==================== block 1
**Block 1: congestion heat map**

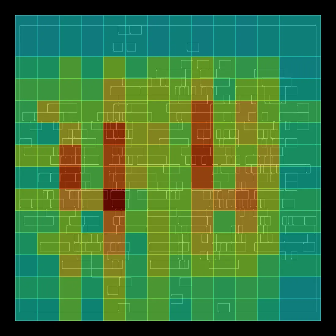

**src/rtl/conv2_pool_reader_pkg.sv**
```systemverilog
// Shared constants, FSM encoding and address helper for the layer-2 pooling reader.
// Optional feature macro used by this slice: POOL2_AVG_EN (average instead of max pooling).
package conv2_pool_reader_pkg;

  localparam int CONV2_COLS      = 24;
  localparam int CONV2_BANK_SIZE = 48;
  localparam int POOL2_OUT_NUM   = 12;
  localparam int POOL2_READS     = 4 * POOL2_OUT_NUM;
  localparam int CONV2_ADDR_W    = 7;

  typedef logic [1:0] state_t;
  localparam state_t ST_IDLE  = 2'd0;
  localparam state_t ST_READ  = 2'd1;
  localparam state_t ST_DRAIN = 2'd2;
  localparam state_t ST_DONE  = 2'd3;

  // Read k = 4w + j: j[1] selects the row, j[0] the column inside window w.
  function automatic logic [CONV2_ADDR_W-1:0] pool2_addr(input logic bank, input logic [5:0] k);
    logic [CONV2_ADDR_W-1:0] a;
    a = bank ? CONV2_ADDR_W'(CONV2_BANK_SIZE) : '0;
    if (k[1]) a = a + CONV2_ADDR_W'(CONV2_COLS);
    a = a + {2'b00, k[5:2], k[0]};
    return a;
  endfunction

endpackage

```
**src/rtl/conv2_pool_reader_window_acc.sv**
```systemverilog
// pool2_window_acc: 4-sample max (or, with POOL2_AVG_EN, average) accumulator.
// i_load starts a window, i_acc folds in a sample, i_last also registers the result.
module pool2_window_acc #(
  parameter int DATA_W = 8
) (
  input  logic              clk,
  input  logic              rst,
  input  logic              i_load,
  input  logic              i_acc,
  input  logic              i_last,
  input  logic [DATA_W-1:0] i_data,
  output logic              o_valid,
  output logic [DATA_W-1:0] o_data
);

`ifdef POOL2_AVG_EN
  localparam int ACC_W = DATA_W + 2;
`else
  localparam int ACC_W = DATA_W;
`endif

  logic [ACC_W-1:0]  r_acc;
  logic [ACC_W-1:0]  w_next;
  logic [ACC_W-1:0]  w_data_ext;
  logic              r_valid;
  logic [DATA_W-1:0] r_data;

  always_comb begin
    w_data_ext = ACC_W'(i_data);
    w_next     = r_acc;
    if (i_load) begin
      w_next = w_data_ext;
    end else if (i_acc) begin
`ifdef POOL2_AVG_EN
      w_next = r_acc + w_data_ext;
`else
      if (w_data_ext > r_acc) w_next = w_data_ext;
`endif
    end
  end

  // The top slice of the accumulator is the max itself, or the sum divided by 4.
  always_ff @(posedge clk or negedge rst) begin
    if (!rst) begin
      r_acc   <= '0;
      r_valid <= 1'b0;
      r_data  <= '0;
    end else begin
      r_acc   <= w_next;
      r_valid <= i_last;
      if (i_last) r_data <= w_next[ACC_W-1:ACC_W-DATA_W];
    end
  end

  assign o_valid = r_valid;
  assign o_data  = r_data;

endmodule

```
**src/rtl/conv2_pool_reader.sv**
```systemverilog
// Layer-2 line-buffer read side: walks one bank in 2x2 windows and streams 12 pooled bytes.
// Build option POOL2_AVG_EN switches the window accumulator to average pooling.
module conv2_pool_reader
  import conv2_pool_reader_pkg::*;
#(
  parameter int DATA_W = 8,
  parameter int ADDR_W = CONV2_ADDR_W
) (
  input  logic              clk,
  input  logic              rst,
  input  logic              start,
  input  logic              bank,
  output logic              busy,
  output logic              rd_en,
  output logic [ADDR_W-1:0] rd_addr,
  input  logic [DATA_W-1:0] rd_data,
  output logic              out_valid,
  output logic [DATA_W-1:0] out_data,
  output logic [3:0]        out_idx,
  output logic              done
);

  state_t            r_state;
  logic              r_bank;
  logic [5:0]        r_k;
  logic              r_rd_en;
  logic [ADDR_W-1:0] r_rd_addr;
  logic              r_pv;
  logic [5:0]        r_pk;
  logic [3:0]        r_out_idx;
  logic              r_done;
  logic              w_load;
  logic              w_acc;
  logic              w_last;
  logic              w_out_valid;
  logic [DATA_W-1:0] w_out_data;

  // r_pv/r_pk tag the rd_data arriving this cycle with the read that produced it.
  assign w_load = r_pv && (r_pk[1:0] == 2'd0);
  assign w_acc  = r_pv && (r_pk[1:0] != 2'd0);
  assign w_last = r_pv && (r_pk[1:0] == 2'd3);

  always_ff @(posedge clk or negedge rst) begin
    if (!rst) begin
      r_state   <= ST_IDLE;
      r_bank    <= 1'b0;
      r_k       <= '0;
      r_rd_en   <= 1'b0;
      r_rd_addr <= '0;
      r_pv      <= 1'b0;
      r_pk      <= '0;
      r_out_idx <= '0;
      r_done    <= 1'b0;
    end else begin
      r_pv   <= r_rd_en;
      r_pk   <= r_k;
      r_done <= 1'b0;
      case (r_state)
        ST_IDLE: begin
          // A start coinciding with the done pulse is dropped.
          if (start && !r_done) begin
            r_bank    <= bank;
            r_k       <= '0;
            r_rd_en   <= 1'b1;
            r_rd_addr <= ADDR_W'(pool2_addr(bank, 6'd0));
            r_state   <= ST_READ;
          end
        end
        ST_READ: begin
          if (r_k == 6'(POOL2_READS - 1)) begin
            r_rd_en <= 1'b0;
            r_state <= ST_DRAIN;
          end else begin
            r_k       <= r_k + 6'd1;
            r_rd_addr <= ADDR_W'(pool2_addr(r_bank, r_k + 6'd1));
          end
        end
        ST_DRAIN: r_state <= ST_DONE;
        ST_DONE: begin
          r_done  <= 1'b1;
          r_state <= ST_IDLE;
        end
        default: r_state <= ST_IDLE;
      endcase
      if (w_last) r_out_idx <= r_pk[5:2];
    end
  end

  pool2_window_acc #(.DATA_W(DATA_W)) u_acc (
    .clk    (clk),
    .rst    (rst),
    .i_load (w_load),
    .i_acc  (w_acc),
    .i_last (w_last),
    .i_data (rd_data),
    .o_valid(w_out_valid),
    .o_data (w_out_data)
  );

  assign busy      = (r_state != ST_IDLE);
  assign rd_en     = r_rd_en;
  assign rd_addr   = r_rd_addr;
  assign out_valid = w_out_valid;
  assign out_data  = w_out_data;
  assign out_idx   = r_out_idx;
  assign done      = r_done;

endmodule

```
**config.mk**
```make
export PLATFORM = sky130hd
export DESIGN_NAME = conv2_pool_reader
export DESIGN_NICKNAME = d
export VERILOG_FILES = /design/src/rtl/conv2_pool_reader_pkg.sv /design/src/rtl/conv2_pool_reader_window_acc.sv /design/src/rtl/conv2_pool_reader.sv
export SDC_FILE = /design/constraint.sdc
export NUM_CORES = 1
export LEC_CHECK = 0
export ABC_AREA = 1
export CORE_UTILIZATION = 25
export CTS_BUF_LIST = sky130_fd_sc_hd__clkbuf_2 sky130_fd_sc_hd__clkbuf_4 sky130_fd_sc_hd__clkbuf_8
export CTS_CLUSTER_DIAMETER = 200
export DETAILED_ROUTE_END_ITERATION = 8
export GPL_TIMING_DRIVEN = 0
export HOLD_SLACK_MARGIN = 0.05
export PLACE_DENSITY = 0.49
export SETUP_SLACK_MARGIN = 0.2
export SLEW_MARGIN = 20
export SYNTH_ARGS = -nofsm -noshare
export SYNTH_HDL_FRONTEND = slang
export SYNTH_SLANG_ARGS = --single-unit
```
**constraint.sdc**
```tcl
create_clock -name clk -period 2.35 [get_ports clk]
set_input_delay 0.47 -clock clk [delete_from_list [all_inputs] [get_ports clk]]
set_output_delay 0.47 -clock clk [all_outputs]
set_load 0.02 [all_outputs]
```
==================== block 2
`config.mk`:
```
export PLATFORM = sky130hd
export DESIGN_NAME = adc_sample_ctrl
export DESIGN_NICKNAME = d
export VERILOG_FILES = /design/src/rtl/adc_sample_ctrl.sv
export SDC_FILE = /design/constraint.sdc
export NUM_CORES = 1
export LEC_CHECK = 0
export ABC_AREA = 1
export CAP_MARGIN = 10
export CORE_MARGIN = 2
export CORE_UTILIZATION = 50
export DETAILED_ROUTE_END_ITERATION = 8
export PLACE_DENSITY_LB_ADDON = 0.08
export SYNTH_ARGS = -nofsm -noshare
export SYNTH_HDL_FRONTEND = slang
export SYNTH_SLANG_ARGS = --single-unit
```
`constraint.sdc`:
```
create_clock -name clk_clk -period 2.7 [get_ports clk_clk]
set_input_delay 0.54 -clock clk_clk [delete_from_list [all_inputs] [get_ports clk_clk]]
set_output_delay 0.54 -clock clk_clk [all_outputs]
set_load 0.1 [all_outputs]
```
`src/rtl/adc_sample_ctrl.sv`:
```
// ADC sequencer: issues channel commands, collects responses with a timeout, reports a result.
// Optional macro ADC_SAMPLE_AVG_EN averages 16 samples instead of returning a single one.
module adc_sample_ctrl #(
  parameter int CHANNEL = 1,
  parameter int TIMEOUT = 1023
) (
  input  logic        clk_clk,
  input  logic        reset_reset,
  input  logic        start,
  output logic        command_valid,
  output logic [4:0]  command_channel,
  output logic        command_startofpacket,
  output logic        command_endofpacket,
  input  logic        command_ready,
  input  logic        response_valid,
  input  logic [4:0]  response_channel,
  input  logic [11:0] response_data,
  input  logic        response_startofpacket,
  input  logic        response_endofpacket,
  output logic [11:0] result_data,
  output logic        result_valid,
  output logic        busy,
  output logic        timeout_err
);

  localparam logic [4:0]  CH = 5'(CHANNEL);
  localparam logic [16:0] TO = 17'(TIMEOUT);
`ifdef ADC_SAMPLE_AVG_EN
  localparam int NSAMP = 16;
`else
  localparam int NSAMP = 1;
`endif
  localparam int              CNT_W = $clog2(NSAMP + 1);
  localparam logic [CNT_W-1:0] LAST = CNT_W'(NSAMP - 1);

  typedef enum logic [1:0] {IDLE, CMD, WAIT, DONE} state_t;

  state_t           state;
  logic [15:0]      wait_cnt;
  logic [16:0]      wait_nxt;
  logic [CNT_W-1:0] samp_cnt;
  logic             accept;
  logic [11:0]      sample_result;
  logic             unused_pkt;

  assign command_channel       = CH;
  assign command_startofpacket = command_valid;
  assign command_endofpacket   = command_valid;
  assign unused_pkt            = response_startofpacket ^ response_endofpacket;

  assign accept   = (state == WAIT) && response_valid && (response_channel == CH);
  assign wait_nxt = {1'b0, wait_cnt} + 17'd1;

`ifdef ADC_SAMPLE_AVG_EN
  logic [15:0] acc;
  logic [15:0] acc_nxt;
  // 16 x 0xFFF still fits in 16 bits, so the mean is just the top 12 bits.
  assign acc_nxt       = acc + {4'b0, response_data};
  assign sample_result = acc_nxt[15:4];
`else
  assign sample_result = response_data;
`endif

  always_ff @(posedge clk_clk or posedge reset_reset) begin
    if (reset_reset) begin
      state         <= IDLE;
      command_valid <= 1'b0;
      result_valid  <= 1'b0;
      result_data   <= '0;
      busy          <= 1'b0;
      timeout_err   <= 1'b0;
      wait_cnt      <= '0;
      samp_cnt      <= '0;
`ifdef ADC_SAMPLE_AVG_EN
      acc           <= '0;
`endif
    end else begin
      result_valid <= 1'b0;
      case (state)
        IDLE: if (start) begin
          state         <= CMD;
          command_valid <= 1'b1;
          busy          <= 1'b1;
          timeout_err   <= 1'b0;
          samp_cnt      <= '0;
`ifdef ADC_SAMPLE_AVG_EN
          acc           <= '0;
`endif
        end
        CMD: if (command_ready) begin
          state         <= WAIT;
          command_valid <= 1'b0;
          wait_cnt      <= '0;
        end
        WAIT: begin
          // An accepted sample takes priority over a timeout in the same cycle.
          if (accept) begin
`ifdef ADC_SAMPLE_AVG_EN
            acc <= acc_nxt;
`endif
            if (samp_cnt == LAST) begin
              state        <= DONE;
              result_valid <= 1'b1;
              result_data  <= sample_result;
            end else begin
              state         <= CMD;
              command_valid <= 1'b1;
              samp_cnt      <= samp_cnt + CNT_W'(1);
            end
          end else if (wait_nxt == TO) begin
            state       <= IDLE;
            busy        <= 1'b0;
            timeout_err <= 1'b1;
          end else begin
            wait_cnt <= wait_nxt[15:0];
          end
        end
        DONE: begin
          state <= IDLE;
          busy  <= 1'b0;
        end
        default: begin
          state         <= IDLE;
          command_valid <= 1'b0;
          busy          <= 1'b0;
        end
      endcase
    end
  end

endmodule

```
==================== block 3
File: src/rtl/regfile_write_arbiter_if.sv
// Bundle between the writeback requesters and the register-file write arbiter:
// per-requester valid/ready/payload plus the registered write beat and commit counter.
interface regfile_write_arbiter_if #(
    parameter int NREQ   = 3,
    parameter int ADDR_W = 6,
    parameter int DATA_W = 32,
    parameter int CNT_W  = 16
);
    logic [NREQ-1:0]        req_valid;
    logic [NREQ-1:0]        req_ready;
    logic [NREQ*ADDR_W-1:0] req_reg;
    logic [NREQ*DATA_W-1:0] req_data;
    logic [NREQ-1:0]        req_float;
    logic                   hold;
    logic [ADDR_W-1:0]      wr_reg;
    logic [DATA_W-1:0]      wr_data;
    logic                   wr_en;
    logic                   wr_float;
    logic [1:0]             grant_id;
    logic [CNT_W-1:0]       writes_done;

    modport master (
        output req_valid, req_reg, req_data, req_float, hold,
        input  req_ready, wr_reg, wr_data, wr_en, wr_float, grant_id, writes_done
    );

    modport slave (
        input  req_valid, req_reg, req_data, req_float, hold,
        output req_ready, wr_reg, wr_data, wr_en, wr_float, grant_id, writes_done
    );
endinterface

File: src/rtl/regfile_write_arbiter.sv
// Round-robin arbiter sharing the register file's single write port among NREQ
// writeback sources; the winning beat is registered onto the regfile write signals.
module regfile_write_arbiter #(
    parameter int NREQ   = 3,
    parameter int ADDR_W = 6,
    parameter int DATA_W = 32,
    parameter int CNT_W  = 16
) (
    input logic                    clk,
    input logic                    rst_n,
    regfile_write_arbiter_if.slave bus
);
    localparam logic [1:0] IDLE  = 2'd0;
    localparam logic [1:0] WRITE = 2'd1;
    localparam logic [1:0] HOLD  = 2'd2;
    localparam int         SLOTS = 4;

    // Requester inputs padded to four slots so a 2-bit index always lands in range.
    logic [SLOTS-1:0]  validPad;
    logic [SLOTS-1:0]  floatPad;
    logic [ADDR_W-1:0] regPad  [SLOTS];
    logic [DATA_W-1:0] dataPad [SLOTS];

    logic [1:0]        state;
    logic [1:0]        nextState;
    logic [1:0]        rrPtr;
    logic [1:0]        winner;
    logic [2:0]        scanIdx;
    logic              grantValid;
    logic              discard;

    logic [ADDR_W-1:0] wrReg;
    logic [DATA_W-1:0] wrData;
    logic              wrFloat;
    logic [1:0]        grantId;
    logic [CNT_W-1:0]  writesDone;

    genvar gi;
    generate
        for (gi = 0; gi < SLOTS; gi++) begin : g_slot
            if (gi < NREQ) begin : g_used
                assign validPad[gi]         = bus.req_valid[gi];
                assign floatPad[gi]         = bus.req_float[gi];
                assign regPad[gi]           = bus.req_reg[gi*ADDR_W +: ADDR_W];
                assign dataPad[gi]          = bus.req_data[gi*DATA_W +: DATA_W];
                assign bus.req_ready[gi]    = rst_n && grantValid && (winner == 2'(gi));
            end else begin : g_unused
                assign validPad[gi] = 1'b0;
                assign floatPad[gi] = 1'b0;
                assign regPad[gi]   = '0;
                assign dataPad[gi]  = '0;
            end
        end
    endgenerate

    // Scan starts one past the last winner and wraps, so every requester gets a turn.
    always_comb begin
        grantValid = 1'b0;
        winner     = 2'd0;
        scanIdx    = 3'd0;
        if (!bus.hold) begin
            for (int off = 1; off <= NREQ; off++) begin
                scanIdx = {1'b0, rrPtr} + 3'(off);
                if (scanIdx >= 3'(NREQ)) begin
                    scanIdx = scanIdx - 3'(NREQ);
                end
                if (!grantValid && validPad[scanIdx[1:0]]) begin
                    grantValid = 1'b1;
                    winner     = scanIdx[1:0];
                end
            end
        end
    end

    // Integer r0 is hardwired: the beat is consumed but never reaches the regfile.
    assign discard = !floatPad[winner] && (regPad[winner] == '0);

    always_comb begin
        if (bus.hold) begin
            nextState = HOLD;
        end else if (grantValid && !discard) begin
            nextState = WRITE;
        end else begin
            nextState = IDLE;
        end
    end

    always_ff @(posedge clk or negedge rst_n) begin
        if (!rst_n) begin
            state      <= IDLE;
            rrPtr      <= 2'(NREQ - 1);
            wrReg      <= '0;
            wrData     <= '0;
            wrFloat    <= 1'b0;
            grantId    <= 2'd0;
            writesDone <= '0;
        end else begin
            state <= nextState;
            if (state == WRITE) begin
                writesDone <= writesDone + CNT_W'(1);
            end
            if (grantValid) begin
                wrReg   <= regPad[winner];
                wrData  <= dataPad[winner];
                wrFloat <= floatPad[winner];
                grantId <= winner;
                rrPtr   <= winner;
            end
        end
    end

    assign bus.wr_en       = (state == WRITE);
    assign bus.wr_reg      = wrReg;
    assign bus.wr_data     = wrData;
    assign bus.wr_float    = wrFloat;
    assign bus.grant_id    = grantId;
    assign bus.writes_done = writesDone;
endmodule
File: src/flat_wrapper.sv
// flat-port wrapper written by rule: the top's interface ports become plain ports
module regfile_write_arbiter_flat 
#(
    parameter int NREQ   = 3,
    parameter int ADDR_W = 6,
    parameter int DATA_W = 32,
    parameter int CNT_W  = 16
)
  (clk, rst_n, bus_req_valid, bus_req_reg, bus_req_data, bus_req_float, bus_hold, bus_req_ready, bus_wr_reg, bus_wr_data, bus_wr_en, bus_wr_float, bus_grant_id, bus_writes_done);
  regfile_write_arbiter_if #(.NREQ(NREQ), .ADDR_W(ADDR_W), .DATA_W(DATA_W), .CNT_W(CNT_W)) bus_i ();
  input logic clk;
  input logic rst_n;
  input wire logic [$bits(bus_i.req_valid)-1:0] bus_req_valid;
  input wire logic [$bits(bus_i.req_reg)-1:0] bus_req_reg;
  input wire logic [$bits(bus_i.req_data)-1:0] bus_req_data;
  input wire logic [$bits(bus_i.req_float)-1:0] bus_req_float;
  input wire logic [$bits(bus_i.hold)-1:0] bus_hold;
  output wire logic [$bits(bus_i.req_ready)-1:0] bus_req_ready;
  output wire logic [$bits(bus_i.wr_reg)-1:0] bus_wr_reg;
  output wire logic [$bits(bus_i.wr_data)-1:0] bus_wr_data;
  output wire logic [$bits(bus_i.wr_en)-1:0] bus_wr_en;
  output wire logic [$bits(bus_i.wr_float)-1:0] bus_wr_float;
  output wire logic [$bits(bus_i.grant_id)-1:0] bus_grant_id;
  output wire logic [$bits(bus_i.writes_done)-1:0] bus_writes_done;
  assign bus_i.req_valid = bus_req_valid;
  assign bus_i.req_reg = bus_req_reg;
  assign bus_i.req_data = bus_req_data;
  assign bus_i.req_float = bus_req_float;
  assign bus_i.hold = bus_hold;
  assign bus_req_ready = bus_i.req_ready;
  assign bus_wr_reg = bus_i.wr_reg;
  assign bus_wr_data = bus_i.wr_data;
  assign bus_wr_en = bus_i.wr_en;
  assign bus_wr_float = bus_i.wr_float;
  assign bus_grant_id = bus_i.grant_id;
  assign bus_writes_done = bus_i.writes_done;
  regfile_write_arbiter #(.NREQ(NREQ), .ADDR_W(ADDR_W), .DATA_W(DATA_W), .CNT_W(CNT_W)) u_core (.clk(clk), .rst_n(rst_n), .bus(bus_i));
endmodule
File: config.mk
export PLATFORM = sky130hd
export DESIGN_NAME = regfile_write_arbiter_flat
export DESIGN_NICKNAME = d
export VERILOG_FILES = /design/src/rtl/regfile_write_arbiter_if.sv /design/src/rtl/regfile_write_arbiter.sv /design/src/flat_wrapper.sv
export SDC_FILE = /design/constraint.sdc
export NUM_CORES = 1
export LEC_CHECK = 0
export CORE_AREA = 2 2 113 82
export CTS_BUF_LIST = sky130_fd_sc_hd__clkbuf_8
export DETAILED_ROUTE_END_ITERATION = 16
export DIE_AREA = 0 0 115 84
export PLACE_DENSITY = 0.82
export RECOVER_POWER = 50
export SKIP_LAST_GASP = 1
export SLEW_MARGIN = 20
export SYNTH_ARGS = -nofsm -noshare
export SYNTH_HDL_FRONTEND = slang
export SYNTH_SLANG_ARGS = --single-unit
File: constraint.sdc
create_clock -name clk -period 2.6 [get_ports clk]
set_clock_uncertainty 0.05 [all_clocks]
set_input_delay 0.26 -clock clk [delete_from_list [all_inputs] [get_ports clk]]
set_output_delay 0.26 -clock clk [all_outputs]
set_load 0.005 [all_outputs]
**Block 2: wires at chosen ports, followed through buffers**

Drawn at 6 px/um.
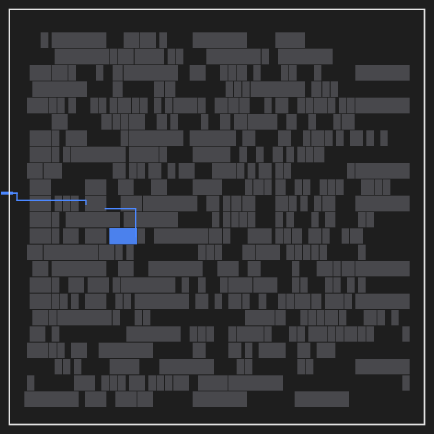
| port | colour | bits | direction | edge | end cells | wire |
|---|---|---|---|---|---|---|
| response_valid | blue | 1 | input | left | 1 | 23.9 um |

==> flow_summary.html, block 2 <==
<h3>Flow metrics</h3>
<table>
<tr><th>Metric</th><th>Value</th></tr>
<tr><th colspan="2">Job</th></tr>
<tr><td>Number of warnings in the stage logs</td><td>29</td></tr>
<tr><th colspan="2">Critical path</th></tr>
<tr><td>Worst path most repeated cell</td><td>nand2_1</td></tr>
<tr><td>Master of the slowest instance on the critical path</td><td>dfrtp_1</td></tr>
<tr><td>Worst stage delay on the critical path</td><td>between 0.4 and 0.5 ns</td></tr>
<tr><th colspan="2">Clock tree</th></tr>
<tr><td>Resized Gates After CTS</td><td>0</td></tr>
<tr><th colspan="2">GRT</th></tr>
<tr><td>Global-route wire length before repair</td><td>roughly 8000 um</td></tr>
<tr><td>Met2 track utilization from global routing</td><td>about two fifths</td></tr>
<tr><th colspan="2">Yosys</th></tr>
<tr><td>Fa+ha+maj area frac</td><td>approximately 1.2%</td></tr>
<tr><td>Fraction of registers with async set/reset</td><td>100.0%</td></tr>
<tr><td>Commonest cells post-synth</td><td>nand2_1, dfrtp_1, nor2_1, nand4_1, inv_1</td></tr>
<tr><td>Area fraction in mux cells</td><td>0%</td></tr>
<tr><th colspan="2">Drt</th></tr>
<tr><td>Number of vias in the routed layout</td><td>roughly 1,900</td></tr>
<tr><td>TritonRoute pass-1 iters</td><td>4</td></tr>
<tr><th colspan="2">Pwr</th></tr>
<tr><td>Clock network power</td><td>between 0.0004 and 0.0005 W</td></tr>
<tr><td>Seq pwr share</td><td>29.8%</td></tr>
<tr><th colspan="2">Floorplanning</th></tr>
<tr><td>Overall die width</td><td>between 60 and 70 um</td></tr>
<tr><td>Total number of placement rows</td><td>23</td></tr>
<tr><th colspan="2">Final layout</th></tr>
<tr><td>Post-route design area</td><td>around 2600 sq um</td></tr>
<tr><td>Top Layout Cells</td><td>nand2_1, dfrtp_1, nor2_1</td></tr>
<tr><th colspan="2">Timing</th></tr>
<tr><td>Period utilization</td><td>between 80% and 90%</td></tr>
<tr><td>Total count of hold-check failures in the final report</td><td>0</td></tr>
<tr><td>Maximum clock frequency</td><td>roughly 410 MHz</td></tr>
<tr><th colspan="2">Status</th></tr>
<tr><td>Outcome</td><td>completed</td></tr>
</table>
[block 2: cell type report]
cell class | instances | area, sq um
fillers | 372 | 1456
multi-input cells | 225 | 1091
flip-flops and latches | 34 | 850.8
repair buffers | 43 | 375.4
clock buffers | 8 | 110.1
inverters | 22 | 82.58
well taps | 50 | 62.56
[block 2: registers in the layout, indices dropped and copies added, names as in the netlist]
register and count:
wait_cnt 16, result_data 12, state 2, busy 1, command_endofpacket 1, result_valid 1
timeout_err 1
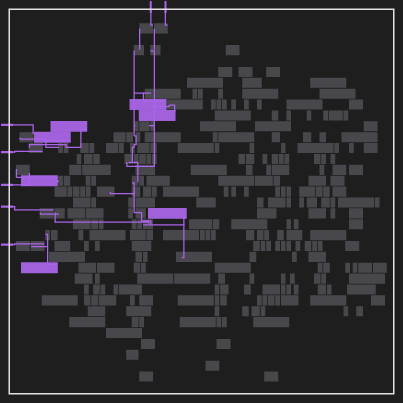
**Above:** block 1 (wires at chosen ports, followed through buffers).
Drawn at 4 px/um.
| port | colour | bits | direction | edge | end cells | wire |
|---|---|---|---|---|---|---|
| rd_addr | purple | 7 | output | 5 left, 2 top | 7 | 294 um |

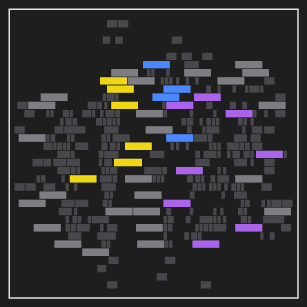
**Above:** block 1 (sequential cells coloured by netlist name).
Drawn at 3 px/um. Other sequential cells in the stronger grey, the rest of the logic in the fainter grey.
| name in the netlist | colour | placed flops |
|---|---|---|
| r_k | yellow | 6 |
| out_idx | blue | 4 |
| u_acc.r_acc | purple | 8 |

## Picture notes: 'congestion heat map' of block 1
met2 track utilization from global routing: 19.64%
overall fraction of global-route tracks in use: 11.13%

==> flow_summary.html, block 1 <==
<h3>Flow metrics</h3>
<table>
<tr><th>Metric</th><th>Value</th></tr>
<tr><th colspan="2">Pwr</th></tr>
<tr><td>Areal power density over the cells</td><td>1124 nW/um^2</td></tr>
<tr><td>Seq pwr share</td><td>a little over a third</td></tr>
<tr><td>Combinational gate power</td><td>~0.0016 W</td></tr>
<tr><td>Worst VDD drop</td><td>approximately 400 uV</td></tr>
<tr><td>Switching portion of total power</td><td>41.25%</td></tr>
<tr><th colspan="2">Yosys</th></tr>
<tr><td>Compound-gate portion of the synthesized area</td><td>roughly 6.7%</td></tr>
<tr><td>Yosys cell count</td><td>242</td></tr>
<tr><td>Cell type contributing the most total cell area after synthesis</td><td>dfrtp_1</td></tr>
<tr><td>Share of the synthesized area in the top cell type</td><td>roughly 49%</td></tr>
<tr><th colspan="2">Critical path</th></tr>
<tr><td>Crit path max-delay family</td><td>adder cells</td></tr>
<tr><td>Path length in cells of the critical path</td><td>10</td></tr>
<tr><td>Worst path most repeated cell</td><td>nand2_1</td></tr>
<tr><th colspan="2">Drt</th></tr>
<tr><td>Routed wl met2</td><td>2137 um</td></tr>
<tr><th colspan="2">Job</th></tr>
<tr><td>Max-cap violation count</td><td>0</td></tr>
<tr><th colspan="2">Final layout</th></tr>
<tr><td>Commonest Layout Cell</td><td>nand2_1</td></tr>
<tr><th colspan="2">GRT</th></tr>
<tr><td>Met3 track demand over resource in global routing</td><td>approximately 2.5%</td></tr>
<tr><th colspan="2">Status</th></tr>
<tr><td>Outcome</td><td>completed</td></tr>
</table>
==> block 1: final timing paths <==
kind                                                  to                from
worst max-delay path              rd_addr[4]$_DFFE_PN0P_  r_k[1]$_DFFE_PN0P_
worst min-delay path            u_acc.r_acc[3]$_DFF_PN0_                 rst
worst max register to register    rd_addr[4]$_DFFE_PN0P_  r_k[1]$_DFFE_PN0P_
worst min register to register            r_pv$_DFF_PN0_   rd_en$_DFFE_PN0P_
max in group asynchronous             r_k[5]$_DFFE_PN0P_                 rst
min in group clk                          r_pv$_DFF_PN0_   rd_en$_DFFE_PN0P_
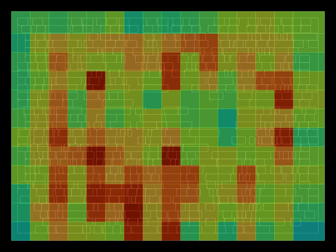
**Above:** block 3 (congestion heat map).
busiest grt layer: met2
met1 global-route usage: 29.15%
met3 track demand over resource in global routing: 6.028%

==> flow_summary.html, block 3 <==
<h3>Flow metrics</h3>
<table>
<tr><th>Metric</th><th>Value</th></tr>
<tr><th colspan="2">Status</th></tr>
<tr><td>Outcome</td><td>finished, violations left</td></tr>
<tr><td>Violations in the final reports</td><td>setup timing</td></tr>
<tr><th colspan="2">Yosys</th></tr>
<tr><td>Cell count after synthesis</td><td>344</td></tr>
<tr><td>Most used DFF post-synth</td><td>dfrtp_1</td></tr>
<tr><td>Synth Register Bits</td><td>60</td></tr>
<tr><th colspan="2">Floorplanning</th></tr>
<tr><td>Total number of placement rows</td><td>29</td></tr>
<tr><td>N_taps</td><td>around 110</td></tr>
<tr><th colspan="2">Critical path</th></tr>
<tr><td>Worst r2r src</td><td>u_core.rrPtr[1]$_DFFE_PN1P_</td></tr>
<tr><td>Worst stage delay on the critical path</td><td>0.57 ns</td></tr>
<tr><th colspan="2">Final layout</th></tr>
<tr><td>#MultiIn Comb</td><td>roughly 250</td></tr>
<tr><td>Ratio of cells with drive above 1 in the final layout</td><td>between 10% and 20%</td></tr>
<tr><th colspan="2">Placed design</th></tr>
<tr><td>DP HPWL</td><td>~8300 um</td></tr>
<tr><td>Standard cell area after detailed placement</td><td>between 5000 and 6000 sq um</td></tr>
<tr><th colspan="2">Pwr</th></tr>
<tr><td>Overall power after layout</td><td>roughly 0.0060 W</td></tr>
<tr><td>Leakage power figure</td><td>around 2.4 nW</td></tr>
<tr><th colspan="2">GRT</th></tr>
<tr><td>Number of antenna violations at the first check in global routing</td><td>0</td></tr>
<tr><th colspan="2">Timing</th></tr>
<tr><td>Post-layout worst setup margin</td><td>-0.04641 ns</td></tr>
<tr><td>Slew at the pin closest to its max-slew limit</td><td>between 0.9 and 1 ns</td></tr>
<tr><td>Final setup viols</td><td>4</td></tr>
<tr><th colspan="2">Clock tree</th></tr>
<tr><td>TritonCTS clock tree</td><td>built</td></tr>
</table>
[block 3: stage by stage]
step           util (%)  worst slack (ns)  setup TNS [ns]
3_3_place_gp      62.40           0.06944               0
4_1_cts           66.70          -0.01000        -0.01521
6_report          67.92          -0.04641        -0.07398
5_1_grt           67.92           -0.1309          -2.254
3_5_place_dp      62.40          -0.06765         -0.6299
2_1_floorplan         -            0.3215               0
[block 3: routing by layer]
layer,track usage [%],wire length [um],up-vias
met4,8.653,227,0
met2,42.89,6049,149
met5,0,0,-
li1,-,-,1718
met3,6.028,755,20
met1,29.15,5110,1774

==> gallery <==
Pin placement.
Plate I
Drawn at 3 px/um. Pins as bars across the die edge, other pins in grey.
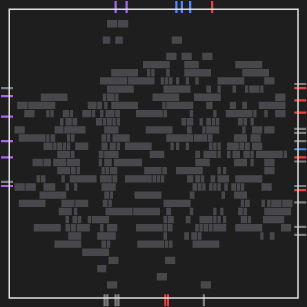
Plate II
Drawn at 2 px/um. Pins as bars across the die edge, other pins in grey.
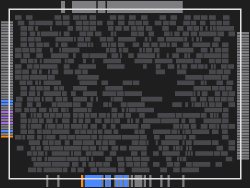
Plate III
Drawn at 4 px/um. Pins as bars across the die edge, other pins in grey.
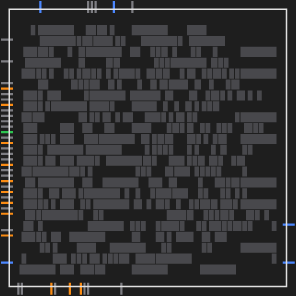
For block 1, see Plate I.
For block 2, see Plate III.
For block 3, see Plate II.


==================== block 4
**Block 4: congestion heat map**

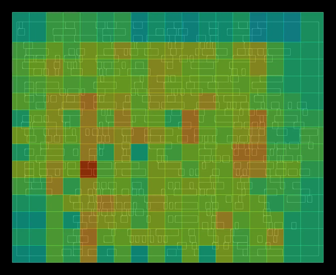

===== config.mk =====
export PLATFORM = sky130hd
export DESIGN_NAME = multicycle_control_flat
export DESIGN_NICKNAME = d
export VERILOG_FILES = /design/src/rtl/cpu_ctrl_pkg.sv /design/src/rtl/multicycle_control_if.sv /design/src/rtl/opcode_classify.sv /design/src/rtl/multicycle_control.sv /design/src/flat_wrapper.sv
export SDC_FILE = /design/constraint.sdc
export NUM_CORES = 1
export LEC_CHECK = 0
export CAP_MARGIN = 10
export CELL_PAD_IN_SITES_DETAIL_PLACEMENT = 1
export CELL_PAD_IN_SITES_GLOBAL_PLACEMENT = 2
export CORE_ASPECT_RATIO = 0.8
export CORE_MARGIN = 1.5
export CORE_UTILIZATION = 24
export DETAILED_ROUTE_END_ITERATION = 16
export GPL_TIMING_DRIVEN = 0
export PLACE_DENSITY_LB_ADDON = 0.1
export SLEW_MARGIN = 20
export SYNTH_ARGS = -nofsm -noshare
export SYNTH_HDL_FRONTEND = slang
export SYNTH_SLANG_ARGS = --single-unit

===== constraint.sdc =====
create_clock -name clk -period 2.7 [get_ports clk]
set_input_delay 0.54 -clock clk [delete_from_list [all_inputs] [get_ports clk]]
set_output_delay 0.54 -clock clk [all_outputs]
set_load 0.1 [all_outputs]

===== src/rtl/cpu_ctrl_pkg.sv =====
// Shared types and constants for the LEGv8 multi-cycle control unit.
// Opcode patterns are value/mask pairs so decoders can share one matcher.
package cpu_ctrl_pkg;

  typedef enum logic [2:0] {
    S_IDLE   = 3'd0,
    S_FETCH  = 3'd1,
    S_DECODE = 3'd2,
    S_EXEC   = 3'd3,
    S_MEM    = 3'd4,
    S_WB     = 3'd5,
    S_TRAP   = 3'd7
  } state_e;

  typedef enum logic [3:0] {
    C_NONE, C_AND, C_ORR, C_ADD, C_SUB, C_ADDI, C_SUBI,
    C_CBZ, C_B, C_LDUR, C_STUR, C_MOVZ
  } class_e;

  localparam logic [3:0] ALU_AND   = 4'b0000;
  localparam logic [3:0] ALU_ORR   = 4'b0001;
  localparam logic [3:0] ALU_ADD   = 4'b0010;
  localparam logic [3:0] ALU_SUB   = 4'b0110;
  localparam logic [3:0] ALU_PASSB = 4'b0111;

  localparam logic [1:0] SIGN_I   = 2'b00;
  localparam logic [1:0] SIGN_D   = 2'b01;
  localparam logic [1:0] SIGN_B   = 2'b10;
  localparam logic [1:0] SIGN_CBZ = 2'b11;

  localparam logic [1:0] CAUSE_NONE    = 2'b00;
  localparam logic [1:0] CAUSE_ILLEGAL = 2'b01;
  localparam logic [1:0] CAUSE_TIMEOUT = 2'b10;

  typedef struct packed {
    logic [10:0] value;
    logic [10:0] mask;
  } op_pat_t;

  localparam op_pat_t PAT_AND  = '{11'b10001010000, 11'b11111111111};
  localparam op_pat_t PAT_ORR  = '{11'b10101010000, 11'b11111111111};
  localparam op_pat_t PAT_ADD  = '{11'b10001011000, 11'b11111111111};
  localparam op_pat_t PAT_SUB  = '{11'b11001011000, 11'b11111111111};
  localparam op_pat_t PAT_ADDI = '{11'b10010001000, 11'b11111111110};
  localparam op_pat_t PAT_SUBI = '{11'b11010001000, 11'b11111111110};
  localparam op_pat_t PAT_CBZ  = '{11'b10110100000, 11'b11111111000};
  localparam op_pat_t PAT_B    = '{11'b00010100000, 11'b11111100000};
  localparam op_pat_t PAT_LDUR = '{11'b11111000010, 11'b11111111111};
  localparam op_pat_t PAT_STUR = '{11'b11111000000, 11'b11111111111};
  localparam op_pat_t PAT_MOVZ = '{11'b11010010100, 11'b11111111100};

  function automatic logic op_match(input logic [10:0] op, input op_pat_t p);
    return (op & p.mask) == p.value;
  endfunction

endpackage


===== src/rtl/multicycle_control_if.sv =====
// Memory handshake between the control unit (master) and instruction/data memory.
// mem_req rises and is held with mem_sel/mem_we stable until a rising edge samples mem_ready high; that edge completes the access.
interface multicycle_control_if;
  logic mem_req;
  logic mem_we;
  logic mem_sel;
  logic mem_ready;

  modport master (output mem_req, output mem_we, output mem_sel, input mem_ready);
  modport slave  (input mem_req, input mem_we, input mem_sel, output mem_ready);
endinterface


===== src/rtl/opcode_classify.sv =====
// Combinational LEGv8 opcode classifier; also intended for reuse by the pipelined core.
module opcode_classify
  import cpu_ctrl_pkg::*;
(
  input  logic [10:0] opcode,
  output class_e      cls,
  output logic        illegal
);

  always_comb begin
    cls = C_NONE;
    if      (op_match(opcode, PAT_AND))  cls = C_AND;
    else if (op_match(opcode, PAT_ORR))  cls = C_ORR;
    else if (op_match(opcode, PAT_ADD))  cls = C_ADD;
    else if (op_match(opcode, PAT_SUB))  cls = C_SUB;
    else if (op_match(opcode, PAT_ADDI)) cls = C_ADDI;
    else if (op_match(opcode, PAT_SUBI)) cls = C_SUBI;
    else if (op_match(opcode, PAT_CBZ))  cls = C_CBZ;
    else if (op_match(opcode, PAT_B))    cls = C_B;
    else if (op_match(opcode, PAT_LDUR)) cls = C_LDUR;
    else if (op_match(opcode, PAT_STUR)) cls = C_STUR;
    else if (op_match(opcode, PAT_MOVZ)) cls = C_MOVZ;
    illegal = (cls == C_NONE);
  end

endmodule


===== src/rtl/multicycle_control.sv =====
// Multi-cycle LEGv8 control FSM: fetch/decode/exec/mem/wb sequencing with
// memory wait timeout, illegal-opcode trap and a retired-instruction counter.
module multicycle_control
  import cpu_ctrl_pkg::*;
#(
  parameter int OPCODE_W = 11,
  parameter int ALUOP_W  = 4,
  parameter int MAX_WAIT = 15,
  parameter int CNT_W    = 32
) (
  input  logic                clk,
  input  logic                rst,
  input  logic [OPCODE_W-1:0] opcode,
  multicycle_control_if.master mem,
  output logic                ir_write,
  output logic                pc_inc,
  output logic                reg2loc,
  output logic                alusrc,
  output logic                mem2reg,
  output logic                regwrite,
  output logic                memread,
  output logic                memwrite,
  output logic                branch,
  output logic                uncond_branch,
  output logic                movz,
  output logic [ALUOP_W-1:0]  aluop,
  output logic [1:0]          signop,
  output logic [1:0]          shamt,
  output logic                trap,
  output logic [1:0]          trap_cause,
  output logic [CNT_W-1:0]    retired,
  output logic [2:0]          state_o
);

  localparam int WAIT_W = $clog2(MAX_WAIT + 1);

  state_e             state, state_nxt;
  class_e             cls_dec, cls_q;
  logic               illegal;
  logic [1:0]         hw_q;
  logic [WAIT_W-1:0]  wait_cnt;
  logic [1:0]         cause_q;
  logic [CNT_W-1:0]   retired_q;
  logic [3:0]         alu_sel;
  logic               timeout;
  logic               retire_evt;

  opcode_classify u_classify (
    .opcode  (opcode[10:0]),
    .cls     (cls_dec),
    .illegal (illegal)
  );

  // Success wins when ready arrives in the same cycle the counter saturates.
  assign timeout    = (wait_cnt == WAIT_W'(MAX_WAIT)) && !mem.mem_ready;
  assign retire_evt = (state_nxt == S_FETCH) &&
                      (state == S_EXEC || state == S_MEM || state == S_WB);

  always_ff @(posedge clk or posedge rst) begin
    if (rst) state <= S_IDLE;
    else     state <= state_nxt;
  end

  always_comb begin
    state_nxt = state;
    case (state)
      S_IDLE:   state_nxt = S_FETCH;
      S_FETCH:  if (mem.mem_ready) state_nxt = S_DECODE;
                else if (timeout)  state_nxt = S_TRAP;
      S_DECODE: state_nxt = illegal ? S_TRAP : S_EXEC;
      S_EXEC: begin
        if (cls_q == C_CBZ || cls_q == C_B)         state_nxt = S_FETCH;
        else if (cls_q == C_LDUR || cls_q == C_STUR) state_nxt = S_MEM;
        else                                         state_nxt = S_WB;
      end
      S_MEM:    if (mem.mem_ready) state_nxt = (cls_q == C_LDUR) ? S_WB : S_FETCH;
                else if (timeout)  state_nxt = S_TRAP;
      S_WB:     state_nxt = S_FETCH;
      S_TRAP:   state_nxt = S_TRAP;
      default:  state_nxt = S_IDLE;
    endcase
  end

  always_ff @(posedge clk or posedge rst) begin
    if (rst) begin
      cls_q     <= C_NONE;
      hw_q      <= 2'b00;
      wait_cnt  <= '0;
      cause_q   <= CAUSE_NONE;
      retired_q <= '0;
    end else begin
      if (state == S_DECODE) begin
        cls_q <= cls_dec;
        hw_q  <= opcode[1:0];
      end
      // Any state change clears the counter, so FETCH/MEM always start from zero.
      if (state_nxt != state)                                           wait_cnt <= '0;
      else if ((state == S_FETCH || state == S_MEM) && !mem.mem_ready)  wait_cnt <= wait_cnt + 1'b1;
      if (state != S_TRAP && state_nxt == S_TRAP)
        cause_q <= (state == S_DECODE) ? CAUSE_ILLEGAL : CAUSE_TIMEOUT;
      if (retire_evt) retired_q <= retired_q + CNT_W'(1);
    end
  end

  always_comb begin
    mem.mem_req   = 1'b0;
    mem.mem_sel   = 1'b0;
    mem.mem_we    = 1'b0;
    ir_write      = 1'b0;
    pc_inc        = 1'b0;
    reg2loc       = 1'b0;
    alusrc        = 1'b0;
    mem2reg       = 1'b0;
    regwrite      = 1'b0;
    memread       = 1'b0;
    memwrite      = 1'b0;
    branch        = 1'b0;
    uncond_branch = 1'b0;
    movz          = 1'b0;
    alu_sel       = ALU_AND;
    signop        = SIGN_I;
    shamt         = 2'b00;
    if (state == S_EXEC || state == S_MEM || state == S_WB) begin
      case (cls_q)
        C_AND:  alu_sel = ALU_AND;
        C_ORR:  alu_sel = ALU_ORR;
        C_ADD:  alu_sel = ALU_ADD;
        C_SUB:  alu_sel = ALU_SUB;
        C_ADDI: begin alu_sel = ALU_ADD;   alusrc = 1'b1; end
        C_SUBI: begin alu_sel = ALU_SUB;   alusrc = 1'b1; end
        C_CBZ:  begin alu_sel = ALU_PASSB; signop = SIGN_CBZ; reg2loc = 1'b1; end
        C_B:    signop = SIGN_B;
        C_LDUR: begin alu_sel = ALU_ADD;   alusrc = 1'b1; signop = SIGN_D; end
        C_STUR: begin alu_sel = ALU_ADD;   alusrc = 1'b1; signop = SIGN_D; reg2loc = 1'b1; end
        C_MOVZ: begin alu_sel = ALU_PASSB; alusrc = 1'b1; movz = 1'b1; shamt = hw_q; end
        default: ;
      endcase
    end
    case (state)
      S_FETCH: begin
        mem.mem_req = 1'b1;
        ir_write    = mem.mem_ready;
        pc_inc      = mem.mem_ready;
      end
      S_EXEC: begin
        branch        = (cls_q == C_CBZ);
        uncond_branch = (cls_q == C_B);
      end
      S_MEM: begin
        mem.mem_req = 1'b1;
        mem.mem_sel = 1'b1;
        mem.mem_we  = (cls_q == C_STUR);
        memread     = (cls_q == C_LDUR);
        memwrite    = (cls_q == C_STUR);
      end
      S_WB: begin
        regwrite = 1'b1;
        mem2reg  = (cls_q == C_LDUR);
      end
      default: ;
    endcase
  end

  assign aluop      = ALUOP_W'(alu_sel);
  assign trap       = (state == S_TRAP);
  assign trap_cause = cause_q;
  assign retired    = retired_q;
  assign state_o    = state;

endmodule


===== src/flat_wrapper.sv =====
// flat-port wrapper written by rule: the top's interface ports become plain ports
module multicycle_control_flat import cpu_ctrl_pkg::*;
#(
  parameter int OPCODE_W = 11,
  parameter int ALUOP_W  = 4,
  parameter int MAX_WAIT = 15,
  parameter int CNT_W    = 32
)
  (clk, rst, opcode, ir_write, pc_inc, reg2loc, alusrc, mem2reg, regwrite, memread, memwrite, branch, uncond_branch, movz, aluop, signop, shamt, trap, trap_cause, retired, state_o, mem_mem_req, mem_mem_we, mem_mem_sel, mem_mem_ready);
  multicycle_control_if mem_i ();
  input  logic clk;
  input  logic rst;
  input  logic [OPCODE_W-1:0] opcode;
  output logic ir_write;
  output logic pc_inc;
  output logic reg2loc;
  output logic alusrc;
  output logic mem2reg;
  output logic regwrite;
  output logic memread;
  output logic memwrite;
  output logic branch;
  output logic uncond_branch;
  output logic movz;
  output logic [ALUOP_W-1:0] aluop;
  output logic [1:0] signop;
  output logic [1:0] shamt;
  output logic trap;
  output logic [1:0] trap_cause;
  output logic [CNT_W-1:0] retired;
  output logic [2:0] state_o;
  output wire logic [$bits(mem_i.mem_req)-1:0] mem_mem_req;
  output wire logic [$bits(mem_i.mem_we)-1:0] mem_mem_we;
  output wire logic [$bits(mem_i.mem_sel)-1:0] mem_mem_sel;
  input wire logic [$bits(mem_i.mem_ready)-1:0] mem_mem_ready;
  assign mem_mem_req = mem_i.mem_req;
  assign mem_mem_we = mem_i.mem_we;
  assign mem_mem_sel = mem_i.mem_sel;
  assign mem_i.mem_ready = mem_mem_ready;
  multicycle_control #(.OPCODE_W(OPCODE_W), .ALUOP_W(ALUOP_W), .MAX_WAIT(MAX_WAIT), .CNT_W(CNT_W)) u_core (.clk(clk), .rst(rst), .opcode(opcode), .mem(mem_i), .ir_write(ir_write), .pc_inc(pc_inc), .reg2loc(reg2loc), .alusrc(alusrc), .mem2reg(mem2reg), .regwrite(regwrite), .memread(memread), .memwrite(memwrite), .branch(branch), .uncond_branch(uncond_branch), .movz(movz), .aluop(aluop), .signop(signop), .shamt(shamt), .trap(trap), .trap_cause(trap_cause), .retired(retired), .state_o(state_o));
endmodule

==================== block 5
`config.mk`:
```
export PLATFORM = sky130hd
export DESIGN_NAME = alu_pipe_ctrl
export DESIGN_NICKNAME = d
export VERILOG_FILES = /design/src/rtl/alu_pipe_ctrl.sv
export SDC_FILE = /design/constraint.sdc
export NUM_CORES = 1
export LEC_CHECK = 0
export ABC_AREA = 1
export CORE_UTILIZATION = 51
export CTS_BUF_LIST = sky130_fd_sc_hd__clkbuf_16
export CTS_CLUSTER_DIAMETER = 30
export CTS_CLUSTER_SIZE = 14
export DETAILED_ROUTE_END_ITERATION = 8
export GPL_ROUTABILITY_DRIVEN = 0
export PLACE_DENSITY = 0.85
export SYNTH_ARGS = -nofsm -noshare
export SYNTH_HDL_FRONTEND = slang
export SYNTH_SLANG_ARGS = --single-unit
```
`constraint.sdc`:
```
create_clock -name clk -period 3.24 [get_ports clk]
set_input_delay 0.972 -clock clk [delete_from_list [all_inputs] [get_ports clk]]
set_output_delay 0.972 -clock clk [all_outputs]
set_load 0.02 [all_outputs]
```
`src/rtl/alu_pipe_ctrl.sv`:
```
// Two-stage (decode / execute) ALU pipeline with valid/ready handshakes and a result counter.
// Optional sticky overflow flag enabled by defining ALU_STICKY_OVF_EN.
module alu_pipe_ctrl #(
    parameter int WIDTH = 32,
    parameter int CNT_W = 16
) (
    input  logic             clk,
    input  logic             reset,
    input  logic             in_valid,
    output logic             in_ready,
    input  logic [WIDTH-1:0] in_a,
    input  logic [WIDTH-1:0] in_b,
    input  logic [2:0]       in_cmd,
    output logic             out_valid,
    input  logic             out_ready,
    output logic [WIDTH-1:0] out_result,
    output logic             out_carry,
    output logic             out_ovf,
    output logic             out_zero,
    output logic [CNT_W-1:0] op_count,
    output logic             ovf_sticky,
    input  logic             ovf_clear
);

    typedef enum logic [2:0] {
        OP_ADD  = 3'd0,
        OP_SUB  = 3'd1,
        OP_XOR  = 3'd2,
        OP_SLT  = 3'd3,
        OP_AND  = 3'd4,
        OP_NAND = 3'd5,
        OP_NOR  = 3'd6,
        OP_OR   = 3'd7
    } op_e;

    logic             d_valid_q, d_valid_d;
    logic [WIDTH-1:0] d_a_q, d_b_q;
    op_e              d_op_q, dec_op;
    logic             d_slt_q, dec_slt;

    logic             e_valid_q, e_valid_d;
    logic [WIDTH-1:0] e_result_q;
    logic             e_carry_q, e_ovf_q, e_zero_q;
    logic [CNT_W-1:0] cnt_q, cnt_d;

    logic             e_adv, out_xfer;
    logic [WIDTH-1:0] b_opnd, x_res;
    logic [WIDTH:0]   sum;
    logic             add_ovf, x_carry, x_ovf;

    always_comb begin
        e_adv     = !e_valid_q || out_ready;
        in_ready  = !d_valid_q || e_adv;
        out_xfer  = e_valid_q && out_ready;
        d_valid_d = in_ready ? in_valid : d_valid_q;
        e_valid_d = e_adv ? d_valid_q : e_valid_q;
        cnt_d     = out_xfer ? cnt_q + 1'b1 : cnt_q;
        dec_slt   = (in_cmd == OP_SLT);
        dec_op    = dec_slt ? OP_SUB : op_e'(in_cmd);
    end

    // SLT reuses the SUB datapath; its result is derived from the difference sign and overflow.
    always_comb begin
        b_opnd  = (d_op_q == OP_SUB) ? ~d_b_q : d_b_q;
        sum     = {1'b0, d_a_q} + {1'b0, b_opnd} + {{WIDTH{1'b0}}, (d_op_q == OP_SUB)};
        add_ovf = (d_a_q[WIDTH-1] == b_opnd[WIDTH-1]) && (sum[WIDTH-1] != d_a_q[WIDTH-1]);
        x_res   = '0;
        x_carry = 1'b0;
        x_ovf   = 1'b0;
        case (d_op_q)
            OP_ADD, OP_SUB: begin
                x_res   = sum[WIDTH-1:0];
                x_carry = sum[WIDTH];
                x_ovf   = add_ovf;
            end
            OP_XOR:  x_res = d_a_q ^ d_b_q;
            OP_AND:  x_res = d_a_q & d_b_q;
            OP_NAND: x_res = ~(d_a_q & d_b_q);
            OP_NOR:  x_res = ~(d_a_q | d_b_q);
            OP_OR:   x_res = d_a_q | d_b_q;
            default: x_res = '0;
        endcase
        if (d_slt_q) begin
            x_res   = {{(WIDTH-1){1'b0}}, sum[WIDTH-1] ^ add_ovf};
            x_carry = 1'b0;
            x_ovf   = 1'b0;
        end
    end

    always_ff @(posedge clk) begin
        if (reset) begin
            d_valid_q  <= 1'b0;
            d_a_q      <= '0;
            d_b_q      <= '0;
            d_op_q     <= OP_ADD;
            d_slt_q    <= 1'b0;
            e_valid_q  <= 1'b0;
            e_result_q <= '0;
            e_carry_q  <= 1'b0;
            e_ovf_q    <= 1'b0;
            e_zero_q   <= 1'b0;
            cnt_q      <= '0;
        end else begin
            d_valid_q <= d_valid_d;
            e_valid_q <= e_valid_d;
            cnt_q     <= cnt_d;
            if (in_ready && in_valid) begin
                d_a_q   <= in_a;
                d_b_q   <= in_b;
                d_op_q  <= dec_op;
                d_slt_q <= dec_slt;
            end
            if (e_adv && d_valid_q) begin
                e_result_q <= x_res;
                e_carry_q  <= x_carry;
                e_ovf_q    <= x_ovf;
                e_zero_q   <= (x_res == '0);
            end
        end
    end

    assign out_valid  = e_valid_q;
    assign out_result = e_result_q;
    assign out_carry  = e_carry_q;
    assign out_ovf    = e_ovf_q;
    assign out_zero   = e_zero_q;
    assign op_count   = cnt_q;

`ifdef ALU_STICKY_OVF_EN
    logic sticky_q, sticky_d;

    // A new overflow takes priority over a clear arriving in the same cycle.
    always_comb begin
        sticky_d = sticky_q;
        if (out_xfer && e_ovf_q)
            sticky_d = 1'b1;
        else if (ovf_clear)
            sticky_d = 1'b0;
    end

    always_ff @(posedge clk) begin
        if (reset)
            sticky_q <= 1'b0;
        else
            sticky_q <= sticky_d;
    end

    assign ovf_sticky = sticky_q;
`else
    logic unused_ovf_clear;
    assign unused_ovf_clear = ovf_clear;
    assign ovf_sticky       = 1'b0;
`endif

endmodule

```
==================== block 6
`config.mk`:
```
export PLATFORM = sky130hd
export DESIGN_NAME = tt_capture
export DESIGN_NICKNAME = d
export VERILOG_FILES = /design/src/rtl/tt_pkg.sv /design/src/rtl/tt_settle_timer.sv /design/src/rtl/tt_capture.sv
export SDC_FILE = /design/constraint.sdc
export NUM_CORES = 1
export LEC_CHECK = 0
export ABC_AREA = 1
export CAP_MARGIN = 20
export CORE_MARGIN = 10
export CORE_UTILIZATION = 40
export DETAILED_ROUTE_END_ITERATION = 10
export GPL_TIMING_DRIVEN = 1
export MAX_ROUTING_LAYER = met4
export PLACE_DENSITY_LB_ADDON = 0.2
export SLEW_MARGIN = 20
export SYNTH_ARGS = -nofsm -noshare
export SYNTH_HDL_FRONTEND = slang
export SYNTH_SLANG_ARGS = --single-unit
```
`constraint.sdc`:
```
create_clock -name clk -period 2.03 [get_ports clk]
set_input_delay 0.5075 -clock clk [delete_from_list [all_inputs] [get_ports clk]]
set_output_delay 0.5075 -clock clk [all_outputs]
set_load 0.03 [all_outputs]
```
`src/rtl/tt_pkg.sv`:
```
// Shared types, defaults and sizing helper for the truth-table capture block.
package tt_pkg;

    localparam int TT_N_IN_DEF   = 3;
    localparam int TT_N_OUT_DEF  = 2;
    localparam int TT_SETTLE_DEF = 2;
    localparam int TT_CNT_W      = 4;

    typedef enum logic [1:0] {
        TT_IDLE   = 2'd0,
        TT_WAIT   = 2'd1,
        TT_SAMPLE = 2'd2,
        TT_DONE   = 2'd3
    } tt_state_e;

    typedef struct packed {
        logic                load;
        logic [TT_CNT_W-1:0] value;
    } tt_tmr_req_t;

    function automatic int tt_tbl_w(input int n_in, input int n_out);
        return n_out * (2 ** n_in);
    endfunction

endpackage

```
`src/rtl/tt_settle_timer.sv`:
```
// Down-counter that measures how long a row has been applied before sampling.
module tt_settle_timer
    import tt_pkg::*;
(
    input  logic                clk,
    input  logic                rst,
    input  logic                load,
    input  logic                en,
    input  logic [TT_CNT_W-1:0] value,
    output logic                done
);

    localparam logic [TT_CNT_W-1:0] CNT_ONE = TT_CNT_W'(1);

    logic [TT_CNT_W-1:0] cnt_q;

    always_ff @(posedge clk) begin
        if (rst)
            cnt_q <= '0;
        else if (load)
            cnt_q <= value;
        else if (en && cnt_q != '0)
            cnt_q <= cnt_q - CNT_ONE;
    end

    assign done = (cnt_q == '0);

endmodule

```
`src/rtl/tt_capture.sv`:
```
// Sweeps every input combination of a combinational DUT, captures its outputs
// into a table and compares that table against a golden one.
module tt_capture
    import tt_pkg::*;
#(
    parameter int N_IN   = TT_N_IN_DEF,
    parameter int N_OUT  = TT_N_OUT_DEF,
    parameter int SETTLE = TT_SETTLE_DEF
) (
    input  logic                               clk,
    input  logic                               rst,
    input  logic                               start,
    output logic                               busy,
    output logic [N_IN-1:0]                    drive,
    input  logic [N_OUT-1:0]                   sense,
    input  logic [tt_tbl_w(N_IN, N_OUT)-1:0]   expect_tbl,
    output logic [tt_tbl_w(N_IN, N_OUT)-1:0]   table_data,
    output logic                               table_valid,
    input  logic                               table_ready,
    output logic                               mismatch
);

    localparam int ROWS = 2 ** N_IN;

    localparam logic [1:0] S_IDLE   = TT_IDLE;
    localparam logic [1:0] S_WAIT   = TT_WAIT;
    localparam logic [1:0] S_SAMPLE = TT_SAMPLE;
    localparam logic [1:0] S_DONE   = TT_DONE;

    // One extra bit so the last-row compare can never alias after increment.
    localparam logic [N_IN:0]         LAST_ROW  = (N_IN + 1)'(ROWS - 1);
    localparam logic [N_IN:0]         ROW_ONE   = (N_IN + 1)'(1);
    localparam logic [TT_CNT_W-1:0]   SETTLE_LD = TT_CNT_W'(SETTLE - 1);

    logic [1:0]                   state_q;
    logic [N_IN:0]                row_q;
    logic [ROWS-1:0][N_OUT-1:0]   tbl_q;
    logic [ROWS-1:0][N_OUT-1:0]   tbl_nxt;
    logic                         mismatch_q;
    logic                         tmr_done;
    tt_tmr_req_t                  tmr_req;

    always_comb begin
        tmr_req       = '0;
        tmr_req.value = SETTLE_LD;
        tmr_req.load  = (state_q == S_IDLE && start) ||
                        (state_q == S_SAMPLE && row_q != LAST_ROW);
    end

    tt_settle_timer u_timer (
        .clk   (clk),
        .rst   (rst),
        .load  (tmr_req.load),
        .en    (state_q == S_WAIT),
        .value (tmr_req.value),
        .done  (tmr_done)
    );

    // Only the slot addressed by the current row can change, and only in SAMPLE.
    for (genvar r = 0; r < ROWS; r++) begin : g_slot
        assign tbl_nxt[r] = (state_q == S_SAMPLE && row_q == (N_IN + 1)'(r))
                            ? sense : tbl_q[r];
    end

    always_ff @(posedge clk) begin
        if (rst) begin
            state_q    <= S_IDLE;
            row_q      <= '0;
            tbl_q      <= '0;
            mismatch_q <= 1'b0;
        end else begin
            case (state_q)
                S_IDLE: begin
                    if (start) begin
                        state_q    <= S_WAIT;
                        row_q      <= '0;
                        tbl_q      <= '0;
                        mismatch_q <= 1'b0;
                    end
                end
                S_WAIT: begin
                    if (tmr_done)
                        state_q <= S_SAMPLE;
                end
                S_SAMPLE: begin
                    tbl_q <= tbl_nxt;
                    if (row_q == LAST_ROW) begin
                        state_q    <= S_DONE;
                        mismatch_q <= (tbl_nxt != expect_tbl);
                    end else begin
                        row_q   <= row_q + ROW_ONE;
                        state_q <= S_WAIT;
                    end
                end
                S_DONE: begin
                    if (table_ready) begin
                        state_q <= S_IDLE;
                        row_q   <= '0;
                    end
                end
                default: state_q <= S_IDLE;
            endcase
        end
    end

    assign drive       = row_q[N_IN-1:0];
    assign busy        = (state_q != S_IDLE);
    assign table_valid = (state_q == S_DONE);
    assign table_data  = tbl_q;
    assign mismatch    = mismatch_q;

endmodule

```
==================== block 7
$ cat config.mk
export PLATFORM = sky130hd
export DESIGN_NAME = insn_fetch_queue
export DESIGN_NICKNAME = d
export VERILOG_FILES = /design/src/rtl/insn_fetch_queue.sv
export SDC_FILE = /design/constraint.sdc
export NUM_CORES = 1
export LEC_CHECK = 0
export CAP_MARGIN = 20
export CORE_MARGIN = 2
export CORE_UTILIZATION = 57
export CTS_BUF_LIST = sky130_fd_sc_hd__clkbuf_16
export DETAILED_ROUTE_END_ITERATION = 12
export PLACE_DENSITY = 0.8
export RECOVER_POWER = 100
export SYNTH_ARGS = -nofsm -noshare
export SYNTH_HDL_FRONTEND = slang
export SYNTH_SLANG_ARGS = --single-unit
export TNS_END_PERCENT = 10
$ cat constraint.sdc
create_clock -name clk -period 10.3 [get_ports clk]
set_input_delay 2.06 -clock clk [delete_from_list [all_inputs] [get_ports clk]]
set_output_delay 2.06 -clock clk [all_outputs]
set_load 0.01 [all_outputs]
$ cat src/rtl/insn_fetch_queue.sv
// Instruction fetch stage: one outstanding word read at a time, a DEPTH-entry FIFO of
// {insn, pc} toward the core, and a redirect that flushes the FIFO and restarts fetch.
module insn_fetch_queue #(
  parameter int          DEPTH    = 4,
  parameter logic [31:0] RESET_PC = 32'h0000_0000
) (
  input  logic        clk,
  input  logic        rst,
  input  logic        redirect,
  input  logic [31:0] redirect_pc,
  output logic        mem_req,
  output logic [31:0] mem_addr,
  input  logic        mem_ack,
  input  logic [31:0] mem_data,
  output logic        insn_valid,
  output logic [31:0] insn,
  output logic [31:0] insn_pc,
  input  logic        insn_ready
);

  localparam int          PW    = (DEPTH > 1) ? $clog2(DEPTH) : 1;
  localparam logic [PW:0] FULL  = (PW+1)'(DEPTH);
  localparam logic [PW:0] EMPTY = {(PW+1){1'b0}};

  typedef enum logic [1:0] {
    IDLE  = 2'd0,
    WAIT  = 2'd1,
    DRAIN = 2'd2
  } state_t;

  state_t        state_r, state_s;
  logic [31:0]   fetch_pc_r, fetch_pc_s;
  logic          req_s;
  logic [31:0]   addr_s;
  logic          push_s, pop_s;
  logic [PW-1:0] head_r, head_s, tail_r, tail_s;
  logic [PW:0]   count_r, count_s;
  logic          valid_s;
  logic [31:0]   insn_s, insn_pc_s;
  logic [31:0]   buf_insn_r [DEPTH];
  logic [31:0]   buf_pc_r   [DEPTH];

  // Fetch FSM: issue, wait for ack, or drain a request made stale by a redirect.
  always_comb begin
    state_s    = state_r;
    fetch_pc_s = fetch_pc_r;
    req_s      = mem_req;
    push_s     = 1'b0;
    addr_s     = mem_addr;
    case (state_r)
      IDLE: begin
        if (redirect) begin
          fetch_pc_s = redirect_pc;
        end else if (count_r < FULL) begin
          state_s = WAIT;
          req_s   = 1'b1;
        end else begin
          state_s = IDLE;
        end
      end
      WAIT: begin
        if (redirect) begin
          fetch_pc_s = redirect_pc;
          if (mem_ack) begin
            state_s = IDLE;
            req_s   = 1'b0;
          end else begin
            state_s = DRAIN;
          end
        end else if (mem_ack) begin
          push_s     = 1'b1;
          fetch_pc_s = mem_addr + 32'd1;
          state_s    = IDLE;
          req_s      = 1'b0;
        end else begin
          state_s = WAIT;
        end
      end
      DRAIN: begin
        if (redirect) begin
          fetch_pc_s = redirect_pc;
        end else begin
          fetch_pc_s = fetch_pc_r;
        end
        if (mem_ack) begin
          state_s = IDLE;
          req_s   = 1'b0;
        end else begin
          state_s = DRAIN;
        end
      end
      default: begin
        state_s = IDLE;
        req_s   = 1'b0;
      end
    endcase
    // While no request is held, mem_addr follows the next fetch address.
    if ((state_r == IDLE) || (state_s == IDLE)) begin
      addr_s = fetch_pc_s;
    end else begin
      addr_s = mem_addr;
    end
  end

  // FIFO pointer/count update and next head view for the registered core outputs.
  always_comb begin
    pop_s     = (count_r != EMPTY) && insn_ready && !redirect;
    head_s    = head_r;
    tail_s    = tail_r;
    count_s   = count_r;
    insn_s    = insn;
    insn_pc_s = insn_pc;
    if (redirect) begin
      head_s  = {PW{1'b0}};
      tail_s  = {PW{1'b0}};
      count_s = EMPTY;
    end else begin
      head_s  = head_r + PW'(pop_s);
      tail_s  = tail_r + PW'(push_s);
      count_s = count_r + (PW+1)'(push_s) - (PW+1)'(pop_s);
    end
    valid_s = (count_s != EMPTY);
    // A word pushed into an otherwise empty FIFO becomes the head directly.
    if (valid_s) begin
      if (push_s && (count_r == (PW+1)'(pop_s))) begin
        insn_s    = mem_data;
        insn_pc_s = mem_addr;
      end else begin
        insn_s    = buf_insn_r[head_s];
        insn_pc_s = buf_pc_r[head_s];
      end
    end else begin
      insn_s    = insn;
      insn_pc_s = insn_pc;
    end
  end

  // Control state and all output registers.
  always_ff @(posedge clk) begin
    if (rst) begin
      state_r    <= IDLE;
      fetch_pc_r <= RESET_PC;
      mem_req    <= 1'b0;
      mem_addr   <= RESET_PC;
      head_r     <= {PW{1'b0}};
      tail_r     <= {PW{1'b0}};
      count_r    <= EMPTY;
      insn_valid <= 1'b0;
      insn       <= 32'h0000_0000;
      insn_pc    <= 32'h0000_0000;
    end else begin
      state_r    <= state_s;
      fetch_pc_r <= fetch_pc_s;
      mem_req    <= req_s;
      mem_addr   <= addr_s;
      head_r     <= head_s;
      tail_r     <= tail_s;
      count_r    <= count_s;
      insn_valid <= valid_s;
      insn       <= insn_s;
      insn_pc    <= insn_pc_s;
    end
  end

  // FIFO storage; contents past count are never observed, so no reset is needed.
  always_ff @(posedge clk) begin
    if (!rst && push_s) begin
      buf_insn_r[tail_r] <= mem_data;
      buf_pc_r[tail_r]   <= mem_addr;
    end else begin
      buf_insn_r[tail_r] <= buf_insn_r[tail_r];
      buf_pc_r[tail_r]   <= buf_pc_r[tail_r];
    end
  end

endmodule

**Block 4: sequential cells coloured by netlist name**

Drawn at 2 px/um. Other sequential cells in the stronger grey, the rest of the logic in the fainter grey.
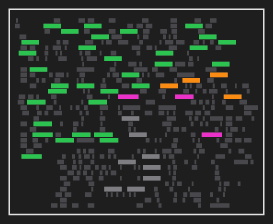
| name in the netlist | colour | placed flops |
|---|---|---|
| u_core.state_o | magenta | 3 |
| u_core.retired | green | 32 |
| u_core.wait_cnt | orange | 4 |
not coloured: 8

## Picture notes: 'congestion heat map' of block 4
met3 track demand over resource in global routing: 3.194%
met2 track utilization from global routing: 20.55%
routed wirelength normalized by instance count: 16.01 um
met1 global-route usage: 20.73%

==> flow_summary.html, block 4 <==
<h3>Flow metrics</h3>
<table>
<tr><th>Metric</th><th>Value</th></tr>
<tr><th colspan="2">Status</th></tr>
<tr><td>Outcome</td><td>completed</td></tr>
<tr><th colspan="2">Placed design</th></tr>
<tr><td>Number of input and output port buffers inserted</td><td>72</td></tr>
<tr><th colspan="2">Pwr</th></tr>
<tr><td>Heaviest power group</td><td>combinational logic</td></tr>
<tr><td>Switching portion of total power</td><td>a little under three fifths</td></tr>
<tr><th colspan="2">Timing</th></tr>
<tr><td>Setup TNS after final layout</td><td>0 ns</td></tr>
<tr><td>Worst hold margin</td><td>~0.47 ns</td></tr>
<tr><th colspan="2">Job</th></tr>
<tr><td>Number of warnings in the stage logs</td><td>27</td></tr>
<tr><th colspan="2">Floorplanning</th></tr>
<tr><td>N_taps</td><td>around 150</td></tr>
<tr><th colspan="2">Critical path</th></tr>
<tr><td>Master of the slowest instance on the critical path</td><td>clkdlybuf4s15_2</td></tr>
<tr><td>Crit start category</td><td>flop</td></tr>
<tr><th colspan="2">Yosys</th></tr>
<tr><td>Fraction of registers with async set/reset</td><td>100.0%</td></tr>
<tr><td>Compound-gate portion of the synthesized area</td><td>under 10%</td></tr>
<tr><td>Cell area after synthesis</td><td>2930 sq um</td></tr>
<tr><th colspan="2">GRT</th></tr>
<tr><td>Global-route wire length before repair</td><td>~14,000 um</td></tr>
<tr><td>Vias in the first global route</td><td>between 2,000 and 3,000</td></tr>
<tr><th colspan="2">Worst hold path</th></tr>
<tr><td>Worst hold path cell count</td><td>2</td></tr>
<tr><th colspan="2">Final layout</th></tr>
<tr><td>Share of cell area taken by flip-flops and latches</td><td>just under 30%</td></tr>
<tr><td>Clock buffers</td><td>5</td></tr>
<tr><th colspan="2">Clock tree</th></tr>
<tr><td>Number of CTS-inserted buffers</td><td>5</td></tr>
</table>
## block 4: sequential cells by signal, summed over array words and instances (netlist names)
name               cells
u_core.cls_q           4
u_core.retired        32
u_core.state_o         3
u_core.hw_q            2
u_core.wait_cnt        4
u_core.trap_cause      2
## block 4: cells by family (layout without fill, tap and decap cells)
logic type,count (synthesis),count (layout)
XOR/XNOR,38,38
adder cells (fa/ha/maj),2,2
AND-OR/OR-AND,35,35
flip-flops,47,47
AND/OR/NAND/NOR,162,162
other,1,1
buffers and inverters,28,109
multiplexers,3,3
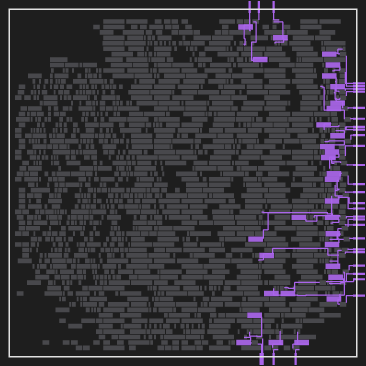
**Above:** block 7 (wires at chosen ports, followed through buffers).
Drawn at 2 px/um.
| port | colour | bits | direction | edge | end cells | wire |
|---|---|---|---|---|---|---|
| insn | purple | 32 | output | 25 right, 4 bottom, 3 top | 32 | 771 um |

==> flow_summary.html, block 7 <==
<h3>Flow metrics</h3>
<table>
<tr><th>Metric</th><th>Value</th></tr>
<tr><th colspan="2">Status</th></tr>
<tr><td>Outcome</td><td>finished, violations left</td></tr>
<tr><td>Violations in the final reports</td><td>capacitance limit, slew limit</td></tr>
<tr><th colspan="2">Floorplanning</th></tr>
<tr><td>Area of the die</td><td>approximately 30,000 sq um</td></tr>
<tr><th colspan="2">Job</th></tr>
<tr><td>Number of warnings in the stage logs</td><td>30</td></tr>
<tr><td>Max-cap violation count</td><td>6</td></tr>
<tr><th colspan="2">Pwr</th></tr>
<tr><td>Clock network fraction of design power</td><td>about two fifths</td></tr>
<tr><td>Switching portion of total power</td><td>22.91%</td></tr>
<tr><td>Areal power density over the cells</td><td>184.3 nW/um^2</td></tr>
<tr><th colspan="2">Clock tree</th></tr>
<tr><td>Number of H-tree levels</td><td>2</td></tr>
<tr><td>Post CTS Setup Buffer Count</td><td>0</td></tr>
<tr><th colspan="2">Final layout</th></tr>
<tr><td>Sequential cell area in the final layout</td><td>10,470 sq um</td></tr>
<tr><td>Flops</td><td>about 400</td></tr>
<tr><th colspan="2">Yosys</th></tr>
<tr><td>Largest cells by area after synthesis</td><td>edfxtp_1, dfxtp_1, mux4_2</td></tr>
<tr><th colspan="2">Drt</th></tr>
<tr><td>Final Routed Wirelength</td><td>38,940 um</td></tr>
<tr><th colspan="2">Critical path</th></tr>
<tr><td>Worst stage delay on the critical path</td><td>approximately 1.1 ns</td></tr>
<tr><th colspan="2">Timing</th></tr>
<tr><td>Max-slew violation total from the final report</td><td>230</td></tr>
</table>
## block 7: worst reg2reg max path: stages (launching register included)
cell      delay (ns)
dfxtp_1         0.34
inv_1           0.08
ha_1            0.64
nand2_1         0.36
nor4_1          0.46
clkbuf_1        2.51
## block 7: synthesized netlist by cell type (all sizes together) (17+ instances only)
master / number
nand2: 189
nor2: 67
a21oi: 46
dfxtp: 139
mux4: 64
a31oi: 71
edfxtp: 256
o21ai: 95
inv: 17
nor3: 22
buf: 23
nand3: 26
clkbuf: 74
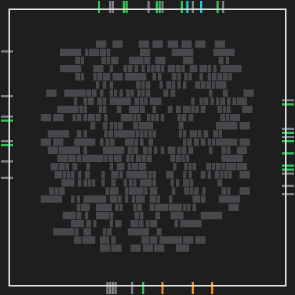
**Above:** block 6 (pin placement).
Drawn at 3 px/um. Pins as bars across the die edge, other pins in grey.
| port | colour | pins | direction | edge |
|---|---|---|---|---|
| sense | cyan | 2 | input | top |
| drive | orange | 3 | output | bottom |
| expect_tbl | green | 16 | input | 7 top, 6 right, 2 left, 1 bottom |
all pins by edge: 15 top, 12 right, 9 bottom, 8 left

==> flow_summary.html, block 6 <==
<h3>Flow metrics</h3>
<table>
<tr><th>Metric</th><th>Value</th></tr>
<tr><th colspan="2">Yosys</th></tr>
<tr><td>Mean Syn Cell Area</td><td>6.071 sq um</td></tr>
<tr><td>Top non-seq family</td><td>simple AND/OR/NAND/NOR gates</td></tr>
<tr><td>Share of synthesized area occupied by flip-flops and latches</td><td>around a quarter</td></tr>
<tr><td>Synth Register Bits</td><td>27</td></tr>
<tr><th colspan="2">Clock tree</th></tr>
<tr><td>TritonCTS clock tree</td><td>built</td></tr>
<tr><td>Resized Gates After CTS</td><td>2</td></tr>
<tr><th colspan="2">Drt</th></tr>
<tr><td>Number of vias in the routed layout</td><td>2,206</td></tr>
<tr><td>Routed wirelength normalized by instance count</td><td>12.58 um</td></tr>
<tr><th colspan="2">Pwr</th></tr>
<tr><td>Seq pwr share</td><td>32.7%</td></tr>
<tr><td>Leakage power figure</td><td>1.153 nW</td></tr>
<tr><td>Switching portion of total power</td><td>44.18%</td></tr>
<tr><th colspan="2">Floorplanning</th></tr>
<tr><td>Total number of placement rows</td><td>26</td></tr>
<tr><td>Area of the core region</td><td>5042 sq um</td></tr>
<tr><th colspan="2">Final layout</th></tr>
<tr><td>Flops</td><td>27</td></tr>
<tr><td>Area of the multi-input gates</td><td>1255 sq um</td></tr>
<tr><td>Ratio of cells with drive above 1 in the final layout</td><td>10.08%</td></tr>
<tr><th colspan="2">Placed design</th></tr>
<tr><td>Pre-CTS WS</td><td>-0.06019 ns</td></tr>
<tr><th colspan="2">Timing</th></tr>
<tr><td>RSZ-0062 raised after global routing</td><td>false</td></tr>
<tr><td>Maximum clock frequency</td><td>509.1 MHz</td></tr>
<tr><td>Post-layout worst setup margin</td><td>between 0.06 and 0.07 ns</td></tr>
<tr><td>Relative slew slack</td><td>63.12%</td></tr>
<tr><td>Slew at the pin closest to its max-slew limit</td><td>0.5526 ns</td></tr>
<tr><th colspan="2">Critical path</th></tr>
<tr><td>Endpoint class of the critical path</td><td>primary output</td></tr>
<tr><td>Critical path buffer and inverter count</td><td>1</td></tr>
<tr><td>Highest fanout seen on the critical path</td><td>4</td></tr>
<tr><th colspan="2">Status</th></tr>
<tr><td>Outcome</td><td>completed</td></tr>
<tr><th colspan="2">GRT</th></tr>
<tr><td>Vias in the first global route</td><td>just over 2,000</td></tr>
<tr><th colspan="2">Job</th></tr>
<tr><td>Number of warnings in the stage logs</td><td>33</td></tr>
</table>
[block 6: worst paths after layout]
check                                             start                      end  slack, ns  depth (start not counted)
worst min register to register  state_q[1]$_SDFFE_PP0P_  state_q[1]$_SDFFE_PP0P_       0.48                          1
worst max-delay path              row_q[2]$_SDFFE_PP0P_                 drive[2]       0.07                          1
worst max register to register  state_q[0]$_SDFFE_PP0P_    mismatch$_SDFFE_PP0P_       0.18                         15
worst min-delay path            state_q[1]$_SDFFE_PP0P_  state_q[1]$_SDFFE_PP0P_       0.48                          1
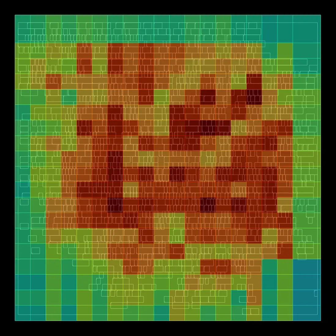
**Above:** block 5 (congestion heat map).
Final Util: 65.84%
met2 track utilization from global routing: 50.76%

==> flow_summary.html, block 5 <==
<h3>Flow metrics</h3>
<table>
<tr><th>Metric</th><th>Value</th></tr>
<tr><th colspan="2">Status</th></tr>
<tr><td>Outcome</td><td>completed</td></tr>
<tr><th colspan="2">Critical path</th></tr>
<tr><td>Endpoint class of the critical path</td><td>flop</td></tr>
<tr><td>Worst r2r src</td><td>d_op_q[2]$_SDFFE_PP0P_</td></tr>
<tr><td>Critical Path Source</td><td>d_op_q[2]$_SDFFE_PP0P_</td></tr>
<tr><th colspan="2">Pwr</th></tr>
<tr><td>Seq pwr share</td><td>between 30% and 40%</td></tr>
<tr><td>Worst VDD drop</td><td>~390 uV</td></tr>
<tr><th colspan="2">Drt</th></tr>
<tr><td>Routed wirelength normalized by instance count</td><td>16.04 um</td></tr>
<tr><th colspan="2">Final layout</th></tr>
<tr><td>Relative area change from synthesis to final layout</td><td>24.40%</td></tr>
<tr><td>Ratio of cells with drive above 1 in the final layout</td><td>under 10%</td></tr>
<tr><th colspan="2">Job</th></tr>
<tr><td>Number of warnings in the stage logs</td><td>68</td></tr>
<tr><th colspan="2">Yosys</th></tr>
<tr><td>Share of synthesized area occupied by flip-flops and latches</td><td>between 20% and 30%</td></tr>
<tr><th colspan="2">Timing</th></tr>
<tr><td>Post-layout worst setup margin</td><td>roughly 0.12 ns</td></tr>
<tr><td>Worst Clk Skew</td><td>0.009704 ns</td></tr>
<tr><th colspan="2">Clock tree</th></tr>
<tr><td>Clock tree root driver cell</td><td>clkbuf_16</td></tr>
<tr><th colspan="2">GRT</th></tr>
<tr><td>Vias in the first global route</td><td>~9,400</td></tr>
<tr><td>Overall fraction of global-route tracks in use</td><td>approximately 30%</td></tr>
</table>
block 5: area by class of cell:
cell class | count | share of cell area [%]
sequential | 121 | 21.07
tap | 225 | 2.446
clock inverter | 15 | 1.327
timing repair buffer | 160 | 13.60
clock buffer | 17 | 3.697
inverter | 183 | 5.969
multi-input combinational | 1013 | 51.89
block 5: cell usage after synthesis, drive strengths merged (5+ instances only):
cell	count
a211oi	18
a21oi	163
a221oi	5
buf	27
clkbuf	32
dfxtp	121
ha	104
inv	181
nand2	276
nand3	72
nand3b	14
nand4	16
nor2	90
nor3	15
o211ai	7
o21ai	168
o22ai	8
xor2	31


==> gallery <==
Wires at chosen ports, followed through buffers.
picture 1
Drawn at 3 px/um.
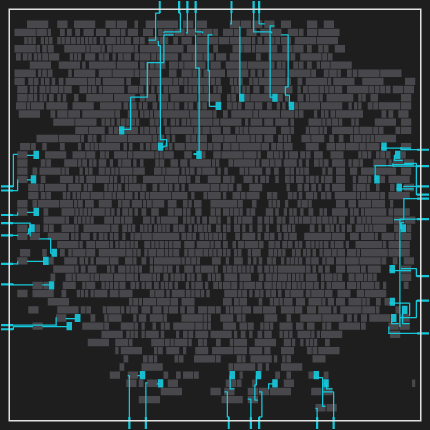
picture 2
Drawn at 3 px/um.
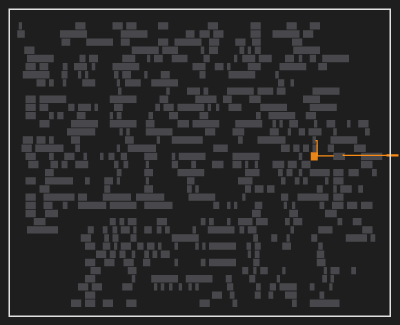
picture 3
Drawn at 4 px/um.
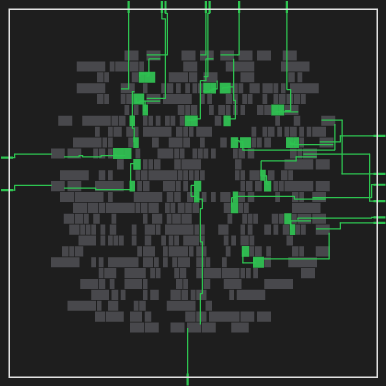
picture 4
Drawn at 3 px/um.
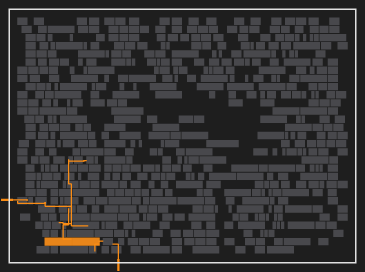
block 3 -> picture 4
block 5 -> picture 1
block 6 -> picture 3
block 4 -> picture 2

Key to picture 3:
| port | colour | bits | direction | edge | end cells | wire |
|---|---|---|---|---|---|---|
| expect_tbl | green | 16 | input | 7 top, 6 right, 2 left, 1 bottom | 32 | 605 um |


## Gallery

Congestion heat map.
image #1
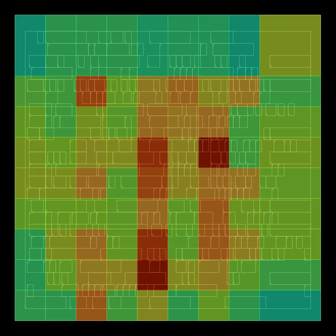
image #2
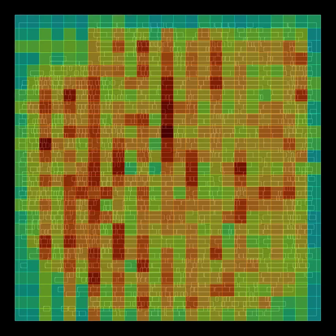
image #3
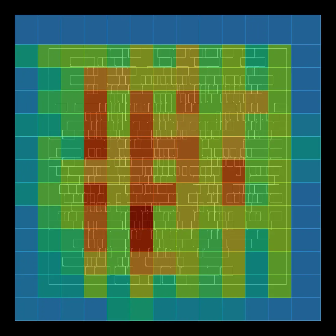
block 2: image #1
block 7: image #2
block 6: image #3

Power is estimated from default activity; no workload was simulated.
